######## block 1 ########
===== config.mk =====
export PLATFORM = sky130hd
export DESIGN_NAME = imem_loader
export DESIGN_NICKNAME = d
export VERILOG_FILES = /design/src/rtl/imem_loader.sv
export SDC_FILE = /design/constraint.sdc
export NUM_CORES = 1
export LEC_CHECK = 0
export ABC_CLOCK_PERIOD_IN_PS = 3800
export CAP_MARGIN = 20
export CORE_ASPECT_RATIO = 0.5
export CORE_UTILIZATION = 60
export DETAILED_ROUTE_END_ITERATION = 10
export PLACE_DENSITY = 0.88
export SKIP_CTS_REPAIR_TIMING = 1
export SLEW_MARGIN = 40
export SYNTH_ARGS = -nofsm -noshare
export SYNTH_HDL_FRONTEND = slang
export SYNTH_SLANG_ARGS = --single-unit

===== constraint.sdc =====
create_clock -name clk -period 3.8 [get_ports clk]
set_input_delay 0.57 -clock clk [delete_from_list [all_inputs] [get_ports clk]]
set_output_delay 0.57 -clock clk [all_outputs]
set_load 0.02 [all_outputs]

===== src/rtl/imem_loader.sv =====
// Boot loader: takes a framed byte stream, writes 32-bit words into instruction memory,
// verifies a payload checksum and releases the cpu from reset on success.
module imem_loader #(
  parameter int unsigned ADDR_WIDTH = 10,
  parameter logic [7:0]  MAGIC      = 8'hA5
) (
  input  logic                  clk,
  input  logic                  reset,
  input  logic [7:0]            in_data,
  input  logic                  in_valid,
  output logic                  in_ready,
  output logic                  imem_we,
  output logic [ADDR_WIDTH-1:0] imem_addr,
  output logic [31:0]           imem_wdata,
  output logic                  cpu_reset,
  output logic                  load_done,
  output logic                  load_error
);

  typedef enum logic [2:0] {
    StIdle, StCntLo, StCntHi, StData, StCsum, StDone, StError
  } state_e;

  localparam int unsigned CntW     = ADDR_WIDTH + 1;
  localparam logic [16:0] Capacity = 17'(1) << ADDR_WIDTH;

  state_e                state_q, state_d;
  logic [15:0]           count_q, count_d;
  logic [CntW-1:0]       word_cnt_q, word_cnt_d;
  logic [1:0]            byte_idx_q, byte_idx_d;
  logic [7:0]            csum_q, csum_d;
  logic [31:0]           word_q, word_d;
  logic                  imem_we_q, imem_we_d;
  logic [ADDR_WIDTH-1:0] imem_addr_q, imem_addr_d;
  logic [31:0]           imem_wdata_q, imem_wdata_d;
  logic                  cpu_reset_q, cpu_reset_d;
  logic                  load_done_q, load_done_d;
  logic                  load_error_q, load_error_d;

  logic accept;
  logic last_word;

  assign in_ready  = (state_q != StDone);
  assign accept    = in_valid && in_ready;
  assign last_word = (17'(word_cnt_q) + 17'd1) == {1'b0, count_q};

  always_comb begin
    state_d      = state_q;
    count_d      = count_q;
    word_cnt_d   = word_cnt_q;
    byte_idx_d   = byte_idx_q;
    csum_d       = csum_q;
    word_d       = word_q;
    imem_we_d    = 1'b0;
    imem_addr_d  = imem_addr_q;
    imem_wdata_d = imem_wdata_q;
    cpu_reset_d  = cpu_reset_q;
    load_done_d  = load_done_q;
    load_error_d = load_error_q;

    case (state_q)
      StIdle, StError: begin
        if (accept && (in_data == MAGIC)) begin
          state_d      = StCntLo;
          load_error_d = 1'b0;
          count_d      = '0;
          word_cnt_d   = '0;
          byte_idx_d   = '0;
          csum_d       = '0;
        end
      end
      StCntLo: begin
        if (accept) begin
          count_d[7:0] = in_data;
          state_d      = StCntHi;
        end
      end
      StCntHi: begin
        if (accept) begin
          count_d[15:8] = in_data;
          // Oversize images are rejected before any write so addresses never wrap.
          if ({1'b0, in_data, count_q[7:0]} > Capacity) begin
            state_d      = StError;
            load_error_d = 1'b1;
          end else if ({in_data, count_q[7:0]} == 16'd0) begin
            state_d = StCsum;
          end else begin
            state_d = StData;
          end
        end
      end
      StData: begin
        if (accept) begin
          word_d     = {in_data, word_q[31:8]};
          csum_d     = csum_q + in_data;
          byte_idx_d = byte_idx_q + 2'd1;
          if (byte_idx_q == 2'd3) begin
            imem_we_d    = 1'b1;
            imem_addr_d  = word_cnt_q[ADDR_WIDTH-1:0];
            imem_wdata_d = {in_data, word_q[31:8]};
            word_cnt_d   = word_cnt_q + 1'b1;
            if (last_word) begin
              state_d = StCsum;
            end
          end
        end
      end
      StCsum: begin
        if (accept) begin
          if (in_data == csum_q) begin
            state_d     = StDone;
            cpu_reset_d = 1'b0;
            load_done_d = 1'b1;
          end else begin
            state_d      = StError;
            load_error_d = 1'b1;
          end
        end
      end
      StDone: ;
      default: state_d = StIdle;
    endcase
  end

  always_ff @(posedge clk) begin
    if (reset) begin
      state_q      <= StIdle;
      count_q      <= '0;
      word_cnt_q   <= '0;
      byte_idx_q   <= '0;
      csum_q       <= '0;
      word_q       <= '0;
      imem_we_q    <= 1'b0;
      imem_addr_q  <= '0;
      imem_wdata_q <= '0;
      cpu_reset_q  <= 1'b1;
      load_done_q  <= 1'b0;
      load_error_q <= 1'b0;
    end else begin
      state_q      <= state_d;
      count_q      <= count_d;
      word_cnt_q   <= word_cnt_d;
      byte_idx_q   <= byte_idx_d;
      csum_q       <= csum_d;
      word_q       <= word_d;
      imem_we_q    <= imem_we_d;
      imem_addr_q  <= imem_addr_d;
      imem_wdata_q <= imem_wdata_d;
      cpu_reset_q  <= cpu_reset_d;
      load_done_q  <= load_done_d;
      load_error_q <= load_error_d;
    end
  end

  assign imem_we    = imem_we_q;
  assign imem_addr  = imem_addr_q;
  assign imem_wdata = imem_wdata_q;
  assign cpu_reset  = cpu_reset_q;
  assign load_done  = load_done_q;
  assign load_error = load_error_q;

endmodule

######## block 2 ########
`config.mk`:
```
export PLATFORM = sky130hd
export DESIGN_NAME = opcode_decode_pipe
export DESIGN_NICKNAME = d
export VERILOG_FILES = /design/src/rtl/opcode_decode_pipe.sv
export SDC_FILE = /design/constraint.sdc
export NUM_CORES = 1
export LEC_CHECK = 0
export ABC_AREA = 0
export CAP_MARGIN = 20
export CORE_ASPECT_RATIO = 0.8
export CORE_MARGIN = 2
export CORE_UTILIZATION = 58
export CTS_CLUSTER_DIAMETER = 40
export DETAILED_ROUTE_END_ITERATION = 10
export GPL_ROUTABILITY_DRIVEN = 0
export MAX_ROUTING_LAYER = met4
export PLACE_DENSITY = 0.83
export SLEW_MARGIN = 20
export SYNTH_ARGS = -nofsm -noshare
export SYNTH_HDL_FRONTEND = slang
export SYNTH_SLANG_ARGS = --single-unit
```
`constraint.sdc`:
```
create_clock -name clk -period 15.6 [get_ports clk]
set_clock_uncertainty 0.2 [all_clocks]
set_input_delay 3.12 -clock clk [delete_from_list [all_inputs] [get_ports clk]]
set_output_delay 3.12 -clock clk [all_outputs]
set_load 0.02 [all_outputs]
```
`src/rtl/opcode_decode_pipe.sv`:
```
// opcode_decode_pipe
//   Registered MIPS32 instruction decoder with a valid/ready handshake and a
//   2-entry skid buffer (main + skid register). Each accepted instruction is
//   decoded into ALU controls (I, S, Cin), one-hot register selects and a
//   sign-extended immediate, and is presented one cycle after acceptance.
//
// Ports
//   clk        rising-edge clock
//   reset      asynchronous, active-high reset
//   ibus       instruction word
//   in_valid   ibus holds a valid instruction
//   in_ready   decoder can accept (registered, independent of out_ready)
//   flush      synchronous discard of every buffered decode
//   out_valid  decoded bundle valid
//   out_ready  downstream accepts the bundle
//   I, S, Cin  ALU immediate-select, function select, carry-in
//   Aselect    one-hot rs
//   Bselect    one-hot rt, all-zero for immediate-operand instructions
//   Dselect    one-hot destination (bit 0 for illegal instructions)
//   imm        ibus[15:0] sign-extended to DATA_W
//   illegal    opcode/funct not in the decode table
module opcode_decode_pipe #(
    parameter int DATA_W = 32,
    parameter int NREG   = 32,
    parameter int RSEL_W = 5
) (
    input  logic              clk,
    input  logic              reset,
    input  logic [31:0]       ibus,
    input  logic              in_valid,
    output logic              in_ready,
    input  logic              flush,
    output logic              out_valid,
    input  logic              out_ready,
    output logic              I,
    output logic [2:0]        S,
    output logic              Cin,
    output logic [NREG-1:0]   Aselect,
    output logic [NREG-1:0]   Bselect,
    output logic [NREG-1:0]   Dselect,
    output logic [DATA_W-1:0] imm,
    output logic              illegal
);

    typedef struct packed {
        logic              i;
        logic [2:0]        s;
        logic              cin;
        logic [NREG-1:0]   asel;
        logic [NREG-1:0]   bsel;
        logic [NREG-1:0]   dsel;
        logic [DATA_W-1:0] imm;
        logic              illegal;
    } bundle_t;

    localparam bundle_t RESET_BUNDLE = '{
        i:       1'b0,
        s:       3'b111,
        cin:     1'b0,
        asel:    '0,
        bsel:    '0,
        dsel:    NREG'(1),
        imm:     '0,
        illegal: 1'b0
    };

    function automatic logic [NREG-1:0] one_hot(input logic [RSEL_W-1:0] idx);
        one_hot      = '0;
        one_hot[idx] = 1'b1;
    endfunction

    // Instruction fields; only the low RSEL_W bits of each register field
    // are used, so smaller register files simply ignore the upper bits.
    logic [5:0]        op;
    logic [5:0]        fn;
    logic [RSEL_W-1:0] rs;
    logic [RSEL_W-1:0] rt;
    logic [RSEL_W-1:0] rd;

    assign op = ibus[31:26];
    assign fn = ibus[5:0];
    assign rs = ibus[21 +: RSEL_W];
    assign rt = ibus[16 +: RSEL_W];
    assign rd = ibus[11 +: RSEL_W];

    // ------------------------------------------------------------------
    // Combinational decode of the instruction currently on ibus
    // ------------------------------------------------------------------
    bundle_t dec;

    always_comb begin
        // NOTE: every field gets a default before the case so no path
        // leaves a field unassigned, which would infer a latch.
        dec         = '0;
        dec.s       = 3'b111;
        dec.illegal = 1'b0;
        case (op)
            6'b000011: begin dec.i = 1'b1; dec.s = 3'b010; end
            6'b000010: begin dec.i = 1'b1; dec.s = 3'b011; dec.cin = 1'b1; end
            6'b000001: begin dec.i = 1'b1; dec.s = 3'b000; end
            6'b001111: begin dec.i = 1'b1; dec.s = 3'b110; end
            6'b001100: begin dec.i = 1'b1; dec.s = 3'b100; end
            6'b000000: begin
                case (fn)
                    6'b000011: dec.s = 3'b010;
                    6'b000010: begin dec.s = 3'b011; dec.cin = 1'b1; end
                    6'b000001: dec.s = 3'b000;
                    6'b000111: dec.s = 3'b110;
                    6'b000100: dec.s = 3'b100;
                    default:   dec.illegal = 1'b1;
                endcase
            end
            default: dec.illegal = 1'b1;
        endcase

        dec.asel = one_hot(rs);
        // Register operand B only when the ALU is not taking the immediate.
        dec.bsel = dec.i ? '0 : one_hot(rt);
        // Illegal instructions write r0 so the result is discarded.
        if (dec.illegal) begin
            dec.dsel = NREG'(1);
        end else if (dec.i) begin
            dec.dsel = one_hot(rt);
        end else begin
            dec.dsel = one_hot(rd);
        end
        dec.imm = {{(DATA_W-16){ibus[15]}}, ibus[15:0]};
    end

    // ------------------------------------------------------------------
    // Skid buffer control
    // ------------------------------------------------------------------
    bundle_t main_q, main_d;
    bundle_t skid_q, skid_d;
    logic    main_valid_q, main_valid_d;
    logic    skid_valid_q, skid_valid_d;
    logic    in_ready_q, in_ready_d;
    logic    accept;
    logic    drain;

    assign accept = in_valid & in_ready_q;
    assign drain  = main_valid_q & out_ready;

    always_comb begin
        main_d       = main_q;
        main_valid_d = main_valid_q;
        skid_d       = skid_q;
        skid_valid_d = skid_valid_q;

        if (flush) begin
            // Flush beats both accept and drain; payloads keep their last
            // value since they are don't-care while invalid.
            main_valid_d = 1'b0;
            skid_valid_d = 1'b0;
        end else if (drain) begin
            if (skid_valid_q) begin
                // in_ready is low whenever skid is full, so no accept here.
                main_d       = skid_q;
                skid_valid_d = 1'b0;
            end else if (accept) begin
                main_d = dec;
            end else begin
                main_valid_d = 1'b0;
            end
        end else if (!main_valid_q) begin
            if (accept) begin
                main_d       = dec;
                main_valid_d = 1'b1;
            end
        end else if (accept) begin
            // Main is stalled: park the new bundle behind it.
            skid_d       = dec;
            skid_valid_d = 1'b1;
        end

        // Ready is a function of next-state occupancy only, so it never
        // depends combinationally on out_ready.
        in_ready_d = ~skid_valid_d;
    end

    // NOTE: clocked blocks use non-blocking assignments so every flop
    // samples the pre-edge value of its inputs.
    always_ff @(posedge clk or posedge reset) begin
        if (reset) begin
            main_q       <= RESET_BUNDLE;
            main_valid_q <= 1'b0;
            skid_valid_q <= 1'b0;
            in_ready_q   <= 1'b1;
        end else begin
            main_q       <= main_d;
            main_valid_q <= main_valid_d;
            skid_valid_q <= skid_valid_d;
            in_ready_q   <= in_ready_d;
        end
    end

    // NOTE: the skid payload has no reset; skid_valid_q qualifies it, so
    // its power-up contents are never observed.
    always_ff @(posedge clk) begin
        skid_q <= skid_d;
    end

    assign in_ready  = in_ready_q;
    assign out_valid = main_valid_q;
    assign I         = main_q.i;
    assign S         = main_q.s;
    assign Cin       = main_q.cin;
    assign Aselect   = main_q.asel;
    assign Bselect   = main_q.bsel;
    assign Dselect   = main_q.dsel;
    assign imm       = main_q.imm;
    assign illegal   = main_q.illegal;

endmodule

```
Figure 1. Zoomed window (block 1).
Window x 88 to 108, y 40 to 60 microns. Cells in grey, sequential cells in the stronger grey; small squares are vias.
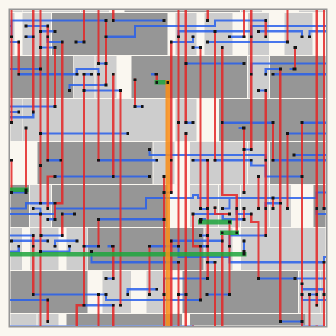
legend:
  orange:
    layer: met4
  blue:
    layer: met1
  green:
    layer: met3
  red:
    layer: met2
cells with their middle in the window: 35
sequential cells in the window: 9
netlist names of flops here include: word_q (6), imem_wdata (3)
most frequent: nand2_1 (15), dfxtp_1 (9), a21oi_1 (8)

==> run_results.csv, block 1 <==
group,metric,value,unit
pwr,seq_power,1150,uW
die,ios,58,
route,dr.pass1.iters,5,
sta,fmax,350,MHz
run_status,status,"finished clean",
worst_hold_path,hp-class,"flip-flop to flip-flop",
synthesis,ys_seq_elements,110,
route,met1_length,5700,microns
critical_path,cp_slowest_cell,"o21ai_0",
critical_path,rr_worst_depth,6,
pwr,p_switching,508,uW
route,wl_met3,957,microns
final_layout,final_common_cell,"nand2_1",
synthesis,yosys_area,4990,sq um
final_layout,drive_above_1_share,5.26,%
route,wl_met2,5780,microns
critical_path,r2r_setup_slack,1.06,ns
route,top_layer_used,"met4",
global_routing,grt_max_degree,58,
synthesis,synth-main-ff-cell,"dfxtp_1",
## block 1: cells by family after synthesis
family | share of synthesized area, %
XOR/XNOR | 2.98
adder cells (fa/ha/maj) | 2.66
AND/OR/NAND/NOR | 25.6
flip-flops | 44.1
AND-OR/OR-AND | 19.7
buffers and inverters | 4.73
multiplexers | 0.200
## block 1: sequential cells by signal, indices dropped and copies added (netlist names)
signal and flops:
load_done 1, byte_idx_q 2, imem_wdata 32, imem_we 1, count_q 16, cpu_reset 1, state_q 3, word_cnt_q 11
csum_q 8, load_error 1, imem_addr 10, word_q 24
## block 1: cells in the mapped netlist (8+ instances only)
library cell  instances
o21ai_0              11
nor4_1                8
nor2_1               28
dfxtp_1             110
inv_1                11
nor3_1               11
a21oi_1             105
clkbuf_1             28
nand2_1             173
nand3_1              32
ha_1                  9
a311oi_1              9
buf_2                11
xnor2_1              12
## block 1: area by class of cell
type / instances / area (sq um)
multi-input cells: 481 / 2570
flip-flops and latches: 110 / 2200
fillers: 615 / 2140
repair buffers: 66 / 636
clock buffers: 10 / 239
well taps: 112 / 140
clock inverters: 6 / 63.8
inverters: 11 / 41.3
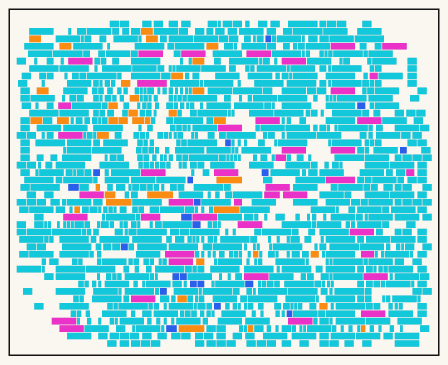
Figure 2: block 2, cell sizes after repair.
legend:
  magenta:
    size: drive 6 and up
    cells: 43
    share: 3.9%
  orange:
    size: drive 2
    cells: 37
    share: 3.3%
  blue:
    size: drive 3 to 4
    cells: 21
    share: 1.9%
  cyan:
    size: drive 1 or less
    cells: 1,012
    share: 91%

==> run_results.csv, block 2 <==
group,metric,value,unit
run_status,status,"finished clean",
final_layout,top_register,"skid_q",
pwr,power_switching_share,25.5,%
pwr,ir_worst_vdd,0.0990,mV
route,drt_iter0_markers,1180,
synthesis,synth_top_cell_by_count,"nor2_1",
die,die_h,126,microns
placed_design,placed_area,12700,sq um
final_layout,final_common_cell,"clkdlybuf4s50_1",
flow_run,openroad.warnings,26,
clock_tree,cts_tree,"built",
worst_hold_path,holdPathStages,2,
pwr,p_leak,0.00494,uW
clock_tree,cts_buffers,29,
route,post_drt_wl_per_cell,19.9,microns
placed_design,placedCellCount,1312,
route,vias_per_cell,6.08,
final_layout,most-common-layout-cells,"172 x clkdlybuf4s50_1, 141 x nor2_1, 132 x dfrtp_1, 118 x edfxtp_1, 96 x a22oi_1",
pwr,power.internal,1270,uW
final_layout,finish.utilization,75.2,%
sta,fin_crit,5.82,ns
die,core_region_area,18200,sq um
pwr,power_density,124,nW/um^2
critical_path,cp_slowest_cell,"buf_4",
critical_path,critPathCapture,"skid_q[132]",
sta,relSlewSlack,29.6,%
synthesis,ys_seq_elements,255,
synthesis,synth.cell_area,10800,sq um
route,vias,8312,
global_routing,grt_pass1_wl,43400,microns
sta,worst_slew_pin_slew,1.06,ns
synthesis,synth-main-ff-cell,"dfrtp_1",
final_layout,fin_area,13700,sq um
[block 2: cells by family after synthesis]
group | count (synthesis) | share of synthesized area (%)
buffers and inverters | 80 | 3.18
XOR/XNOR | 4 | 0.324
flip-flops | 255 | 64.5
AND-OR/OR-AND | 289 | 18.1
AND/OR/NAND/NOR | 321 | 13.9
[block 2: power by group through the flow]
| stage | Clock (uW) | Combinational (uW) | Sequential (uW) |
|---|---|---|---|
| 2_1_floorplan | 0 | 76.2 | 809 |
| 3_3_place_gp | 0 | 209 | 773 |
| 3_5_place_dp | 0 | 214 | 774 |
| 4_1_cts | 729 | 216 | 761 |
| 5_1_grt | 765 | 231 | 765 |
| 6_report | 725 | 215 | 761 |
[block 2: area by class of cell]
class / instances / area [sq um]
flip-flops and latches: 255 / 6980
fillers: 1211 / 4520
inverters: 7 / 35.0
repair buffers: 183 / 1800
well taps: 253 / 317
multi-input cells: 614 / 3520
clock buffers: 39 / 847
clock inverters: 15 / 205
[block 2: per-layer routing]
layer / track usage, % / wire length, microns
met3: 4.61 / 2240
met5: - / 0
met4: 6.69 / 563
met1: 43.9 / 12000
met2: 40.7 / 12400

==> layout pictures side by side <==
Cell area per tile.
shot_01.png
13 x 7 tiles, from white (low) to dark blue (high), 0 to 100% covered.
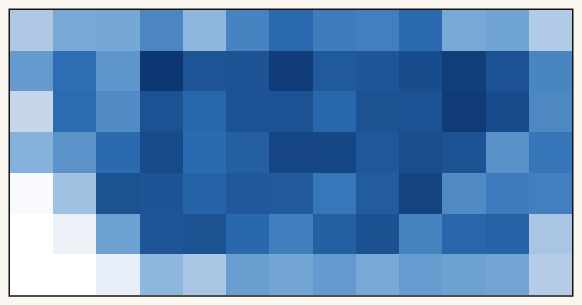
shot_02.png
16 x 13 tiles, from white (low) to dark blue (high), 0 to 100% covered.
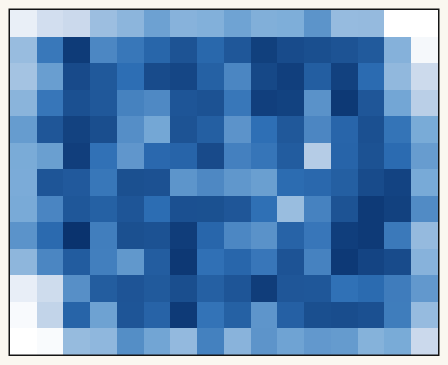
| from | picture |
|---|---|
| block 1 | shot_01.png |
| block 2 | shot_02.png |

Key to shot_01.png:
emptiest ninth of the die: lower left
fullest tile: 97%
tiles over 75% full: 50%


######## block 3 ########
Figure 3. Zoomed window (block 3).
Window x 87 to 107, y 87 to 107 microns. Cells in grey, sequential cells in the stronger grey; small squares are vias.
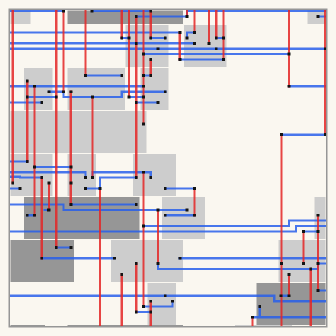

<file path="config.mk">
export PLATFORM = sky130hd
export DESIGN_NAME = mem_arbiter
export DESIGN_NICKNAME = d
export VERILOG_FILES = /design/src/rtl/mem_arbiter.sv
export SDC_FILE = /design/constraint.sdc
export NUM_CORES = 1
export LEC_CHECK = 0
export CELL_PAD_IN_SITES_DETAIL_PLACEMENT = 1
export CELL_PAD_IN_SITES_GLOBAL_PLACEMENT = 1
export CORE_MARGIN = 2
export CORE_UTILIZATION = 24
export CTS_CLUSTER_SIZE = 28
export DETAILED_ROUTE_END_ITERATION = 6
export PLACE_DENSITY_LB_ADDON = 0.3
export SLEW_MARGIN = 20
export SYNTH_ARGS = -nofsm -noshare
export SYNTH_HDL_FRONTEND = slang
export SYNTH_SLANG_ARGS = --single-unit
</file>
<file path="constraint.sdc">
create_clock -name i_clk -period 5.3 [get_ports i_clk]
set_clock_uncertainty 0.15 [all_clocks]
set_input_delay 0.795 -clock i_clk [delete_from_list [all_inputs] [get_ports i_clk]]
set_output_delay 0.795 -clock i_clk [all_outputs]
set_load 0.03 [all_outputs]
</file>
<file path="src/rtl/mem_arbiter.sv">
// mem_arbiter: two-master physical bus arbiter (I-side m0, D-side m1) onto one slave bus.
// Define ROUND_ROBIN_EN for round-robin on collisions; default is fixed m1 priority.
module mem_arbiter #(
    parameter int AW = 32,
    parameter int DW = 32
) (
    input  logic          i_clk,
    input  logic          rst,
    input  logic [AW-1:0] i_m0_addr,
    input  logic          i_m0_stb,
    input  logic [3:0]    i_m0_we,
    input  logic [DW-1:0] i_m0_dat_w,
    output logic          o_m0_ack,
    output logic [DW-1:0] o_m0_dat_r,
    input  logic [AW-1:0] i_m1_addr,
    input  logic          i_m1_stb,
    input  logic [3:0]    i_m1_we,
    input  logic [DW-1:0] i_m1_dat_w,
    output logic          o_m1_ack,
    output logic [DW-1:0] o_m1_dat_r,
    output logic [AW-1:0] o_s_addr,
    output logic          o_s_stb,
    output logic [3:0]    o_s_we,
    output logic [DW-1:0] o_s_dat_w,
    input  logic          i_s_ack,
    input  logic [DW-1:0] i_s_dat_r
);
    typedef enum logic [1:0] {IDLE, OWN0, OWN1} state_t;
    state_t state, state_n;
    logic pend0, pend1, last, pend0_n, pend1_n, last_n, stb_n;
    logic req0, req1, pick1, grant;
    logic [AW-1:0] addr_n;
    logic [3:0] we_n;
    logic [DW-1:0] dat_n;
    assign req0 = pend0 | i_m0_stb;
    assign req1 = pend1 | i_m1_stb;
`ifdef ROUND_ROBIN_EN
    assign pick1 = req1 & (~req0 | ~last);
`else
    assign pick1 = req1;
`endif
    assign grant = (state == IDLE) & (req0 | req1);
    assign o_m0_ack = i_s_ack & (state == OWN0);
    assign o_m1_ack = i_s_ack & (state == OWN1);
    assign o_m0_dat_r = i_s_dat_r;
    assign o_m1_dat_r = i_s_dat_r;
    // A strobe from the current owner is a protocol violation and is not queued.
    always_comb begin
        state_n = state;
        last_n  = last;
        stb_n   = 1'b0;
        addr_n  = o_s_addr;
        we_n    = o_s_we;
        dat_n   = o_s_dat_w;
        pend0_n = pend0 | (i_m0_stb & (state != OWN0));
        pend1_n = pend1 | (i_m1_stb & (state != OWN1));
        if (grant) begin
            state_n = pick1 ? OWN1 : OWN0;
            last_n  = pick1;
            stb_n   = 1'b1;
            addr_n  = pick1 ? i_m1_addr : i_m0_addr;
            we_n    = pick1 ? i_m1_we : i_m0_we;
            dat_n   = pick1 ? i_m1_dat_w : i_m0_dat_w;
            pend0_n = pick1 & pend0_n;
            pend1_n = ~pick1 & pend1_n;
        end else if (state != IDLE && i_s_ack) begin
            state_n = IDLE;
        end
    end
    always_ff @(posedge i_clk) begin
        if (rst) begin
            state     <= IDLE;
            pend0     <= 1'b0;
            pend1     <= 1'b0;
            last      <= 1'b0;
            o_s_stb   <= 1'b0;
            o_s_addr  <= '0;
            o_s_we    <= '0;
            o_s_dat_w <= '0;
        end else begin
            state     <= state_n;
            pend0     <= pend0_n;
            pend1     <= pend1_n;
            last      <= last_n;
            o_s_stb   <= stb_n;
            o_s_addr  <= addr_n;
            o_s_we    <= we_n;
            o_s_dat_w <= dat_n;
        end
    end
endmodule

</file>
######## block 4 ########
File: src/rtl/stack_pkg.sv
// Shared constants and command encoding for the hardware operand stack.
package stack_pkg;
  localparam int WIDTH_DEF = 8;
  localparam int DEPTH_DEF = 16;

  typedef enum logic [1:0] {
    NOP  = 2'd0,
    PUSH = 2'd1,
    POP  = 2'd2,
    TOS  = 2'd3
  } op_e;
endpackage

File: src/rtl/stack_ram.sv
// Stack storage: one synchronous write port, one asynchronous read port.
module stack_ram #(
  parameter int WIDTH = 8,
  parameter int DEPTH = 16,
  parameter int PW    = $clog2(DEPTH)
) (
  input  logic             clk,
  input  logic             we,
  input  logic [PW-1:0]    waddr,
  input  logic [WIDTH-1:0] wdata,
  input  logic [PW-1:0]    raddr,
  output logic [WIDTH-1:0] rdata
);
  logic [WIDTH-1:0] mem [DEPTH];

  // Contents are deliberately not reset; the controller gates reads with empty.
  always_ff @(posedge clk)
    if (we) mem[waddr] <= wdata;

  assign rdata = mem[raddr];
endmodule

File: src/rtl/stack_unit.sv
// Operand stack: push/pop/tos decode, fill level, registered read data and
// sticky overflow/underflow flags.
module stack_unit
  import stack_pkg::*;
#(
  parameter int WIDTH = WIDTH_DEF,
  parameter int DEPTH = DEPTH_DEF,
  parameter int PW    = $clog2(DEPTH)
) (
  input  logic             clk,
  input  logic             rst,
  input  logic             push,
  input  logic             pop,
  input  logic             tos,
  input  logic [WIDTH-1:0] din,
  input  logic             err_clr,
  output logic [WIDTH-1:0] dout,
  output logic             dvalid,
  output logic [PW:0]      count,
  output logic             full,
  output logic             empty,
  output logic             ovf,
  output logic             udf
);
  logic [PW:0]      cnt_m1;
  logic [PW-1:0]    top_idx;
  logic [WIDTH-1:0] rdata;
  logic             we;
  logic [PW-1:0]    waddr;
  logic [PW:0]      count_nxt;
  logic [WIDTH-1:0] dout_nxt;
  logic             dv_nxt;
  logic             ovf_set;
  logic             udf_set;
  op_e              op;

  assign full    = (count == (PW+1)'(DEPTH));
  assign empty   = (count == '0);
  assign cnt_m1  = count - (PW+1)'(1);
  // When full, count-1 is DEPTH-1, so one read port covers every read case.
  assign top_idx = cnt_m1[PW-1:0];

  stack_ram #(.WIDTH(WIDTH), .DEPTH(DEPTH), .PW(PW)) u_ram (
    .clk   (clk),
    .we    (we),
    .waddr (waddr),
    .wdata (din),
    .raddr (top_idx),
    .rdata (rdata)
  );

  // Single-command view; push&pop together is handled ahead of this.
  always_comb begin
    if (pop)       op = POP;
    else if (push) op = PUSH;
    else if (tos)  op = TOS;
    else           op = NOP;
  end

  always_comb begin
    we        = 1'b0;
    waddr     = top_idx;
    count_nxt = count;
    dout_nxt  = dout;
    dv_nxt    = 1'b0;
    ovf_set   = 1'b0;
    udf_set   = 1'b0;
    if (push && pop) begin
      if (!empty) begin
        dout_nxt = rdata;
        we       = 1'b1;
        dv_nxt   = 1'b1;
      end else begin
        // Empty stack cannot be full (DEPTH>=2), so the push always lands.
        we        = 1'b1;
        waddr     = count[PW-1:0];
        count_nxt = count + (PW+1)'(1);
        udf_set   = 1'b1;
      end
    end else begin
      case (op)
        POP: begin
          if (!empty) begin
            dout_nxt  = rdata;
            count_nxt = cnt_m1;
            dv_nxt    = 1'b1;
          end else begin
            udf_set = 1'b1;
          end
        end
        PUSH: begin
          if (!full) begin
            we        = 1'b1;
            waddr     = count[PW-1:0];
            count_nxt = count + (PW+1)'(1);
            if (tos) begin
              dout_nxt = din;
              dv_nxt   = 1'b1;
            end
          end else begin
            ovf_set = 1'b1;
            if (tos) begin
              dout_nxt = rdata;
              dv_nxt   = 1'b1;
            end
          end
        end
        TOS: begin
          if (!empty) begin
            dout_nxt = rdata;
            dv_nxt   = 1'b1;
          end else begin
            udf_set = 1'b1;
          end
        end
        default: ;
      endcase
    end
  end

  always_ff @(posedge clk or negedge rst) begin
    if (!rst) begin
      count  <= '0;
      dout   <= '0;
      dvalid <= 1'b0;
      ovf    <= 1'b0;
      udf    <= 1'b0;
    end else begin
      count  <= count_nxt;
      dout   <= dout_nxt;
      dvalid <= dv_nxt;
      // A new error in the same cycle as err_clr keeps the flag set.
      ovf    <= ovf_set | (ovf & ~err_clr);
      udf    <= udf_set | (udf & ~err_clr);
    end
  end
endmodule

File: config.mk
export PLATFORM = sky130hd
export DESIGN_NAME = stack_unit
export DESIGN_NICKNAME = d
export VERILOG_FILES = /design/src/rtl/stack_pkg.sv /design/src/rtl/stack_ram.sv /design/src/rtl/stack_unit.sv
export SDC_FILE = /design/constraint.sdc
export NUM_CORES = 1
export LEC_CHECK = 0
export CAP_MARGIN = 20
export CORE_ASPECT_RATIO = 1.2
export CORE_MARGIN = 2
export CORE_UTILIZATION = 35
export DETAILED_ROUTE_END_ITERATION = 10
export GPL_ROUTABILITY_DRIVEN = 1
export PLACE_DENSITY = 0.5
export SYNTH_ARGS = -nofsm -noshare
export SYNTH_HDL_FRONTEND = slang
export SYNTH_SLANG_ARGS = --single-unit
export TNS_END_PERCENT = 50
File: constraint.sdc
create_clock -name clk -period 8.15 [get_ports clk]
set_input_delay 1.2225 -clock clk [delete_from_list [all_inputs] [get_ports clk]]
set_output_delay 1.2225 -clock clk [all_outputs]
set_load 0.01 [all_outputs]
######## block 5 ########
==> src/rtl/fetch_pkg.sv <==
// rtl/fetch_pkg.sv - shared fetch-stage types, defaults and branch target helper
package fetch_pkg;

  typedef enum logic [1:0] {
    ST_IDLE = 2'd0,
    ST_REQ  = 2'd1,
    ST_WAIT = 2'd2,
    ST_HOLD = 2'd3
  } fetch_state_e;

  localparam logic [31:0] FETCH_RESET_PC = 32'h0000_0000;
  localparam logic [31:0] FETCH_PC_STEP  = 32'd4;

  // Relative displacement is in words; both forms wrap mod 2^32 and are word aligned.
  function automatic logic [31:0] branch_target(
    input logic        br_abs,
    input logic [31:0] br_pc,
    input logic [15:0] br_rel,
    input logic [31:0] br_base,
    input logic [15:0] br_offset
  );
    logic [31:0] t;
    if (br_abs) t = br_base + {{16{br_offset[15]}}, br_offset};
    else        t = br_pc + {{14{br_rel[15]}}, br_rel, 2'b00};
    return {t[31:2], 2'b00};
  endfunction

endpackage

==> src/rtl/fetch_target_calc.sv <==
// rtl/fetch_target_calc.sv - combinational branch target adder with word alignment
module fetch_target_calc
  import fetch_pkg::*;
(
  input  logic        br_abs_i,
  input  logic [31:0] br_pc_i,
  input  logic [15:0] br_rel_i,
  input  logic [31:0] br_base_i,
  input  logic [15:0] br_offset_i,
  output logic [31:0] target_o
);

  assign target_o = branch_target(br_abs_i, br_pc_i, br_rel_i, br_base_i, br_offset_i);

endmodule

==> src/rtl/fetch_ctrl.sv <==
// rtl/fetch_ctrl.sv - instruction fetch sequencer: PC, single-outstanding IM request, IF/ID handoff
module fetch_ctrl
  import fetch_pkg::*;
#(
  parameter logic [31:0] RESET_PC = FETCH_RESET_PC,
  parameter logic [31:0] PC_STEP  = FETCH_PC_STEP
) (
  input  logic        clk,
  input  logic        rst,
  output logic        im_req,
  output logic [31:0] im_addr,
  input  logic        im_gnt,
  input  logic        im_rvalid,
  input  logic [31:0] im_rdata,
  output logic        if_valid,
  output logic [31:0] if_instr,
  output logic [31:0] if_pc,
  input  logic        id_ready,
  input  logic        br_taken,
  input  logic        br_abs,
  input  logic [31:0] br_pc,
  input  logic [15:0] br_rel,
  input  logic [31:0] br_base,
  input  logic [15:0] br_offset
);

  fetch_state_e state_q;
  logic [31:0]  pc_q;
  logic [31:0]  pc_inflight_q;
  logic         drop_q;
  logic         im_req_q;
  logic         if_valid_q;
  logic [31:0]  if_instr_q;
  logic [31:0]  if_pc_q;
  logic [31:0]  br_target;
  logic [31:0]  pc_d;

  fetch_target_calc u_target (
    .br_abs_i   (br_abs),
    .br_pc_i    (br_pc),
    .br_rel_i   (br_rel),
    .br_base_i  (br_base),
    .br_offset_i(br_offset),
    .target_o   (br_target)
  );

  assign pc_d = pc_q + PC_STEP;

  always_ff @(posedge clk or posedge rst) begin
    if (rst) begin
      state_q       <= ST_IDLE;
      pc_q          <= RESET_PC;
      pc_inflight_q <= '0;
      drop_q        <= 1'b0;
      im_req_q      <= 1'b0;
      if_valid_q    <= 1'b0;
      if_instr_q    <= '0;
      if_pc_q       <= '0;
    end else if (br_taken) begin
      pc_q       <= br_target;
      if_valid_q <= 1'b0;
      // A request already handed to IM must have its response swallowed before refetching.
      if (state_q == ST_WAIT && !im_rvalid) begin
        drop_q   <= 1'b1;
        im_req_q <= 1'b0;
      end else if (state_q == ST_REQ && im_gnt) begin
        state_q  <= ST_WAIT;
        drop_q   <= 1'b1;
        im_req_q <= 1'b0;
      end else begin
        state_q  <= ST_REQ;
        drop_q   <= 1'b0;
        im_req_q <= 1'b1;
      end
    end else begin
      case (state_q)
        ST_IDLE: begin
          state_q  <= ST_REQ;
          im_req_q <= 1'b1;
        end
        ST_REQ: begin
          if (im_gnt) begin
            state_q       <= ST_WAIT;
            pc_inflight_q <= pc_q;
            im_req_q      <= 1'b0;
          end
        end
        ST_WAIT: begin
          if (im_rvalid) begin
            if (drop_q) begin
              drop_q   <= 1'b0;
              state_q  <= ST_REQ;
              im_req_q <= 1'b1;
            end else begin
              if_instr_q <= im_rdata;
              if_pc_q    <= pc_inflight_q;
              if_valid_q <= 1'b1;
              pc_q       <= pc_d;
              state_q    <= ST_HOLD;
            end
          end
        end
        ST_HOLD: begin
          if (id_ready) begin
            if_valid_q <= 1'b0;
            state_q    <= ST_REQ;
            im_req_q   <= 1'b1;
          end
        end
        default: begin
          state_q  <= ST_IDLE;
          im_req_q <= 1'b0;
        end
      endcase
    end
  end

  assign im_req   = im_req_q;
  assign im_addr  = pc_q;
  assign if_valid = if_valid_q;
  assign if_instr = if_instr_q;
  assign if_pc    = if_pc_q;

endmodule

==> config.mk <==
export PLATFORM = sky130hd
export DESIGN_NAME = fetch_ctrl
export DESIGN_NICKNAME = d
export VERILOG_FILES = /design/src/rtl/fetch_pkg.sv /design/src/rtl/fetch_target_calc.sv /design/src/rtl/fetch_ctrl.sv
export SDC_FILE = /design/constraint.sdc
export NUM_CORES = 1
export LEC_CHECK = 0
export CORE_ASPECT_RATIO = 0.8
export CORE_MARGIN = 2
export CORE_UTILIZATION = 37
export CTS_CLUSTER_SIZE = 30
export DETAILED_ROUTE_END_ITERATION = 8
export GPL_TIMING_DRIVEN = 0
export PLACE_DENSITY_LB_ADDON = 0.12
export SLEW_MARGIN = 25
export SYNTH_ARGS = -nofsm -noshare
export SYNTH_HDL_FRONTEND = slang
export SYNTH_SLANG_ARGS = --single-unit
==> constraint.sdc <==
create_clock -name clk -period 5.28 [get_ports clk]
set_input_delay 0.528 -clock clk [delete_from_list [all_inputs] [get_ports clk]]
set_output_delay 0.528 -clock clk [all_outputs]
set_load 0.02 [all_outputs]
Figure 4. Cell outlines without signal wires (block 4).
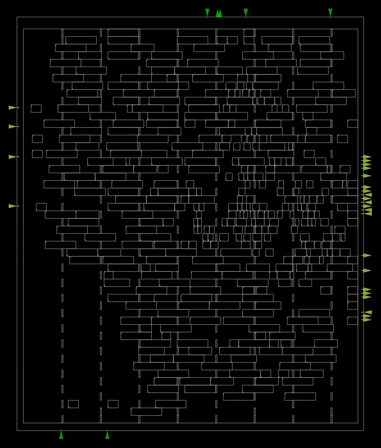
# fillers: 1,497
final std cells w/o fill: 619
final core utilization: 42.8%
Flops: 144
FP Rows: 52

==> run_results.csv, block 4 <==
group,metric,value,unit
run_status,status,"finished clean",
placed_design,placedCellCount,586,
die,die_h,148,microns
clock_tree,cts_setup_buffers,0,
synthesis,synth.cell_area,6090,sq um
placed_design,place.gp.congestion,0.909,
synthesis,synthCells,352,
route,wl_met2,7120,microns
final_layout,drive_above_1_share,20.1,%
critical_path,rr_endpoint,"u_ram.mem[1][4]",
flow_run,openroad.warnings,28,
pwr,ir_worst_vdd,0.160,mV
route,antenna_left,0,
flow_run,cap_violations,0,
final_layout,final_common_cell,"edfxtp_1",
synthesis,ys_types,48,
synthesis,synth-edff-count,128,
clock_tree,htree_levels,4,
global_routing,grt.busiest_layer,"met2",
final_layout,top_register,"u_ram.mem",
synthesis,syn_area_per_cell,17.3,sq um
synthesis,synth_top_cell_by_count,"edfxtp_1",
route,wl,14200,microns
synthesis,area_leaders,"edfxtp_1 63%, mux4_2 12%, dfrtp_1 6.6%",
clock_tree,clock-sinks,144,
global_routing,grt_pass1_vias,3462,
route,dr.pass1.iters,5,
sta,setup_tns,0,ns
die,ios,32,
synthesis,top_cells_by_count,"128 x edfxtp_1, 32 x mux4_2, 17 x nor3_1",
global_routing,grt_pass1_wl,21800,microns
global_routing,use_met3,4.03,%
sta,clock_skew,0.00731,ns
route,met1_length,6070,microns
sta,fin_ws,4.23,ns
final_layout,largest_reg_flops,128,
-- block 4: layout make-up --
cell class,instances,area (sq um)
clock buffers,18,429
clock inverters,14,181
fillers,1497,9720
inverters,10,37.5
multi-input cells,175,1710
flip-flops and latches,144,4250
well taps,216,270
repair buffers,42,393
-- block 4: where the power goes --
part | switching (uW) | internal (uW)
Combinational | 559 | 454
Clock | 312 | 487
Sequential | 62.3 | 922
-- block 4: logic make-up after synthesis --
| family | after synthesis | share of synthesized area, % |
|---|---|---|
| flip-flops | 144 | 69.7 |
| adder cells (fa/ha/maj) | 3 | 0.617 |
| AND-OR/OR-AND | 48 | 5.69 |
| XOR/XNOR | 3 | 0.432 |
| multiplexers | 48 | 14.5 |
| buffers and inverters | 33 | 2.34 |
| AND/OR/NAND/NOR | 73 | 6.72 |
-- block 4: per-stage QoR --
step | power, uW | hold WS (ns)
floorplan | 1670 | 0.558
global placement | 2010 | 0.537
detailed placement | 2020 | 0.538
CTS | 2830 | 0.548
global route | 2930 | 0.594
finish | 2800 | 0.548
-- block 4: worst max-delay path, stage by stage --
cell	delay, ns
clkdlybuf4s50_1	0.89
inv_1	0.30
a211oi_1	0.40
o2111ai_1	0.28
nor2_1	0.86
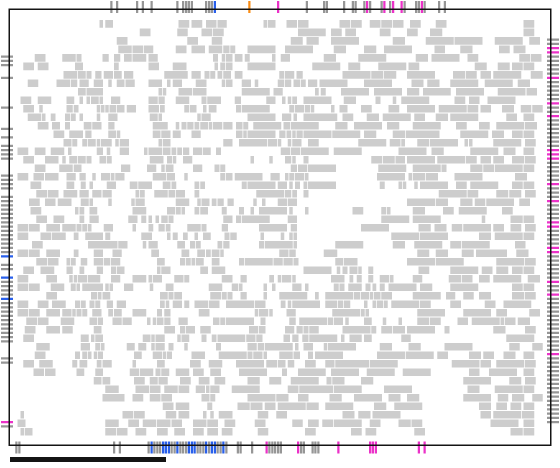
Figure 5: block 5, pin map.
Bar = 50 microns. Pins as bars across the die edge, other pins in grey.
legend:
  magenta:
    port: if_pc
    pins: 32
    direction: output
    edge: 17 right, 8 bottom, 6 top, 1 left
  blue:
    port: br_offset
    pins: 16
    direction: input
    edge: 12 bottom, 3 left, 1 top
  orange:
    port: br_abs
    pins: 1
    direction: input
    edge: top

==> run_results.csv, block 5 <==
group,metric,value,unit
synthesis,synth-main-ff-cell,"dfrtp_1",
worst_hold_path,hp-class,"flip-flop to flip-flop",
synthesis,ys_sh_adder,9.73,%
sta,hold_viol,0,
synthesis,area_leaders,"dfrtp_1 38%, mux2_2 12%, ha_1 9.5%",
run_status,status,"finished clean",
sta,clock_skew,0.00936,ns
clock_tree,cts_hold_buf,0,
route,vias_per_cell,5.12,
pwr,power_switching_share,34.1,%
critical_path,cp_slowest_cell,"clkdlybuf4s50_1",
synthesis,synth.cell_area,8440,sq um
sta,fin_ws,1.55,ns
synthesis,simple_gate_share,11.7,%
pwr,p_leak,0.00502,uW
critical_path,cpMostUsedCell,"a21oi_1",
die,core_region_area,22400,sq um
sta,setup_tns,0,ns
critical_path,required,5.54,ns
final_layout,comb_area,5050,sq um
placed_design,io_buffers,225,
critical_path,crit_path_max_fanout,17,
==> block 5: worst paths after layout <==
check / startpoint / end / slack, ns
hold / removal: pc_inflight_q[15] / pc_inflight_q[15] / 0.47
hold reg to reg: pc_inflight_q[15] / pc_inflight_q[15] / 0.47
max in group asynchronous: rst / im_addr[23] / 4.07
min in group asynchronous: rst / if_instr[29] / 0.51
setup reg to reg: state_q[0] / im_addr[30] / 2.28
setup / recovery: br_offset[15] / im_addr[29] / 1.55
==> block 5: area by class of cell <==
type | count | share of cell area, %
repair buffers | 226 | 19.4
well taps | 306 | 3.26
plain buffers | 32 | 1.16
clock buffers | 17 | 3.62
clock inverters | 15 | 1.79
flip-flops and latches | 127 | 27.0
multi-input cells | 663 | 43.0
inverters | 23 | 0.798
==> block 5: metrics by stage <==
step	instances	hold slack [ns]
after floorplan	845	0.444
after global placement	1376	0.463
after detailed placement	1377	0.472
after CTS	1409	0.484
after global routing	1409	0.505
final	1409	0.475
==> block 5: flip-flops by register name, summed over array words and instances (netlist names) <==
register and count:
drop_q 1, if_instr 32, if_pc 30, if_valid 1
im_addr 30, im_req 1, pc_inflight_q 30, state_q 2
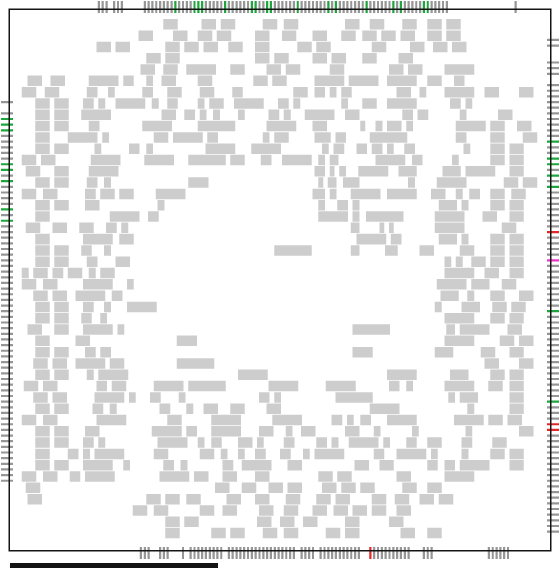
Figure 6: block 3, pin map.
Bar = 50 microns. Pins as bars across the die edge, other pins in grey.
legend:
  green:
    port: i_m1_dat_w
    pins: 32
    direction: input
    edge: 17 top, 8 left, 7 right
  magenta:
    port: o_m1_ack
    pins: 1
    direction: output
    edge: right
  red:
    port: i_m0_we
    pins: 4
    direction: input
    edge: 3 right, 1 bottom

About Figure 3:
legend:
  blue:
    layer: met1
  red:
    layer: met2
most frequent: a21oi_1 (4), a211oi_1 (3), dfxtp_1 (3)
netlist names of flops here include: o_s_dat_w (3)
sequential cells in the window: 3
cells with their middle in the window: 16

==> run_results.csv, block 3 <==
group,metric,value,unit
run_status,status,"finished clean",
final_layout,nClkBuffers,13,
synthesis,synth.cell_area,3810,sq um
final_layout,nonClockInverterCount,0,
route,drt_iter0_markers,72,
final_layout,final_common_cell,"clkdlybuf4s50_1",
final_layout,dominant_cells,"buffers",
synthesis,yosys_area,3810,sq um
route,dr.pass1.iters,2,
critical_path,path_class,"input pin to flip-flop",
clock_tree,cts_setup_buffers,0,
worst_hold_path,hp-class,"flip-flop to flip-flop",
synthesis,synthCells,401,
pwr,ir_worst_vdd,0.129,mV
route,vias_per_cell,4.57,
die,die_area,16900,sq um
final_layout,clock_area_share,4.60,%
placed_design,place_ws,1.68,ns
clock_tree,path_clk_slew,0.06,ns
final_layout,area_delta_synth_final,54.3,%
synthesis,synth_nets,574,
flow_run,openroad.warnings,26,
clock_tree,htree_levels,3,
clock_tree,clock_latency,0.32,ns
placed_design,placedCellCount,732,
route,wl,11700,microns
pwr,finalPower,1860,uW
final_layout,ff_count,73,
synthesis,ys_warn_count,0,
critical_path,setup.worst_path.start_class,"input pin",
final_layout,drive_above_1_share,6.24,%
synthesis,ys_seq_elements,73,
[block 3: cell families (layout without fill, tap and decap cells)]
kind of cell    after synthesis  count (layout)  synth area share [%]
compound gates              142             142                  24.5
buf+inv                     102             230                  16.9
flops                        73              73                  38.4
mux                          68              68                  17.9
simple gates                 16              16                  2.33
[block 3: layer usage]
| metal | vias to the layer above | wire (microns) | track usage (%) |
|---|---|---|---|
| li1 | 1652 | - | - |
| met1 | 1589 | 4790 | 15.4 |
| met2 | 134 | 5670 | 22.3 |
| met3 | 26 | 1000 | 5.04 |
| met4 | 0 | 194 | 4.55 |
| met5 | - | 0 | 0 |
[block 3: worst max-delay path, cell delays in order]
cell             delay [ns]
clkdlybuf4s50_1        0.50
or4_2                  0.67
buf_4                  0.36
and2_2                 0.30
buf_4                  0.35
a211oi_1               0.32
[block 3: flip-flops by register name, indices dropped and copies added, names as in the netlist]
register,cells
o_s_addr,32
o_s_dat_w,32
o_s_stb,1
o_s_we,4
pend0,1
pend1,1
state,2
[block 3: power by group]
part / switching (uW) / internal, uW
Sequential: 41.0 / 623
Clock: 211 / 347
Combinational: 336 / 297

==> layout pictures side by side <==
Cell sizes after repair.
panel A
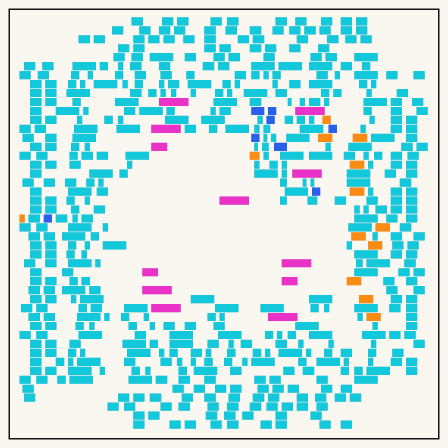
panel B
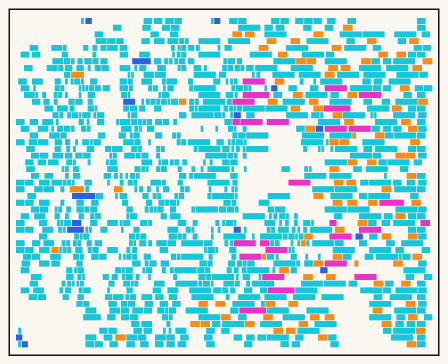
panel C
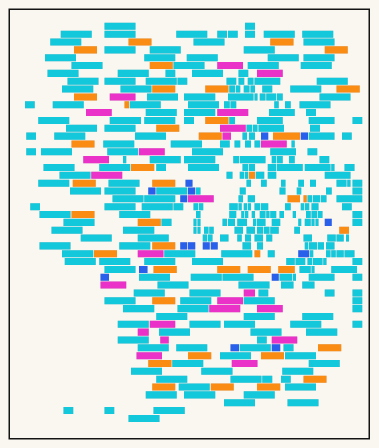
Panel B is block 5.
Panel C is block 4.
Panel A is block 3.
- most cells: panel B


######## block 6 ########
Figure 7. Cell outlines without signal wires (block 6).
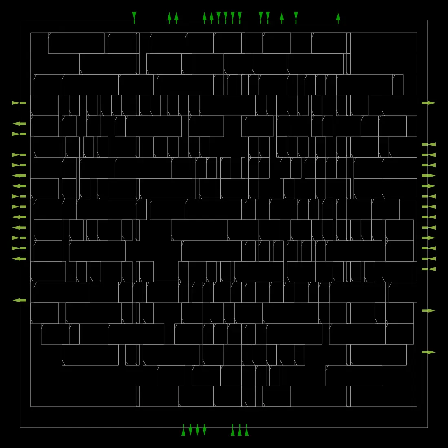

==> src/rtl/reg_access_arbiter.sv <==
`default_nettype none
// ============================================================================
// Module   : reg_access_arbiter
// Brief    : Two-port round-robin arbiter/sequencer for the shared main register
// Revision : 1.0 - initial release
// ============================================================================
module reg_access_arbiter #(
    parameter int NUMBITS = 8
) (
    input  logic               CLOCK,
    input  logic               RESET,
    input  logic               REQ0,
    input  logic               REQ1,
    input  logic               WE0,
    input  logic               WE1,
    input  logic [NUMBITS-1:0] WDATA0,
    input  logic [NUMBITS-1:0] WDATA1,
    output logic               GNT0,
    output logic               GNT1,
    output logic               DONE0,
    output logic               DONE1,
    output logic [NUMBITS-1:0] RDATA,
    output logic [NUMBITS-1:0] REG_DATA,
    output logic               REG_EWR,
    output logic               REG_EDY,
    input  logic [NUMBITS-1:0] REG_Q
);

    typedef enum logic [2:0] {
        S_IDLE   = 3'd0,
        S_WRITE  = 3'd1,
        S_READ   = 3'd2,
        S_SAMPLE = 3'd3,
        S_DONE   = 3'd4
    } state_t;

    state_t               r_state, w_state;
    logic                 r_owner, w_owner;
    logic                 r_prio,  w_prio;
    logic                 r_gnt0,  w_gnt0;
    logic                 r_gnt1,  w_gnt1;
    logic                 r_done0, w_done0;
    logic                 r_done1, w_done1;
    logic                 r_ewr,   w_ewr;
    logic                 r_edy,   w_edy;
    logic [NUMBITS-1:0]   r_rdata, w_rdata;
    logic [NUMBITS-1:0]   r_wdata, w_wdata;
    logic                 w_any;
    logic                 w_win;

    // r_prio names the requester that wins a tie; it flips to the loser on every grant.
    always_comb begin
        w_any = REQ0 | REQ1;
        w_win = 1'b0;
        if (REQ1 && (!REQ0 || r_prio)) begin
            w_win = 1'b1;
        end
    end

    always_comb begin
        w_state = r_state;
        w_owner = r_owner;
        w_prio  = r_prio;
        w_gnt0  = r_gnt0;
        w_gnt1  = r_gnt1;
        w_done0 = 1'b0;
        w_done1 = 1'b0;
        w_ewr   = 1'b1;
        w_edy   = 1'b1;
        w_rdata = r_rdata;
        w_wdata = r_wdata;
        case (r_state)
            S_IDLE: begin
                if (w_any) begin
                    w_owner = w_win;
                    w_prio  = ~w_win;
                    w_gnt0  = ~w_win;
                    w_gnt1  = w_win;
                    if (w_win ? WE1 : WE0) begin
                        w_state = S_WRITE;
                        w_ewr   = 1'b0;
                        w_wdata = w_win ? WDATA1 : WDATA0;
                    end else begin
                        w_state = S_READ;
                        w_edy   = 1'b0;
                    end
                end
            end
            S_WRITE: begin
                w_state = S_DONE;
                w_done0 = ~r_owner;
                w_done1 = r_owner;
            end
            S_READ: begin
                w_state = S_SAMPLE;
                w_edy   = 1'b0;
            end
            S_SAMPLE: begin
                w_state = S_DONE;
                w_rdata = REG_Q;
                w_done0 = ~r_owner;
                w_done1 = r_owner;
            end
            S_DONE: begin
                w_state = S_IDLE;
                w_gnt0  = 1'b0;
                w_gnt1  = 1'b0;
            end
            default: begin
                w_state = S_IDLE;
                w_gnt0  = 1'b0;
                w_gnt1  = 1'b0;
            end
        endcase
    end

    always_ff @(posedge CLOCK) begin
        if (RESET) begin
            r_state <= S_IDLE;
            r_owner <= 1'b0;
            r_prio  <= 1'b0;
            r_gnt0  <= 1'b0;
            r_gnt1  <= 1'b0;
            r_done0 <= 1'b0;
            r_done1 <= 1'b0;
            r_ewr   <= 1'b1;
            r_edy   <= 1'b1;
            r_rdata <= '0;
            r_wdata <= '0;
        end else begin
            r_state <= w_state;
            r_owner <= w_owner;
            r_prio  <= w_prio;
            r_gnt0  <= w_gnt0;
            r_gnt1  <= w_gnt1;
            r_done0 <= w_done0;
            r_done1 <= w_done1;
            r_ewr   <= w_ewr;
            r_edy   <= w_edy;
            r_rdata <= w_rdata;
            r_wdata <= w_wdata;
        end
    end

    assign GNT0     = r_gnt0;
    assign GNT1     = r_gnt1;
    assign DONE0    = r_done0;
    assign DONE1    = r_done1;
    assign RDATA    = r_rdata;
    assign REG_DATA = r_wdata;
    assign REG_EWR  = r_ewr;
    assign REG_EDY  = r_edy;

endmodule
`default_nettype wire
==> config.mk <==
export PLATFORM = sky130hd
export DESIGN_NAME = reg_access_arbiter
export DESIGN_NICKNAME = d
export VERILOG_FILES = /design/src/rtl/reg_access_arbiter.sv
export SDC_FILE = /design/constraint.sdc
export NUM_CORES = 1
export LEC_CHECK = 0
export ABC_AREA = 1
export CORE_UTILIZATION = 43
export DETAILED_ROUTE_END_ITERATION = 8
export PLACE_DENSITY = 0.92
export SLEW_MARGIN = 5
export SYNTH_ARGS = -nofsm -noshare
export SYNTH_HDL_FRONTEND = slang
export SYNTH_SLANG_ARGS = --single-unit
export TNS_END_PERCENT = 10
==> constraint.sdc <==
create_clock -name CLOCK -period 1.8 [get_ports CLOCK]
set_input_delay 0.54 -clock CLOCK [delete_from_list [all_inputs] [get_ports CLOCK]]
set_output_delay 0.54 -clock CLOCK [all_outputs]
set_load 0.01 [all_outputs]
######## block 7 ########
$ cat config.mk
export PLATFORM = sky130hd
export DESIGN_NAME = matmul_seq_engine_flat
export DESIGN_NICKNAME = d
export VERILOG_FILES = /design/src/rtl/matmul_seq_engine_if.sv /design/src/rtl/matmul_seq_engine.sv /design/src/flat_wrapper.sv
export SDC_FILE = /design/constraint.sdc
export NUM_CORES = 1
export LEC_CHECK = 0
export CAP_MARGIN = 20
export CORE_UTILIZATION = 40
export CTS_CLUSTER_DIAMETER = 120
export DETAILED_ROUTE_END_ITERATION = 8
export SETUP_SLACK_MARGIN = 0.1
export SLEW_MARGIN = 25
export SYNTH_ARGS = -nofsm -noshare
export SYNTH_HDL_FRONTEND = slang
export SYNTH_SLANG_ARGS = --single-unit
export TNS_END_PERCENT = 1
$ cat constraint.sdc
create_clock -name clk -period 8.17 [get_ports clk]
set_input_delay 0.817 -clock clk [delete_from_list [all_inputs] [get_ports clk]]
set_output_delay 0.817 -clock clk [all_outputs]
set_load 0.005 [all_outputs]
$ cat src/rtl/matmul_seq_engine_if.sv
// Bus bundle for matmul_seq_engine: element load port, run handshake and registered result read port.
interface matmul_seq_engine_if #(
   parameter int N  = 4,
   parameter int DW = 8,
   parameter int AW = 2*DW + $clog2(N)
);
   localparam int NA = $clog2(N);

   logic          wr_en;
   logic          wr_sel;
   logic [NA-1:0] wr_row;
   logic [NA-1:0] wr_col;
   logic [DW-1:0] wr_data;
   logic          signed_mode;
   logic          start;
   logic          busy;
   logic          done;
   logic [NA-1:0] rd_row;
   logic [NA-1:0] rd_col;
   logic [AW-1:0] rd_data;

   modport master (
      output wr_en, wr_sel, wr_row, wr_col, wr_data, signed_mode, start, rd_row, rd_col,
      input  busy, done, rd_data
   );

   modport slave (
      input  wr_en, wr_sel, wr_row, wr_col, wr_data, signed_mode, start, rd_row, rd_col,
      output busy, done, rd_data
   );
endinterface

$ cat src/rtl/matmul_seq_engine.sv
// Sequential N x N matrix multiplier: one shared MAC walks i/j/k, producing C = A x B in N^3 cycles.
module matmul_seq_engine #(
   parameter int N  = 4,
   parameter int DW = 8,
   parameter int AW = 2*DW + $clog2(N)
) (
   input  logic               clk,
   input  logic               reset,
   matmul_seq_engine_if.slave bus
);
   localparam int            NA   = $clog2(N);
   localparam int            NP   = 1 << NA;
   localparam int            PW   = 2*DW + 2;
   localparam logic [NA-1:0] LAST = NA'(N - 1);

   typedef enum logic [1:0] {IDLE, RUN, DONE} state_t;

   state_t state, state_nxt;

   // Arrays are sized to the full index space so any wr/rd address is legal.
   logic [DW-1:0] a_mem [NP][NP];
   logic [DW-1:0] b_mem [NP][NP];
   logic [AW-1:0] c_mem [NP][NP];

   logic [NA-1:0]        i_q, j_q, k_q;
   logic                 mode_q;
   logic signed [AW-1:0] acc;
   logic signed [DW:0]   op_a_p0, op_b_p0;
   logic signed [PW-1:0] prod_full_p0;
   logic signed [AW-1:0] prod_p0;
   logic                 last_k, last_mac;

   function automatic logic signed [DW:0] ext_op(input logic [DW-1:0] v, input logic sgn);
      return signed'({sgn & v[DW-1], v});
   endfunction

   function automatic logic signed [AW-1:0] fit_acc(input logic signed [PW-1:0] p);
      logic signed [AW+PW-1:0] wide;
      wide = (AW+PW)'(p);
      return wide[AW-1:0];
   endfunction

   // MAC operand fetch and product
   always_comb begin
      op_a_p0      = ext_op(a_mem[i_q][k_q], mode_q);
      op_b_p0      = ext_op(b_mem[k_q][j_q], mode_q);
      prod_full_p0 = PW'(op_a_p0) * PW'(op_b_p0);
      prod_p0      = fit_acc(prod_full_p0);
   end

   assign last_k   = (k_q == LAST);
   assign last_mac = last_k && (j_q == LAST) && (i_q == LAST);

   always_ff @(posedge clk or negedge reset) begin
      if (!reset) state <= IDLE;
      else        state <= state_nxt;
   end

   always_comb begin
      state_nxt = state;
      unique case (state)
         IDLE:    if (bus.start) state_nxt = RUN;
         RUN:     if (last_mac)  state_nxt = DONE;
         DONE:    state_nxt = IDLE;
         default: state_nxt = IDLE;
      endcase
   end

   always_comb begin
      bus.busy = 1'b0;
      bus.done = 1'b0;
      unique case (state)
         RUN:     bus.busy = 1'b1;
         DONE:    bus.done = 1'b1;
         default: ;
      endcase
   end

   // Accumulate / write-back stage
   always_ff @(posedge clk or negedge reset) begin
      if (!reset) begin
         for (int r = 0; r < NP; r++) begin
            for (int c = 0; c < NP; c++) begin
               a_mem[r][c] <= '0;
               b_mem[r][c] <= '0;
               c_mem[r][c] <= '0;
            end
         end
         i_q         <= '0;
         j_q         <= '0;
         k_q         <= '0;
         acc         <= '0;
         mode_q      <= 1'b0;
         bus.rd_data <= '0;
      end else begin
         bus.rd_data <= c_mem[bus.rd_row][bus.rd_col];
         if (state != RUN && bus.wr_en) begin
            if (bus.wr_sel) b_mem[bus.wr_row][bus.wr_col] <= bus.wr_data;
            else            a_mem[bus.wr_row][bus.wr_col] <= bus.wr_data;
         end
         if (state == IDLE && bus.start) begin
            mode_q <= bus.signed_mode;
            i_q    <= '0;
            j_q    <= '0;
            k_q    <= '0;
            acc    <= '0;
         end else if (state == RUN) begin
            if (last_k) begin
               c_mem[i_q][j_q] <= acc + prod_p0;
               acc             <= '0;
               k_q             <= '0;
               if (j_q == LAST) begin
                  j_q <= '0;
                  i_q <= (i_q == LAST) ? '0 : i_q + 1'b1;
               end else begin
                  j_q <= j_q + 1'b1;
               end
            end else begin
               acc <= acc + prod_p0;
               k_q <= k_q + 1'b1;
            end
         end
      end
   end
endmodule

$ cat src/flat_wrapper.sv
// flat-port wrapper written by rule: the top's interface ports become plain ports
module matmul_seq_engine_flat 
#(
   parameter int N  = 4,
   parameter int DW = 8,
   parameter int AW = 2*DW + $clog2(N)
)
  (clk, reset, bus_wr_en, bus_wr_sel, bus_wr_row, bus_wr_col, bus_wr_data, bus_signed_mode, bus_start, bus_rd_row, bus_rd_col, bus_busy, bus_done, bus_rd_data);
  matmul_seq_engine_if #(.N(N), .DW(DW), .AW(AW)) bus_i ();
  input  logic clk;
  input  logic reset;
  input wire logic [$bits(bus_i.wr_en)-1:0] bus_wr_en;
  input wire logic [$bits(bus_i.wr_sel)-1:0] bus_wr_sel;
  input wire logic [$bits(bus_i.wr_row)-1:0] bus_wr_row;
  input wire logic [$bits(bus_i.wr_col)-1:0] bus_wr_col;
  input wire logic [$bits(bus_i.wr_data)-1:0] bus_wr_data;
  input wire logic [$bits(bus_i.signed_mode)-1:0] bus_signed_mode;
  input wire logic [$bits(bus_i.start)-1:0] bus_start;
  input wire logic [$bits(bus_i.rd_row)-1:0] bus_rd_row;
  input wire logic [$bits(bus_i.rd_col)-1:0] bus_rd_col;
  output wire logic [$bits(bus_i.busy)-1:0] bus_busy;
  output wire logic [$bits(bus_i.done)-1:0] bus_done;
  output wire logic [$bits(bus_i.rd_data)-1:0] bus_rd_data;
  assign bus_i.wr_en = bus_wr_en;
  assign bus_i.wr_sel = bus_wr_sel;
  assign bus_i.wr_row = bus_wr_row;
  assign bus_i.wr_col = bus_wr_col;
  assign bus_i.wr_data = bus_wr_data;
  assign bus_i.signed_mode = bus_signed_mode;
  assign bus_i.start = bus_start;
  assign bus_i.rd_row = bus_rd_row;
  assign bus_i.rd_col = bus_rd_col;
  assign bus_busy = bus_i.busy;
  assign bus_done = bus_i.done;
  assign bus_rd_data = bus_i.rd_data;
  matmul_seq_engine #(.N(N), .DW(DW), .AW(AW)) u_core (.clk(clk), .reset(reset), .bus(bus_i));
endmodule

==> gallery <==
Cell sizes after repair.
image #1
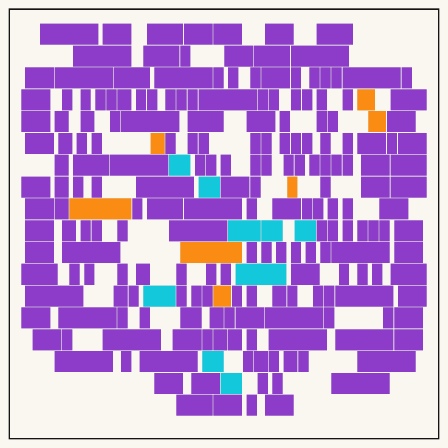
image #2
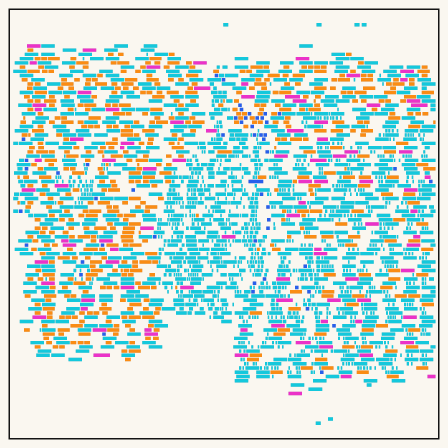
| from | picture |
|---|---|
| block 6 | image #1 |
| block 7 | image #2 |
- most cells: image #2

Key to image #1:
legend:
  orange:
    size: drive 2
    cells: 7
    share: 3.2%
  purple:
    size: drive 1 or less
    cells: 203
    share: 93%
  cyan:
    size: drive 3 to 4
    cells: 9
    share: 4.1%

Figure 8. Cell area per tile (block 7).
27 x 27 tiles, from white (low) to dark blue (high), 0 to 100% covered.
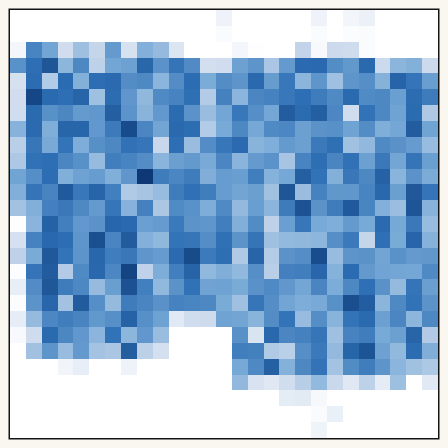
nearly empty tiles: 23%
mean over tiles: 43%
tiles over 75% full: 12%
fullest tile: 96%

==> run_results.csv, block 7 <==
group,metric,value,unit
run_status,status,"finished with violations",
run_status,failed_checks,"design-rule violations",
clock_tree,cts_buffers,60,
final_layout,ff_count,589,
pwr,ir_worst_vdd,0.177,mV
route,wl,71000,microns
pwr,comb_power_share,20.0,%
critical_path,r2r_setup_slack,0.63,ns
clock_tree,cts_tree,"built",
clock_tree,clock_latency,0.63,ns
die,die_area,75400,sq um
synthesis,synth_stat.cells,2320,
critical_path,path_class,"flip-flop to flip-flop",
sta,relSlewSlack,32.9,%
synthesis,ys_sh_aoi,6.27,%
final_layout,buffers,95,
flow_run,cap_violations,0,
pwr,p_seq_share,44.5,%
final_layout,final_common_cell,"dfrtp_1",
pwr,power.internal,5700,uW
clock_tree,cts_max_path_buffers,3,
final_layout,final-nonclk-buf-share,2.62,%
synthesis,synthArstFlopShare,100,%
critical_path,crit_family,"adder cells",
worst_hold_path,hp-class,"input pin to async pin",
route,drc,4,
final_layout,comb_area,14000,sq um
block 7: per-stage QoR:
stage / instances / power, uW / hold slack, ns
6_report: 3326 / 7960 / 0.235
5_1_grt: 3326 / 8370 / 0.303
4_1_cts: 3324 / 8050 / 0.254
3_5_place_dp: 3213 / 5210 / 0.463
3_3_place_gp: 3213 / 5130 / 0.456
2_1_floorplan: 2320 / 4630 / 0.441
block 7: synthesized netlist by cell type (2+ instances only):
master      n  area (sq um)
o21a_1      7          52.6
a21oi_1    27           135
clkbuf_1  140           526
nor2_1     78           293
buf_2       5          25.0
o21ai_2    10          87.6
mux4_2    170          3830
o21ai_1     2          10.0
mux2i_1     2          20.0
nand2b_1   11          68.8
o31ai_1    17           128
nand2_1   286          1070
mux2_2    320          3600
a21o_1      3          22.5
buf_1      13          48.8
inv_1     119           447
nor4_1     17           106
a22o_1      7          61.3
a211oi_1    2          15.0
or4_1       2          15.0
a211o_1    18           158
and2_1     38           238
dfrtp_1   589         14700
fa_1       84          1680
xor2_1      6          52.6
or3_1       4          25.0
xnor2_1    12           105
nand3_1    18          90.1
and3_1      6          37.5
nor2b_1     5          31.3
ha_1       56           701
nor3_1      9          45.0
o21ai_0   220          1100
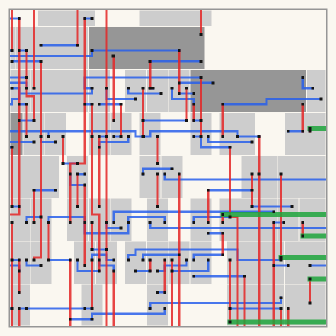
Figure 9: block 6, zoomed window.
Window x 30 to 50, y 30 to 50 microns. Cells in grey, sequential cells in the stronger grey; small squares are vias.
legend:
  blue:
    layer: met1
  green:
    layer: met3
  red:
    layer: met2
sequential cells in the window: 2
most frequent: nand2_1 (22), nor2_1 (8), clkdlybuf4s50_1 (6)
netlist names of flops here include: REG_DATA (2)
cells with their middle in the window: 48

Notes on Figure 7 above:
# fillers: 215
number of well taps: 30
final std cells w/o fill: 249

==> run_results.csv, block 6 <==
group,metric,value,unit
critical_path,cp_num_buf_inv,1,
sta,finalCritPeriodShare,97.5,%
critical_path,arrival,1.21,ns
pwr,p_seq_share,45.1,%
synthesis,synth_stat.cells,164,
placed_design,hpwl,1910,microns
flow_run,cap_violations,0,
sta,hold_viol,0,
synthesis,ys_seq_share,47.7,%
global_routing,use_met2,35.2,%
final_layout,antenna_cells,0,
sta,setup_tns,0,ns
route,dr.pass1.iters,4,
placed_design,place_ws,-0.0661,ns
run_status,status,"finished clean",
route,wl_met2,1290,microns
global_routing,grt_pass1_wl,3950,microns
pwr,ir_worst_vdd,0.691,mV
pwr,power.internal,1170,uW
route,met1_length,1020,microns
synthesis,synth_nets,194,
global_routing,antenna_found_initial,0,
synthesis,yosys_area,1130,sq um
worst_hold_path,hold_end,"DONE0",
synthesis,synthTopLogicFamily,"simple AND/OR/NAND/NOR gates",
sta,fin_ws,0.0459,ns
placed_design,io_buffers,51,
critical_path,path_class,"flip-flop to output port",
## block 6: synth_stat cells
| cell | n |
|---|---|
| nor2_4 | 2 |
| buf_6 | 1 |
| nand2_1 | 51 |
| inv_1 | 20 |
| nor2_1 | 39 |
| clkbuf_8 | 1 |
| a21boi_0 | 1 |
| buf_2 | 1 |
| o21ai_0 | 10 |
| nand3_1 | 2 |
| dfxtp_1 | 27 |
| a21oi_1 | 4 |
| nand3_4 | 1 |
| nand2_2 | 3 |
| inv_2 | 1 |
## block 6: area by class of cell
type / instances / area (sq um)
clock buffer: 3 / 22.5
clock inverter: 1 / 5.00
fill: 215 / 738
inverter: 21 / 78.8
multi-input combinational: 113 / 484
sequential: 27 / 543
tap: 30 / 37.5
timing repair buffer: 54 / 568
## block 6: stage by stage
step	hold slack (ns)	power [uW]	cell area, sq um
floorplan	0.413	1240	1130
global placement	0.426	1540	1670
detailed placement	0.432	1560	1670
CTS	0.454	1830	1700
global route	0.474	1940	1740
finish	0.453	1790	1740
## block 6: cells by family after synthesis
family                 after synthesis
DFF                                 27
buffers and inverters               24
AOI/OAI and AO/OA                   15
and+or+nand+nor                     98

######## block 8 ########
Figure 10. Cell area per tile (block 8).
16 x 9 tiles, from white (low) to dark blue (high), 0 to 100% covered.
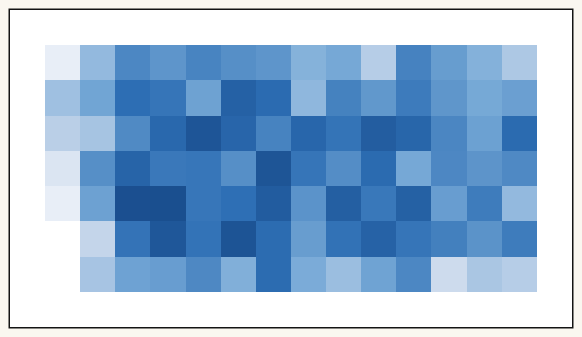

File: src/rtl/gpsreceiver2_pkg.sv
// Shared constants and types for the GPS serial-link transmitter.
package gpsreceiver2_pkg;

  localparam int unsigned BITS_PER_BYTE = 8;
  localparam int unsigned SYNC_BIT      = 7;
  localparam int unsigned CNT_W         = 16;
  localparam logic [CNT_W-1:0] UNDERRUN_MAX = 16'hFFFF;

  typedef enum logic {
    IDLE  = 1'b0,
    SHIFT = 1'b1
  } state_t;

endpackage : gpsreceiver2_pkg

File: src/rtl/gpsreceiver2_tx_fifo.sv
// Single-clock show-ahead byte FIFO with full/empty flags.
module gpsreceiver2_tx_fifo
  import gpsreceiver2_pkg::*;
#(
  parameter int unsigned FIFO_DEPTH_LOG2 = 3
) (
  input  logic                     clk,
  input  logic                     rst_n,
  input  logic                     push,
  input  logic [BITS_PER_BYTE-1:0] din,
  input  logic                     pop,
  output logic [BITS_PER_BYTE-1:0] dout,
  output logic                     full,
  output logic                     empty
);

  localparam int unsigned DEPTH = 1 << FIFO_DEPTH_LOG2;
  localparam int unsigned PTR_W = FIFO_DEPTH_LOG2 + 1;

  logic [BITS_PER_BYTE-1:0] mem [DEPTH];
  logic [PTR_W-1:0]         wr_ptr;
  logic [PTR_W-1:0]         rd_ptr;

  // Extra pointer bit distinguishes full from empty when the indices match.
  assign empty = (wr_ptr == rd_ptr);
  assign full  = (wr_ptr[FIFO_DEPTH_LOG2] != rd_ptr[FIFO_DEPTH_LOG2]) &&
                 (wr_ptr[FIFO_DEPTH_LOG2-1:0] == rd_ptr[FIFO_DEPTH_LOG2-1:0]);
  assign dout  = mem[rd_ptr[FIFO_DEPTH_LOG2-1:0]];

  // Pointer update; push and pop are pre-qualified by the caller.
  always_ff @(posedge clk or negedge rst_n) begin
    if (!rst_n) begin
      wr_ptr <= '0;
      rd_ptr <= '0;
    end else begin
      if (push) wr_ptr <= wr_ptr + PTR_W'(1);
      if (pop)  rd_ptr <= rd_ptr + PTR_W'(1);
    end
  end

  // Storage array, no reset needed.
  always_ff @(posedge clk) begin
    if (push) mem[wr_ptr[FIFO_DEPTH_LOG2-1:0]] <= din;
  end

endmodule : gpsreceiver2_tx_fifo

File: src/rtl/gpsreceiver2_tx.sv
// Byte-to-serial transmitter: FIFO-buffered bytes sent LSB-first with bit clock and sync.
module gpsreceiver2_tx
  import gpsreceiver2_pkg::*;
#(
  parameter int unsigned CLK_DIV         = 4,
  parameter int unsigned FIFO_DEPTH_LOG2 = 3
) (
  input  logic        sys_clk,
  input  logic        sys_rst_n,
  input  logic        enable,
  input  logic [7:0]  tx_byte,
  input  logic        tx_valid,
  output logic        tx_ready,
  output logic        gps_tx_clk,
  output logic        gps_tx_data,
  output logic        gps_tx_sync,
  output logic        busy,
  output logic [15:0] underrun_count
);

  localparam int unsigned DIV_W = (CLK_DIV > 2) ? $clog2(CLK_DIV) : 1;
  localparam int unsigned BC_W  = $clog2(BITS_PER_BYTE);

  logic [DIV_W-1:0]         div_q;
  logic [DIV_W-1:0]         div_nxt;
  logic                     tick;

  state_t                   state_q, state_d;
  logic [BITS_PER_BYTE-1:0] shreg_q, shreg_d;
  logic [BC_W-1:0]          bitcnt_q, bitcnt_d;
  logic                     data_d, sync_d, busy_d, clk_d;
  logic [CNT_W-1:0]         urun_d;

  logic                     fifo_push, fifo_pop;
  logic                     fifo_full, fifo_empty;
  logic [BITS_PER_BYTE-1:0] fifo_dout;

  assign tx_ready  = !fifo_full;
  assign fifo_push = tx_valid && !fifo_full;

  gpsreceiver2_tx_fifo #(
    .FIFO_DEPTH_LOG2(FIFO_DEPTH_LOG2)
  ) u_fifo (
    .clk   (sys_clk),
    .rst_n (sys_rst_n),
    .push  (fifo_push),
    .din   (tx_byte),
    .pop   (fifo_pop),
    .dout  (fifo_dout),
    .full  (fifo_full),
    .empty (fifo_empty)
  );

  assign tick    = (div_q == DIV_W'(CLK_DIV - 1));
  assign div_nxt = tick ? '0 : div_q + DIV_W'(1);

  // Free-running bit-period divider.
  always_ff @(posedge sys_clk or negedge sys_rst_n) begin
    if (!sys_rst_n) div_q <= '0;
    else            div_q <= div_nxt;
  end

  // Next-state, shifter and output logic; all changes on a tick except the bit clock.
  always_comb begin
    state_d  = state_q;
    shreg_d  = shreg_q;
    bitcnt_d = bitcnt_q;
    data_d   = gps_tx_data;
    sync_d   = gps_tx_sync;
    busy_d   = busy;
    urun_d   = underrun_count;
    fifo_pop = 1'b0;

    case (state_q)
      IDLE: begin
        data_d = 1'b0;
        sync_d = 1'b0;
        busy_d = 1'b0;
        if (tick && enable && !fifo_empty) begin
          fifo_pop = 1'b1;
          shreg_d  = fifo_dout;
          data_d   = fifo_dout[0];
          bitcnt_d = '0;
          busy_d   = 1'b1;
          state_d  = SHIFT;
        end
      end
      SHIFT: begin
        if (tick) begin
          if (bitcnt_q == BC_W'(SYNC_BIT)) begin
            sync_d = 1'b0;
            if (enable && !fifo_empty) begin
              // Back-to-back load, no idle bit between bytes.
              fifo_pop = 1'b1;
              shreg_d  = fifo_dout;
              data_d   = fifo_dout[0];
              bitcnt_d = '0;
            end else begin
              if (enable && (underrun_count != UNDERRUN_MAX)) begin
                urun_d = underrun_count + CNT_W'(1);
              end
              data_d  = 1'b0;
              busy_d  = 1'b0;
              state_d = IDLE;
            end
          end else begin
            shreg_d  = shreg_q >> 1;
            data_d   = shreg_q[1];
            bitcnt_d = bitcnt_q + BC_W'(1);
            sync_d   = ((bitcnt_q + BC_W'(1)) == BC_W'(SYNC_BIT));
          end
        end
      end
      default: state_d = IDLE;
    endcase

    // Bit clock is high for the second half of each bit, held low when idle.
    clk_d = (state_d == SHIFT) && (div_nxt >= DIV_W'(CLK_DIV / 2));
  end

  // State and registered outputs.
  always_ff @(posedge sys_clk or negedge sys_rst_n) begin
    if (!sys_rst_n) begin
      state_q        <= IDLE;
      shreg_q        <= '0;
      bitcnt_q       <= '0;
      gps_tx_data    <= 1'b0;
      gps_tx_sync    <= 1'b0;
      gps_tx_clk     <= 1'b0;
      busy           <= 1'b0;
      underrun_count <= '0;
    end else begin
      state_q        <= state_d;
      shreg_q        <= shreg_d;
      bitcnt_q       <= bitcnt_d;
      gps_tx_data    <= data_d;
      gps_tx_sync    <= sync_d;
      gps_tx_clk     <= clk_d;
      busy           <= busy_d;
      underrun_count <= urun_d;
    end
  end

endmodule : gpsreceiver2_tx

File: config.mk
export PLATFORM = sky130hd
export DESIGN_NAME = gpsreceiver2_tx
export DESIGN_NICKNAME = d
export VERILOG_FILES = /design/src/rtl/gpsreceiver2_pkg.sv /design/src/rtl/gpsreceiver2_tx_fifo.sv /design/src/rtl/gpsreceiver2_tx.sv
export SDC_FILE = /design/constraint.sdc
export NUM_CORES = 1
export LEC_CHECK = 0
export ABC_AREA = 1
export CAP_MARGIN = 0
export CORE_ASPECT_RATIO = 0.5
export CORE_MARGIN = 10
export CORE_UTILIZATION = 55
export CTS_CLUSTER_DIAMETER = 60
export CTS_CLUSTER_SIZE = 16
export DETAILED_ROUTE_END_ITERATION = 7
export GPL_ROUTABILITY_DRIVEN = 0
export PLACE_DENSITY_LB_ADDON = 0.2
export SKIP_CTS_REPAIR_TIMING = 1
export SLEW_MARGIN = 25
export SYNTH_ARGS = -nofsm -noshare
export SYNTH_HDL_FRONTEND = slang
export SYNTH_HIERARCHICAL = 1
export SYNTH_SLANG_ARGS = --single-unit
export TNS_END_PERCENT = 5
File: constraint.sdc
create_clock -name sys_clk -period 5.9 [get_ports sys_clk]
set_input_delay 1.475 -clock sys_clk [delete_from_list [all_inputs] [get_ports sys_clk]]
set_output_delay 1.475 -clock sys_clk [all_outputs]
set_load 0.01 [all_outputs]
######## block 9 ########
$ cat config.mk
export PLATFORM = sky130hd
export DESIGN_NAME = onehot_event_counter
export DESIGN_NICKNAME = d
export VERILOG_FILES = /design/src/rtl/enc_pkg.sv /design/src/rtl/onehot_sat_counter.sv /design/src/rtl/onehot_event_counter.sv
export SDC_FILE = /design/constraint.sdc
export NUM_CORES = 1
export LEC_CHECK = 0
export CAP_MARGIN = 20
export CORE_ASPECT_RATIO = 0.75
export CORE_MARGIN = 2
export CORE_UTILIZATION = 66
export DETAILED_ROUTE_END_ITERATION = 8
export PLACE_DENSITY = 0.9
export SLEW_MARGIN = 20
export SYNTH_ARGS = -nofsm -noshare
export SYNTH_HDL_FRONTEND = slang
export SYNTH_SLANG_ARGS = --single-unit
$ cat constraint.sdc
create_clock -name clk -period 4.97 [get_ports clk]
set_clock_uncertainty 0.15 [all_clocks]
set_input_delay 1.2425 -clock clk [delete_from_list [all_inputs] [get_ports clk]]
set_output_delay 1.2425 -clock clk [all_outputs]
set_load 0.01 [all_outputs]
$ cat src/rtl/enc_pkg.sv
// Shared sizing and types for the one-hot decoder stage and its event counter.
package enc_pkg;

    localparam int unsigned N_LINES = 15;
    localparam int unsigned IDX_W   = 4;
    localparam int unsigned CNT_W   = 8;

    typedef logic [N_LINES-1:0] onehot_t;
    typedef logic [IDX_W-1:0]   idx_t;
    typedef logic [CNT_W-1:0]   cnt_t;

endpackage

$ cat src/rtl/onehot_sat_counter.sv
// One saturating event counter with a sticky overflow flag.
// Priority: clr > (inc with rd_clr_sel -> 1) > inc > rd_clr_sel.
module onehot_sat_counter #(
    parameter int unsigned CNT_W = enc_pkg::CNT_W
) (
    input  logic             clk,
    input  logic             rst,
    input  logic             clr,
    input  logic             inc,
    input  logic             rd_clr_sel,
    output logic [CNT_W-1:0] cnt,
    output logic             ovf
);

    localparam logic [CNT_W-1:0] CNT_MAX = '1;

    always_ff @(posedge clk or negedge rst) begin
        if (!rst) begin
            cnt <= '0;
            ovf <= 1'b0;
        end else if (clr) begin
            cnt <= '0;
            ovf <= 1'b0;
        end else if (inc && rd_clr_sel) begin
            // The read returned the old value, so only this edge's event remains.
            cnt <= CNT_W'(1);
        end else if (inc) begin
            if (cnt == CNT_MAX) begin
                ovf <= 1'b1;
            end else begin
                cnt <= cnt + CNT_W'(1);
            end
        end else if (rd_clr_sel) begin
            cnt <= '0;
        end
    end

endmodule

$ cat src/rtl/onehot_event_counter.sv
// Per-line event histogram behind the one-hot decoder: input register,
// multi-hot check, saturating counters and a registered read port.
module onehot_event_counter #(
    parameter int unsigned N_LINES = enc_pkg::N_LINES,
    parameter int unsigned IDX_W   = enc_pkg::IDX_W,
    parameter int unsigned CNT_W   = enc_pkg::CNT_W
) (
    input  logic               clk,
    input  logic               rst,
    input  logic               clr,
    input  logic [N_LINES-1:0] onehot_in,
    input  logic               rd_en,
    input  logic [IDX_W-1:0]   rd_idx,
    input  logic               rd_clr,
    output logic [CNT_W-1:0]   rd_data,
    output logic               rd_valid,
    output logic [N_LINES-1:0] ovf,
    output logic               err_multi
);

    logic [N_LINES-1:0] ev_q;
    logic [N_LINES-1:0] inc_c;
    logic [N_LINES-1:0] rd_clr_sel_c;
    logic [CNT_W-1:0]   cnt_q [N_LINES];
    logic [CNT_W-1:0]   rd_mux_c;
    logic               multi_c;

    // Stage 1: capture the decoder output; clr drops any in-flight event.
    always_ff @(posedge clk or negedge rst) begin
        if (!rst) begin
            ev_q <= '0;
        end else if (clr) begin
            ev_q <= '0;
        end else begin
            ev_q <= onehot_in;
        end
    end

    // Two or more bits set iff clearing the lowest set bit leaves something.
    assign multi_c = |(ev_q & (ev_q - N_LINES'(1)));

    always_comb begin
        inc_c        = '0;
        rd_clr_sel_c = '0;
        rd_mux_c     = '0;
        if (!multi_c) begin
            inc_c = ev_q;
        end
        for (int i = 0; i < int'(N_LINES); i++) begin
            if (rd_idx == IDX_W'(i)) begin
                rd_clr_sel_c[i] = rd_en & rd_clr;
                rd_mux_c        = cnt_q[i];
            end
        end
    end

    for (genvar g = 0; g < int'(N_LINES); g++) begin : g_cnt
        onehot_sat_counter #(
            .CNT_W (CNT_W)
        ) u_cnt (
            .clk        (clk),
            .rst        (rst),
            .clr        (clr),
            .inc        (inc_c[g]),
            .rd_clr_sel (rd_clr_sel_c[g]),
            .cnt        (cnt_q[g]),
            .ovf        (ovf[g])
        );
    end

    // Clear wins over a multi-hot detection at the same edge.
    always_ff @(posedge clk or negedge rst) begin
        if (!rst) begin
            err_multi <= 1'b0;
        end else if (clr) begin
            err_multi <= 1'b0;
        end else if (multi_c) begin
            err_multi <= 1'b1;
        end
    end

    // Read register samples pre-update counter values; out-of-range reads give 0.
    always_ff @(posedge clk or negedge rst) begin
        if (!rst) begin
            rd_data  <= '0;
            rd_valid <= 1'b0;
        end else begin
            rd_valid <= rd_en;
            if (rd_en) begin
                rd_data <= rd_mux_c;
            end
        end
    end

endmodule

######## block 10 ########
`src/rtl/seg_scan_if.sv`:
```
// Bundle between the segment encoders, seg_scan and the display pins.
//   seg_in     : active-low patterns, digit i at [8*i+7:8*i] (a..g,dp on bit7..bit0)
//   digit_en   : 1 = digit participates in the scan
//   blink      : 1 = digit goes dark during the blink-off phase
//   seg_out    : shared active-low segment bus
//   an_out     : active-low digit selects, at most one low
//   frame_done : one-cycle pulse at each frame boundary
// master = pattern source / observer, slave = seg_scan.
interface seg_scan_if #(
    parameter int unsigned NUM_DIGITS = 8
);
    logic [NUM_DIGITS*8-1:0] seg_in;
    logic [NUM_DIGITS-1:0]   digit_en;
    logic [NUM_DIGITS-1:0]   blink;
    logic [7:0]              seg_out;
    logic [NUM_DIGITS-1:0]   an_out;
    logic                    frame_done;

    modport master (
        output seg_in, digit_en, blink,
        input  seg_out, an_out, frame_done
    );

    modport slave (
        input  seg_in, digit_en, blink,
        output seg_out, an_out, frame_done
    );
endinterface

```
`src/rtl/seg_scan.sv`:
```
// Time-multiplexed common-anode seven-segment scanner.
// Each digit slot is a BLANK gap (all anodes off) followed by a SHOW window.
// Inputs are captured once per frame so mid-frame updates never tear.
//   clk   : system clock
//   rst_n : asynchronous active-low reset
//   bus   : seg_scan_if.slave (seg_in, digit_en, blink in; seg_out, an_out, frame_done out)
module seg_scan #(
    parameter int unsigned NUM_DIGITS   = 8,
    parameter int unsigned CLK_DIV      = 50000,
    parameter int unsigned BLANK_CYCLES = 2,
    parameter int unsigned BLINK_FRAMES = 64
) (
    input  logic        clk,
    input  logic        rst_n,
    seg_scan_if.slave   bus
);

    localparam int unsigned PhaseMax = (CLK_DIV > BLANK_CYCLES) ? CLK_DIV : BLANK_CYCLES;
    localparam int unsigned PhaseW   = (PhaseMax > 1) ? $clog2(PhaseMax) : 1;
    localparam int unsigned IdxW     = (NUM_DIGITS > 1) ? $clog2(NUM_DIGITS) : 1;
    localparam int unsigned FrameW   = (BLINK_FRAMES > 1) ? $clog2(BLINK_FRAMES) : 1;

    typedef enum logic [1:0] {StStart, StBlank, StShow} state_e;

    state_e                  state_q, state_d;
    logic [IdxW-1:0]         idx_q, idx_d;
    logic [PhaseW-1:0]       cnt_q, cnt_d;
    logic [NUM_DIGITS*8-1:0] snap_q, snap_d;
    logic [NUM_DIGITS-1:0]   en_q, en_d;
    logic [NUM_DIGITS-1:0]   blink_q, blink_d;
    logic                    blink_phase_q, blink_phase_d;
    logic [FrameW-1:0]       frame_cnt_q, frame_cnt_d;
    logic                    frame_done_q, frame_done_d;

    logic load;
    logic frame_end;
    logic lit;

    always_ff @(posedge clk or negedge rst_n) begin
        if (!rst_n) begin
            state_q       <= StStart;
            idx_q         <= '0;
            cnt_q         <= '0;
            snap_q        <= '1;
            en_q          <= '0;
            blink_q       <= '0;
            blink_phase_q <= 1'b0;
            frame_cnt_q   <= '0;
            frame_done_q  <= 1'b0;
        end else begin
            state_q       <= state_d;
            idx_q         <= idx_d;
            cnt_q         <= cnt_d;
            snap_q        <= snap_d;
            en_q          <= en_d;
            blink_q       <= blink_d;
            blink_phase_q <= blink_phase_d;
            frame_cnt_q   <= frame_cnt_d;
            frame_done_q  <= frame_done_d;
        end
    end

    always_comb begin
        state_d       = state_q;
        idx_d         = idx_q;
        cnt_d         = cnt_q;
        snap_d        = snap_q;
        en_d          = en_q;
        blink_d       = blink_q;
        blink_phase_d = blink_phase_q;
        frame_cnt_d   = frame_cnt_q;
        load          = 1'b0;
        frame_end     = 1'b0;

        unique case (state_q)
            StStart: begin
                state_d = StBlank;
                idx_d   = '0;
                cnt_d   = '0;
                load    = 1'b1;
            end
            StBlank: begin
                if (cnt_q == PhaseW'(BLANK_CYCLES - 1)) begin
                    cnt_d   = '0;
                    state_d = StShow;
                end else begin
                    cnt_d = cnt_q + 1'b1;
                end
            end
            StShow: begin
                if (cnt_q == PhaseW'(CLK_DIV - 1)) begin
                    cnt_d   = '0;
                    state_d = StBlank;
                    if (idx_q == IdxW'(NUM_DIGITS - 1)) begin
                        idx_d     = '0;
                        load      = 1'b1;
                        frame_end = 1'b1;
                    end else begin
                        idx_d = idx_q + 1'b1;
                    end
                end else begin
                    cnt_d = cnt_q + 1'b1;
                end
            end
            default: state_d = StStart;
        endcase

        // Frame-boundary capture keeps the whole frame consistent.
        if (load) begin
            snap_d  = bus.seg_in;
            en_d    = bus.digit_en;
            blink_d = bus.blink;
        end

        // The toggled phase lands during the first BLANK, so it governs the
        // first SHOW of the new frame.
        if (frame_end) begin
            if (frame_cnt_q == FrameW'(BLINK_FRAMES - 1)) begin
                frame_cnt_d   = '0;
                blink_phase_d = ~blink_phase_q;
            end else begin
                frame_cnt_d = frame_cnt_q + 1'b1;
            end
        end

        // Pulse covers exactly the first BLANK cycle of each new frame.
        frame_done_d = frame_end;
    end

    // Outputs decode registers only; no input reaches an output combinationally.
    always_comb begin
        lit = (state_q == StShow) && en_q[idx_q] && !(blink_q[idx_q] && blink_phase_q);
        bus.seg_out    = 8'hFF;
        bus.an_out     = '1;
        bus.frame_done = frame_done_q;
        if (lit) begin
            bus.seg_out        = snap_q[8*idx_q +: 8];
            bus.an_out[idx_q]  = 1'b0;
        end
    end

endmodule

```
`src/flat_wrapper.sv`:
```
// flat-port wrapper written by rule: the top's interface ports become plain ports
module seg_scan_flat 
#(
    parameter int unsigned NUM_DIGITS   = 8,
    parameter int unsigned CLK_DIV      = 50000,
    parameter int unsigned BLANK_CYCLES = 2,
    parameter int unsigned BLINK_FRAMES = 64
)
  (clk, rst_n, bus_seg_in, bus_digit_en, bus_blink, bus_seg_out, bus_an_out, bus_frame_done);
  seg_scan_if #(.NUM_DIGITS(NUM_DIGITS)) bus_i ();
  input  logic clk;
  input  logic rst_n;
  input wire logic [$bits(bus_i.seg_in)-1:0] bus_seg_in;
  input wire logic [$bits(bus_i.digit_en)-1:0] bus_digit_en;
  input wire logic [$bits(bus_i.blink)-1:0] bus_blink;
  output wire logic [$bits(bus_i.seg_out)-1:0] bus_seg_out;
  output wire logic [$bits(bus_i.an_out)-1:0] bus_an_out;
  output wire logic [$bits(bus_i.frame_done)-1:0] bus_frame_done;
  assign bus_i.seg_in = bus_seg_in;
  assign bus_i.digit_en = bus_digit_en;
  assign bus_i.blink = bus_blink;
  assign bus_seg_out = bus_i.seg_out;
  assign bus_an_out = bus_i.an_out;
  assign bus_frame_done = bus_i.frame_done;
  seg_scan #(.NUM_DIGITS(NUM_DIGITS), .CLK_DIV(CLK_DIV), .BLANK_CYCLES(BLANK_CYCLES), .BLINK_FRAMES(BLINK_FRAMES)) u_core (.clk(clk), .rst_n(rst_n), .bus(bus_i));
endmodule
```
`config.mk`:
```
export PLATFORM = sky130hd
export DESIGN_NAME = seg_scan_flat
export DESIGN_NICKNAME = d
export VERILOG_FILES = /design/src/rtl/seg_scan_if.sv /design/src/rtl/seg_scan.sv /design/src/flat_wrapper.sv
export SDC_FILE = /design/constraint.sdc
export NUM_CORES = 1
export LEC_CHECK = 0
export ABC_CLOCK_PERIOD_IN_PS = 6600
export CAP_MARGIN = 0
export CORE_AREA = 8 8 110 112
export CTS_BUF_LIST = sky130_fd_sc_hd__clkbuf_8 sky130_fd_sc_hd__clkbuf_16
export DETAILED_ROUTE_END_ITERATION = 16
export DIE_AREA = 0 0 118 120
export PLACE_DENSITY = 0.78
export SYNTH_ARGS = -nofsm -noshare
export SYNTH_HDL_FRONTEND = slang
export SYNTH_SLANG_ARGS = --single-unit
export TNS_END_PERCENT = 10
```
`constraint.sdc`:
```
create_clock -name clk -period 6.6 [get_ports clk]
set_input_delay 1.32 -clock clk [delete_from_list [all_inputs] [get_ports clk]]
set_output_delay 1.32 -clock clk [all_outputs]
set_load 0.01 [all_outputs]
```

==> screenshots <==
Cell sizes after repair.
picture 1
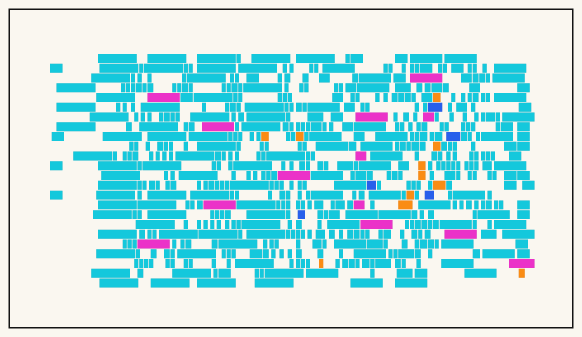
picture 2
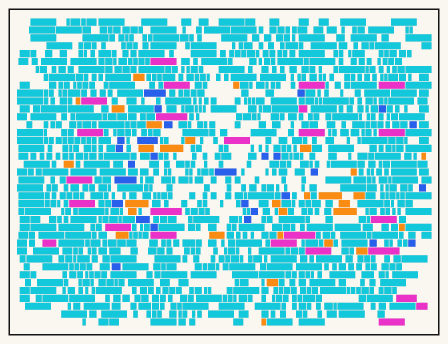
picture 3
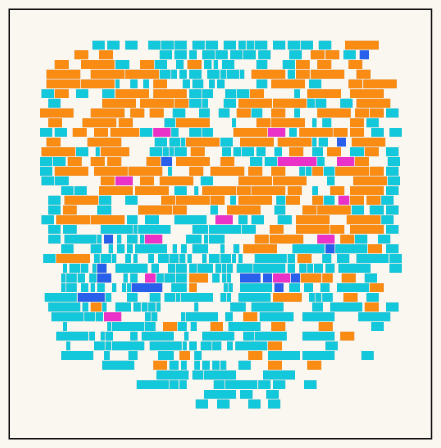
| from | picture |
|---|---|
| block 10 | picture 3 |
| block 9 | picture 2 |
| block 8 | picture 1 |
- most cells: picture 2

Key to picture 1:
legend:
  orange:
    size: drive 2
    cells: 11
    share: 1.8%
  magenta:
    size: drive 6 and up
    cells: 13
    share: 2.1%
  cyan:
    size: drive 1 or less
    cells: 576
    share: 95%
  blue:
    size: drive 3 to 4
    cells: 5
    share: 0.83%

Figure 11. Pin map (block 8).
Bar = 50 microns. Pins as bars across the die edge, other pins in grey.
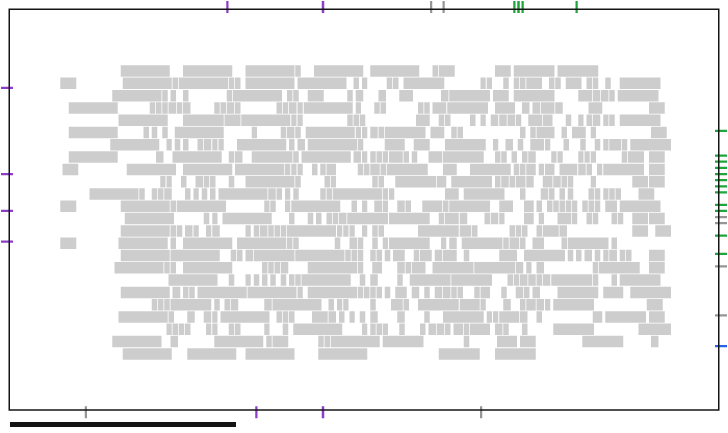
legend:
  blue:
    port: sys_rst_n
    pins: 1
    direction: input
    edge: right
  purple:
    port: tx_byte
    pins: 8
    direction: input
    edge: 4 left, 2 top, 2 bottom
  green:
    port: underrun_count
    pins: 16
    direction: output
    edge: 12 right, 4 top
all pins by edge: 17 right, 8 top, 4 bottom, 4 left

Notes on Figure 10 above:
tiles over 75% full: 16%
densest ninth of the die: centre
nearly empty tiles: 33%
fullest tile: 88%
emptiest ninth of the die: lower left

==> run_results.csv, block 8 <==
group,metric,value,unit
route,dr.pass1.iters,5,
route,wl,10600,microns
clock_tree,cts_root_buffer,"clkbuf_16",
flow_run,cap_violations,0,
final_layout,nonClockInverterCount,96,
synthesis,synthCells,574,
global_routing,grt_util_met1,20.6,%
route,wl_met3,816,microns
critical_path,rr_worst_depth,7,
synthesis,ys_warn_count,6,
critical_path,crit_path_max_fanout,20,
sta,fin_crit,3.67,ns
critical_path,required,4.43,ns
final_layout,sh_comb_area,29.0,%
sta,relSlewSlack,46.8,%
worst_hold_path,hold_end,"div_q[0]",
final_layout,final-nonclk-buf-share,5.98,%
synthesis,ys_seq_elements,105,
sta,clock_skew,0.00601,ns
run_status,status,"finished clean",
final_layout,buffers,34,
sta,setup_viol,0,
die,ios,33,
route,drt_iter0_markers,330,
global_routing,grt_max_degree,42,
sta,worst_slew_pin_slew,0.799,ns
critical_path,startpoint,"u_fifo/rd_ptr[1]",
die,fp_util,57.7,%
synthesis,synth_nets,594,
final_layout,instances_no_fill,722,
route,vias_per_cell,5.07,
==> block 8: power by group through the flow <==
stage	sequential (uW)	clock (uW)	combinational (uW)
after floorplan	991	0	558
after global placement	1020	0	680
after detailed placement	1030	0	692
after CTS	1010	564	698
after global routing	1030	588	798
final	1010	550	700
==> block 8: sequential cells by signal (all words and copies together), names as in the netlist <==
signal and count:
u_fifo/mem 64, underrun_count 16, shreg_q 7, u_fifo/rd_ptr 4, u_fifo/wr_ptr 4, bitcnt_q 3
div_q 2, busy 1, gps_tx_clk 1, gps_tx_data 1, gps_tx_sync 1, state_q 1
==> block 8: cell usage after synthesis (4+ instances only) <==
cell type	n	share of area [%]
edfxtp_1	64	37
xnor2_1	9	1.5
o21ai_0	13	1.3
buf_2	5	0.49
nand4_1	4	0.49
nand2_1	193	14
buf_6	9	2.0
nor2_1	37	2.7
o211ai_1	4	0.59
xor2_1	7	1.2
a21oi_1	4	0.39
buf_4	5	0.73
dfrtp_1	41	20
nand3_1	58	5.7
ha_1	8	2.0
inv_1	94	6.9
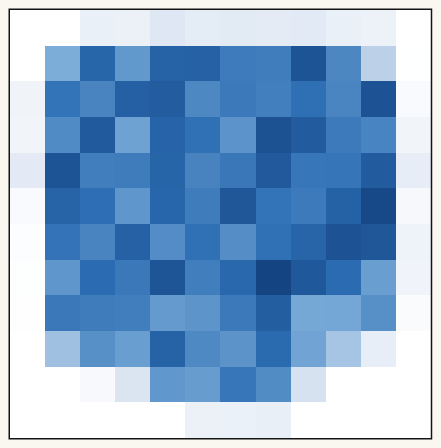
Figure 12: block 10, cell area per tile.
12 x 12 tiles, from white (low) to dark blue (high), 0 to 100% covered.
tiles over 75% full: 23%
emptiest ninth of the die: lower right
mean over tiles: 47%
densest ninth of the die: centre

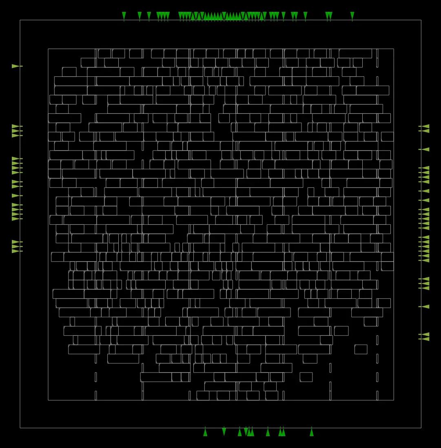
Figure 13: block 10, cell outlines without signal wires.
final std cells w/o fill: 684
final core utilization: 64.9%
# fillers: 842
sequential share of cell area: 41.2%

==> run_results.csv, block 10 <==
group,metric,value,unit
global_routing,grt_pass1_vias,4063,
synthesis,top_cell_area_share,30.2,%
route,antenna_left,0,
die,core_region_area,10500,sq um
synthesis,area_leaders,"dfstp_2 30%, dfrtp_1 20%, mux2_2 16%",
clock_tree,htree_levels,3,
clock_tree,cts_max_path_buffers,2,
critical_path,setup.worst_path.start_class,"flip-flop",
synthesis,ys_seq_share,50.4,%
route,top_layer_used,"met4",
flow_run,openroad.warnings,31,
final_layout,reg.largest.list,"u_core.snap_q (64), u_core.cnt_q (16)",
final_layout,antenna_cells,0,
critical_path,path_cells,"buf_4 > mux4_2 > a22o_1 > a41oi_2 > o2111ai_1 > clkdlybuf4s50_1",
run_status,status,"finished clean",
final_layout,nets,631,
clock_tree,cts_hold_buf,0,
-- block 10: power by group through the flow --
stage | logic, uW | registers [uW] | clock network, uW
3_3_place_gp | 108 | 731 | 0
3_5_place_dp | 111 | 732 | 0
2_1_floorplan | 36.7 | 727 | 0
6_report | 109 | 721 | 408
4_1_cts | 112 | 721 | 422
5_1_grt | 119 | 725 | 443
-- block 10: routing by layer --
metal	global-route usage, %	up-vias
met5	0	-
li1	-	1843
met3	4.18	19
met4	7.05	0
met2	30.1	101
met1	22.8	1980
-- block 10: worst paths after layout --
| path | slack (ns) | cells past startpoint | startpoint | to |
|---|---|---|---|---|
| max | 1.86 | 6 | u_core.idx_q[0] | bus_seg_out[3] |
| min | 0.48 | 1 | u_core.frame_cnt_q[4] | u_core.frame_cnt_q[4] |
| max reg2reg | 3.27 | 7 | u_core.state_q[0] | u_core.en_q[1] |
| min reg2reg | 0.48 | 1 | u_core.frame_cnt_q[4] | u_core.frame_cnt_q[4] |
| max in group asynchronous | 4.49 | 2 | rst_n | u_core.snap_q[11] |
| min in group asynchronous | 1.02 | 1 | rst_n | u_core.blink_q[7] |
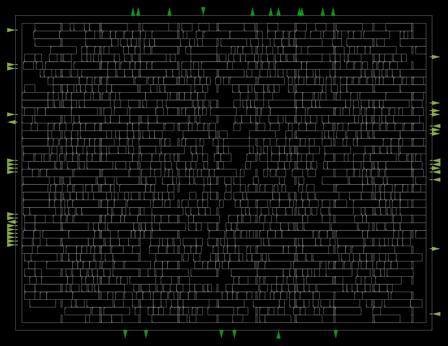
Figure 14: block 9, cell outlines without signal wires.
# fillers: 1,133
number of well taps: 205
final std cells w/o fill: 1,385
sequential share of cell area: 35.5%

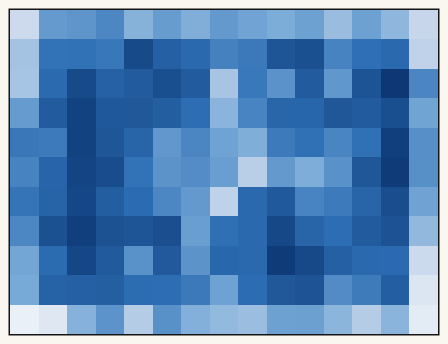
Figure 15: block 9, cell area per tile.
15 x 11 tiles, from white (low) to dark blue (high), 0 to 100% covered.
densest ninth of the die: middle left
tiles over 75% full: 45%
fullest tile: 97%

==> run_results.csv, block 9 <==
group,metric,value,unit
run_status,status,"finished clean",
sta,setup_viol,0,
sta,hold_viol,0,
synthesis,ys_sh_adder,2.08,%
critical_path,arrival,4.06,ns
global_routing,use_met3,11.1,%
route,post_drt_wl_per_cell,23.2,microns
die,core_region_area,15200,sq um
pwr,p_clk,1420,uW
final_layout,regArea,4000,sq um
pwr,p_leak,0.00445,uW
final_layout,area_delta_synth_final,10.6,%
pwr,pwr-share-clk,46.2,%
placed_design,io_buffers,48,
clock_tree,cts_tree,"built",
sta,fin_ws,1.12,ns
synthesis,ys_seq_elements,160,
final_layout,ff_count,160,
synthesis,synth_stat.cells,1171,
synthesis,ys_sh_xor,0,%
final_layout,clock_area_share,5.58,%
synthesis,simple_gate_share,26.2,%
critical_path,required,5.18,ns
critical_path,crit_family,"simple AND/OR/NAND/NOR gates",
synthesis,synth_nets,1210,
final_layout,nClkBuffers,20,
synthesis,yosys_area,10200,sq um
synthesis,synthTopLogicFamily,"simple AND/OR/NAND/NOR gates",
global_routing,use_met2,56.5,%
synthesis,ys_sh_aoi,23.8,%
critical_path,r2r_start,"ev_q[7]",
route,vias_per_cell,7.40,
critical_path,slowest_delay,0.64,ns
clock_tree,cts_max_path_buffers,2,
final_layout,nonClockInverterCount,32,
sta,rsz0062_at_grt,"false",
final_layout,final_common_cell,"dfrtp_1",
synthesis,synth_top_cell_by_area,"dfrtp_1",
global_routing,grt_pass1_vias,9555,
pwr,p_seq_share,44.0,%
synthesis,synth.cell_area,10200,sq um
route,wl_met2,13700,microns
die,fp_util,67.1,%
sta,finalCritPeriodShare,77.6,%
[block 9: worst paths after layout]
check,slack (ns),to,cells past startpoint
min in group asynchronous,0.76,g_cnt[3].u_cnt.cnt[6],1
setup reg to reg,1.12,g_cnt[12].u_cnt.cnt[5],7
hold / removal,0.35,g_cnt[10].u_cnt.ovf,1
hold reg to reg,0.35,g_cnt[10].u_cnt.ovf,1
setup / recovery,1.12,g_cnt[12].u_cnt.cnt[5],7
max in group asynchronous,3.07,g_cnt[0].u_cnt.cnt[2],2
[block 9: state kept, by name, summed over array words and instances (netlist names)]
signal           cells
g_cnt.u_cnt.ovf     15
rd_data              8
g_cnt.u_cnt.cnt    120
rd_valid             1
ev_q                15
err_multi            1
[block 9: cells by family (layout without fill, tap and decap cells)]
| logic type | after synthesis | after routing |
|---|---|---|
| AND-OR/OR-AND | 367 | 367 |
| adder cells (fa/ha/maj) | 17 | 17 |
| buffers and inverters | 120 | 128 |
| flip-flops | 160 | 160 |
| multiplexers | 27 | 27 |
| other | 0 | 1 |
| AND/OR/NAND/NOR | 480 | 480 |

######## block 11 ########
`src/rtl/dcm_lock_supervisor.sv`:
```
// dcm_lock_supervisor
//   Brings up the DCM that derives the 100 MHz core clock from the 32 MHz
//   reference. It pulses DCM reset, waits for LOCKED, and then requires lock
//   to hold for a settle window. It retries on lost lock or stopped clocks,
//   up to a bounded number of times. While locked it serves single-step
//   phase-shift requests over the PSEN/PSINCDEC/PSDONE handshake. PSCLK is
//   this block's clock.
//
// Ports
//   clock        in   system clock (also DCM PSCLK)
//   reset        in   synchronous, active-high
//   dcm_rst      out  DCM RST
//   dcm_locked   in   DCM LOCKED (asynchronous, synchronized here)
//   dcm_status   in   DCM STATUS (asynchronous); [1] CLKIN stopped, [2] CLKFX stopped
//   ps_req       in   request one phase step (level-sampled while ps_busy=0)
//   ps_dir       in   1 = increment, 0 = decrement
//   ps_busy      out  a request would not be accepted this cycle
//   ps_en        out  DCM PSEN (one-cycle pulse)
//   ps_incdec    out  DCM PSINCDEC (holds its last value between steps)
//   ps_done      in   DCM PSDONE (synchronous to clock)
//   clk_ok       out  DCM locked and qualified
//   retry_count  out  retries since reset, saturating at 255
//   fail         out  retry budget exhausted; cleared only by reset
module dcm_lock_supervisor #(
    parameter int unsigned RST_CYCLES    = 8,
    parameter int unsigned LOCK_TIMEOUT  = 65535,
    parameter int unsigned SETTLE_CYCLES = 256,
    parameter int unsigned PS_TIMEOUT    = 1023,
    parameter int unsigned MAX_RETRIES   = 15
) (
    input  logic       clock,
    input  logic       reset,
    output logic       dcm_rst,
    input  logic       dcm_locked,
    input  logic [7:0] dcm_status,
    input  logic       ps_req,
    input  logic       ps_dir,
    output logic       ps_busy,
    output logic       ps_en,
    output logic       ps_incdec,
    input  logic       ps_done,
    output logic       clk_ok,
    output logic [7:0] retry_count,
    output logic       fail
);

    localparam int unsigned MAX_A   = (RST_CYCLES > LOCK_TIMEOUT) ? RST_CYCLES : LOCK_TIMEOUT;
    localparam int unsigned MAX_B   = (SETTLE_CYCLES > PS_TIMEOUT) ? SETTLE_CYCLES : PS_TIMEOUT;
    localparam int unsigned CNT_MAX = (MAX_A > MAX_B) ? MAX_A : MAX_B;
    localparam int unsigned CW      = $clog2(CNT_MAX + 1);

    localparam logic [CW-1:0] RST_LAST    = CW'(RST_CYCLES - 1);
    localparam logic [CW-1:0] LOCK_LAST   = CW'(LOCK_TIMEOUT - 1);
    localparam logic [CW-1:0] SETTLE_LAST = CW'(SETTLE_CYCLES - 1);
    localparam logic [CW-1:0] PS_LAST     = CW'(PS_TIMEOUT - 1);
    localparam logic [7:0]    RETRY_LIMIT = (MAX_RETRIES > 255) ? 8'd255 : 8'(MAX_RETRIES);

    typedef enum logic [2:0] {
        RESET_HOLD,
        WAIT_LOCK,
        SETTLE,
        RUN,
        PS_WAIT,
        RETRY,
        FAIL
    } state_t;

    state_t        state_q;
    logic [CW-1:0] cnt_q;
    logic          lock_meta_q, lock_q;
    logic [1:0]    stat_meta_q, stat_q;
    logic          dcm_rst_q, clk_ok_q, ps_en_q, ps_incdec_q, ps_busy_q, fail_q;
    logic [7:0]    retry_q;

    logic fault;
    logic ps_done_ok;
    logic to_retry;

    // Only STATUS[2:1] are monitored.
    logic unused_status;
    assign unused_status = ^{dcm_status[7:3], dcm_status[0]};

    assign fault = !lock_q || (stat_q != 2'b00);

    // PSDONE is ignored in the cycle PSEN is still high. The DCM cannot
    // answer the request it is seeing in that cycle, and ignoring it keeps
    // back-to-back steps at least three cycles apart.
    always_comb begin
        ps_done_ok = ps_done && !ps_en_q;
        to_retry   = 1'b0;
        case (state_q)
            WAIT_LOCK:   to_retry = !lock_q && (cnt_q == LOCK_LAST);
            SETTLE, RUN: to_retry = fault;
            PS_WAIT:     to_retry = fault || (!ps_done_ok && (cnt_q == PS_LAST));
            default:     to_retry = 1'b0;
        endcase
    end

    always_ff @(posedge clock) begin
        if (reset) begin
            lock_meta_q <= 1'b0;
            lock_q      <= 1'b0;
            stat_meta_q <= '0;
            stat_q      <= '0;
            state_q     <= RESET_HOLD;
            cnt_q       <= '0;
            dcm_rst_q   <= 1'b1;
            clk_ok_q    <= 1'b0;
            ps_en_q     <= 1'b0;
            ps_incdec_q <= 1'b0;
            ps_busy_q   <= 1'b1;
            retry_q     <= '0;
            fail_q      <= 1'b0;
        end else begin
            lock_meta_q <= dcm_locked;
            lock_q      <= lock_meta_q;
            stat_meta_q <= dcm_status[2:1];
            stat_q      <= stat_meta_q;
            ps_en_q     <= 1'b0;

            // All retry causes share one entry path. Its checks have priority
            // over the normal transitions of the same state.
            if (to_retry) begin
                state_q   <= RETRY;
                cnt_q     <= '0;
                dcm_rst_q <= 1'b1;
                clk_ok_q  <= 1'b0;
                ps_busy_q <= 1'b1;
            end else begin
                case (state_q)
                    RESET_HOLD: begin
                        if (cnt_q == RST_LAST) begin
                            state_q   <= WAIT_LOCK;
                            cnt_q     <= '0;
                            dcm_rst_q <= 1'b0;
                        end else begin
                            cnt_q <= cnt_q + CW'(1);
                        end
                    end
                    WAIT_LOCK: begin
                        if (lock_q) begin
                            state_q <= SETTLE;
                            cnt_q   <= '0;
                        end else begin
                            cnt_q <= cnt_q + CW'(1);
                        end
                    end
                    SETTLE: begin
                        if (cnt_q == SETTLE_LAST) begin
                            state_q   <= RUN;
                            cnt_q     <= '0;
                            clk_ok_q  <= 1'b1;
                            ps_busy_q <= 1'b0;
                        end else begin
                            cnt_q <= cnt_q + CW'(1);
                        end
                    end
                    RUN: begin
                        if (ps_req) begin
                            state_q     <= PS_WAIT;
                            cnt_q       <= '0;
                            ps_en_q     <= 1'b1;
                            ps_incdec_q <= ps_dir;
                            ps_busy_q   <= 1'b1;
                        end
                    end
                    PS_WAIT: begin
                        if (ps_done_ok) begin
                            state_q   <= RUN;
                            cnt_q     <= '0;
                            ps_busy_q <= 1'b0;
                        end else begin
                            cnt_q <= cnt_q + CW'(1);
                        end
                    end
                    RETRY: begin
                        cnt_q <= '0;
                        if (retry_q >= RETRY_LIMIT) begin
                            state_q <= FAIL;
                            fail_q  <= 1'b1;
                        end else begin
                            state_q <= RESET_HOLD;
                            if (retry_q != 8'hFF) begin
                                retry_q <= retry_q + 8'd1;
                            end
                        end
                    end
                    FAIL: begin
                        cnt_q <= '0;
                    end
                    default: begin
                        state_q   <= FAIL;
                        cnt_q     <= '0;
                        fail_q    <= 1'b1;
                        dcm_rst_q <= 1'b1;
                        clk_ok_q  <= 1'b0;
                        ps_busy_q <= 1'b1;
                    end
                endcase
            end
        end
    end

    assign dcm_rst     = dcm_rst_q;
    assign clk_ok      = clk_ok_q;
    assign ps_en       = ps_en_q;
    assign ps_incdec   = ps_incdec_q;
    assign ps_busy     = ps_busy_q;
    assign retry_count = retry_q;
    assign fail        = fail_q;

endmodule

```
`config.mk`:
```
export PLATFORM = sky130hd
export DESIGN_NAME = dcm_lock_supervisor
export DESIGN_NICKNAME = d
export VERILOG_FILES = /design/src/rtl/dcm_lock_supervisor.sv
export SDC_FILE = /design/constraint.sdc
export NUM_CORES = 1
export LEC_CHECK = 0
export ABC_CLOCK_PERIOD_IN_PS = 2310
export CORE_ASPECT_RATIO = 1.4
export CORE_MARGIN = 4
export CORE_UTILIZATION = 45
export CTS_BUF_LIST = sky130_fd_sc_hd__clkbuf_16
export DETAILED_ROUTE_END_ITERATION = 10
export GPL_TIMING_DRIVEN = 0
export PLACE_DENSITY = 0.67
export SLEW_MARGIN = 25
export SYNTH_ARGS = -nofsm -noshare
export SYNTH_HDL_FRONTEND = slang
export SYNTH_SLANG_ARGS = --single-unit
```
`constraint.sdc`:
```
create_clock -name clock -period 2.31 [get_ports clock]
set_input_delay 0.462 -clock clock [delete_from_list [all_inputs] [get_ports clock]]
set_output_delay 0.462 -clock clock [all_outputs]
set_load 0.05 [all_outputs]
```
==> run_results.csv <==
group,metric,value,unit
run_status,status,"finished clean",
synthesis,top_cell_area_share,42.1,%
placed_design,io_buffers,21,
route,met1_length,1790,microns
synthesis,ys_seq_elements,39,
synthesis,synth.cell_area,1860,sq um
clock_tree,cts_buffers,5,
pwr,ir_worst_vdd,0.727,mV
route,drc,0,
synthesis,synth_stat.cells,208,
critical_path,slowest_delay,0.50,ns
critical_path,rr_endpoint,"cnt_q[2]",
clock_tree,clock_latency,0.28,ns
sta,fin_ws,0.160,ns
flow_run,cap_violations,0,
final_layout,drive_above_1_share,12.6,%
global_routing,overflow,0,
final_layout,comb_area,1030,sq um
critical_path,crit_path_end_kind,"flip-flop",
synthesis,area_leaders,"dfxtp_1 42%, nor2_1 5.3%, xor2_1 5.2%",
final_layout,antenna_cells,0,
route,wl_met3,97,microns
route,post_drt_wl_per_cell,14.3,microns
global_routing,use_met2,27.8,%
synthesis,synth_top_cell_by_count,"dfxtp_1",
critical_path,crit_path_max_fanout,10,
route,dr.pass1.iters,4,
synthesis,ys_warn_count,0,
-- area by class of cell --
type                       count  area share [%]
timing repair buffer          22            9.30
clock buffer                   5            5.35
tap                           43            2.30
buffer                         8            2.14
multi-input combinational    156            43.9
sequential                    39            33.5
inverter                       5           0.802
clock inverter                 3            2.73
-- state kept, by name, indices dropped and copies added (netlist names) --
register     flops
stat_meta_q      2
stat_q           2
fail             1
clk_ok           1
lock_q           1
cnt_q           16
ps_busy          1
dcm_rst          1
ps_en            1
lock_meta_q      1
ps_incdec        1
retry_count      8
state_q          3
-- power breakdown --
group	switching [uW]	internal [uW]	leakage, uW	total, uW
clock	257	614	0.0000952	871
sequential	47.9	726	0.000317	774
combinational	287	227	0.000481	514
total	592	1570	0.000893	2160
-- repair_timing --
item / CTS / global route
endpoints found under the hold margin: 0 / 0
resized: 0 / 7
setup buffers: 0 / 1
endpoints found under the setup margin: 0 / 16
-- worst register-to-register path, stage by stage, from the launching register on --
cell and delay, ns:
dfxtp_2 0.37, ha_2 0.22, nor4bb_2 0.29, nand4_1 0.18, and3b_2 0.30, nor3_4 0.20
or2_1 0.12, buf_4 0.14, buf_6 0.14, nor2_1 0.05
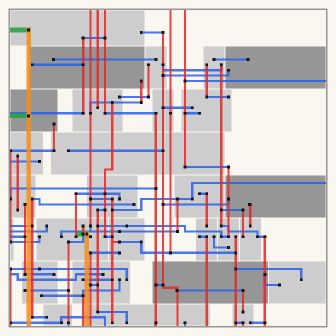
Figure 16: block 11, zoomed window.
Window x 37 to 57, y 53 to 73 microns. Cells in grey, sequential cells in the stronger grey; small squares are vias.
legend:
  green:
    layer: met3
  blue:
    layer: met1
  orange:
    layer: met4
  red:
    layer: met2
most frequent: nor2_1 (5), dfxtp_1 (4), xor2_1 (3)
cells with their middle in the window: 26
sequential cells in the window: 4
netlist names of flops here include: cnt_q (4)



==> gallery <==
Cell outlines without signal wires.
(a)
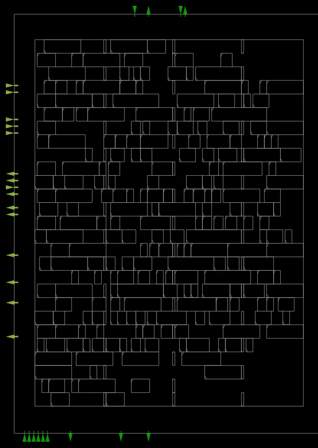
(b)
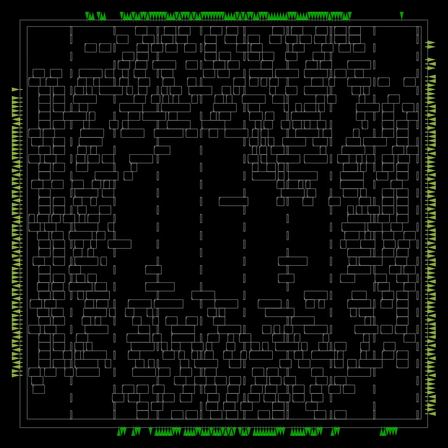
(c)
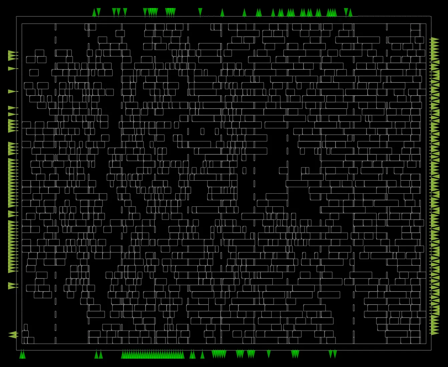
(d)
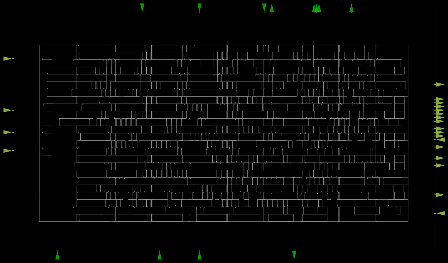
(e)
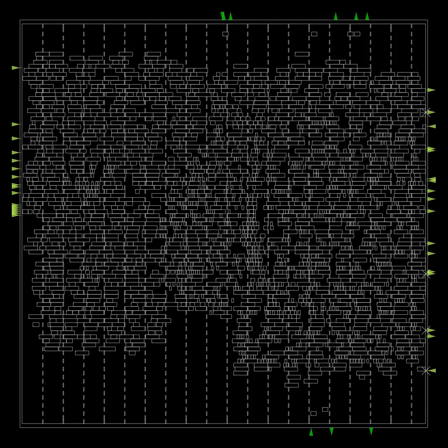
(f)
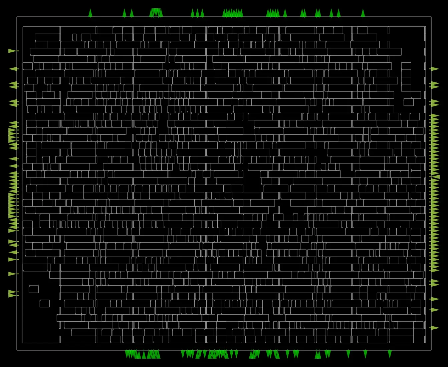
The one with the most cells is (e).
The one with the most sequential cells is (e).
(d) is block 8.
(b) is block 3.
(a) is block 11.
(c) is block 5.
(f) is block 2.
(e) is block 7.


## Gallery

Cell area per tile.
Plate I
13 x 13 tiles, from white (low) to dark blue (high), 0 to 100% covered.
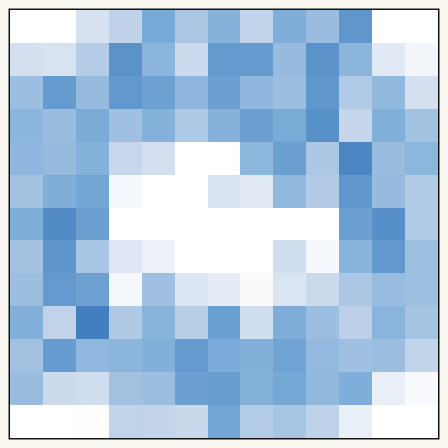
Plate II
17 x 14 tiles, from white (low) to dark blue (high), 0 to 100% covered.
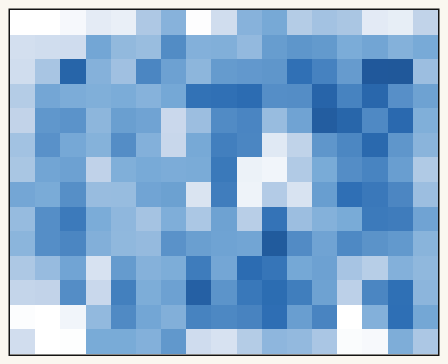
Plate III
11 x 11 tiles, from white (low) to dark blue (high), 0 to 100% covered.
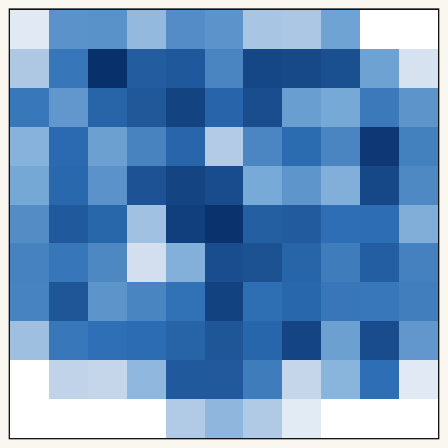
Plate IV
6 x 8 tiles, from white (low) to dark blue (high), 0 to 100% covered.
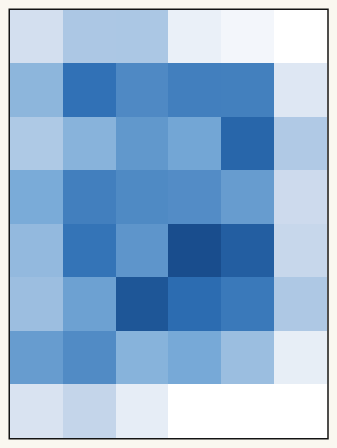
Plate V
12 x 15 tiles, from white (low) to dark blue (high), 0 to 100% covered.
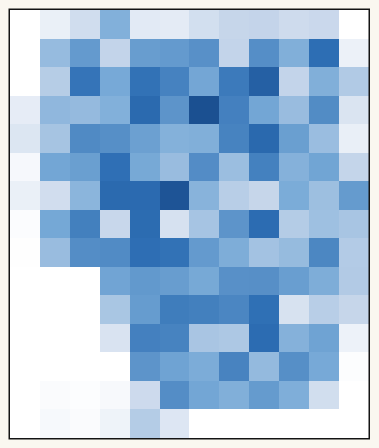
The one with the highest utilization is Plate III.
- Plate V = block 4
- Plate IV = block 11
- Plate I = block 3
- Plate III = block 6
- Plate II = block 5

Key to Plate V:
tiles over 75% full: 5.6%
nearly empty tiles: 17%
mean over tiles: 38%
emptiest ninth of the die: lower left
fullest tile: 87%

No activity file was given, so power comes from the tool's default toggle rates.
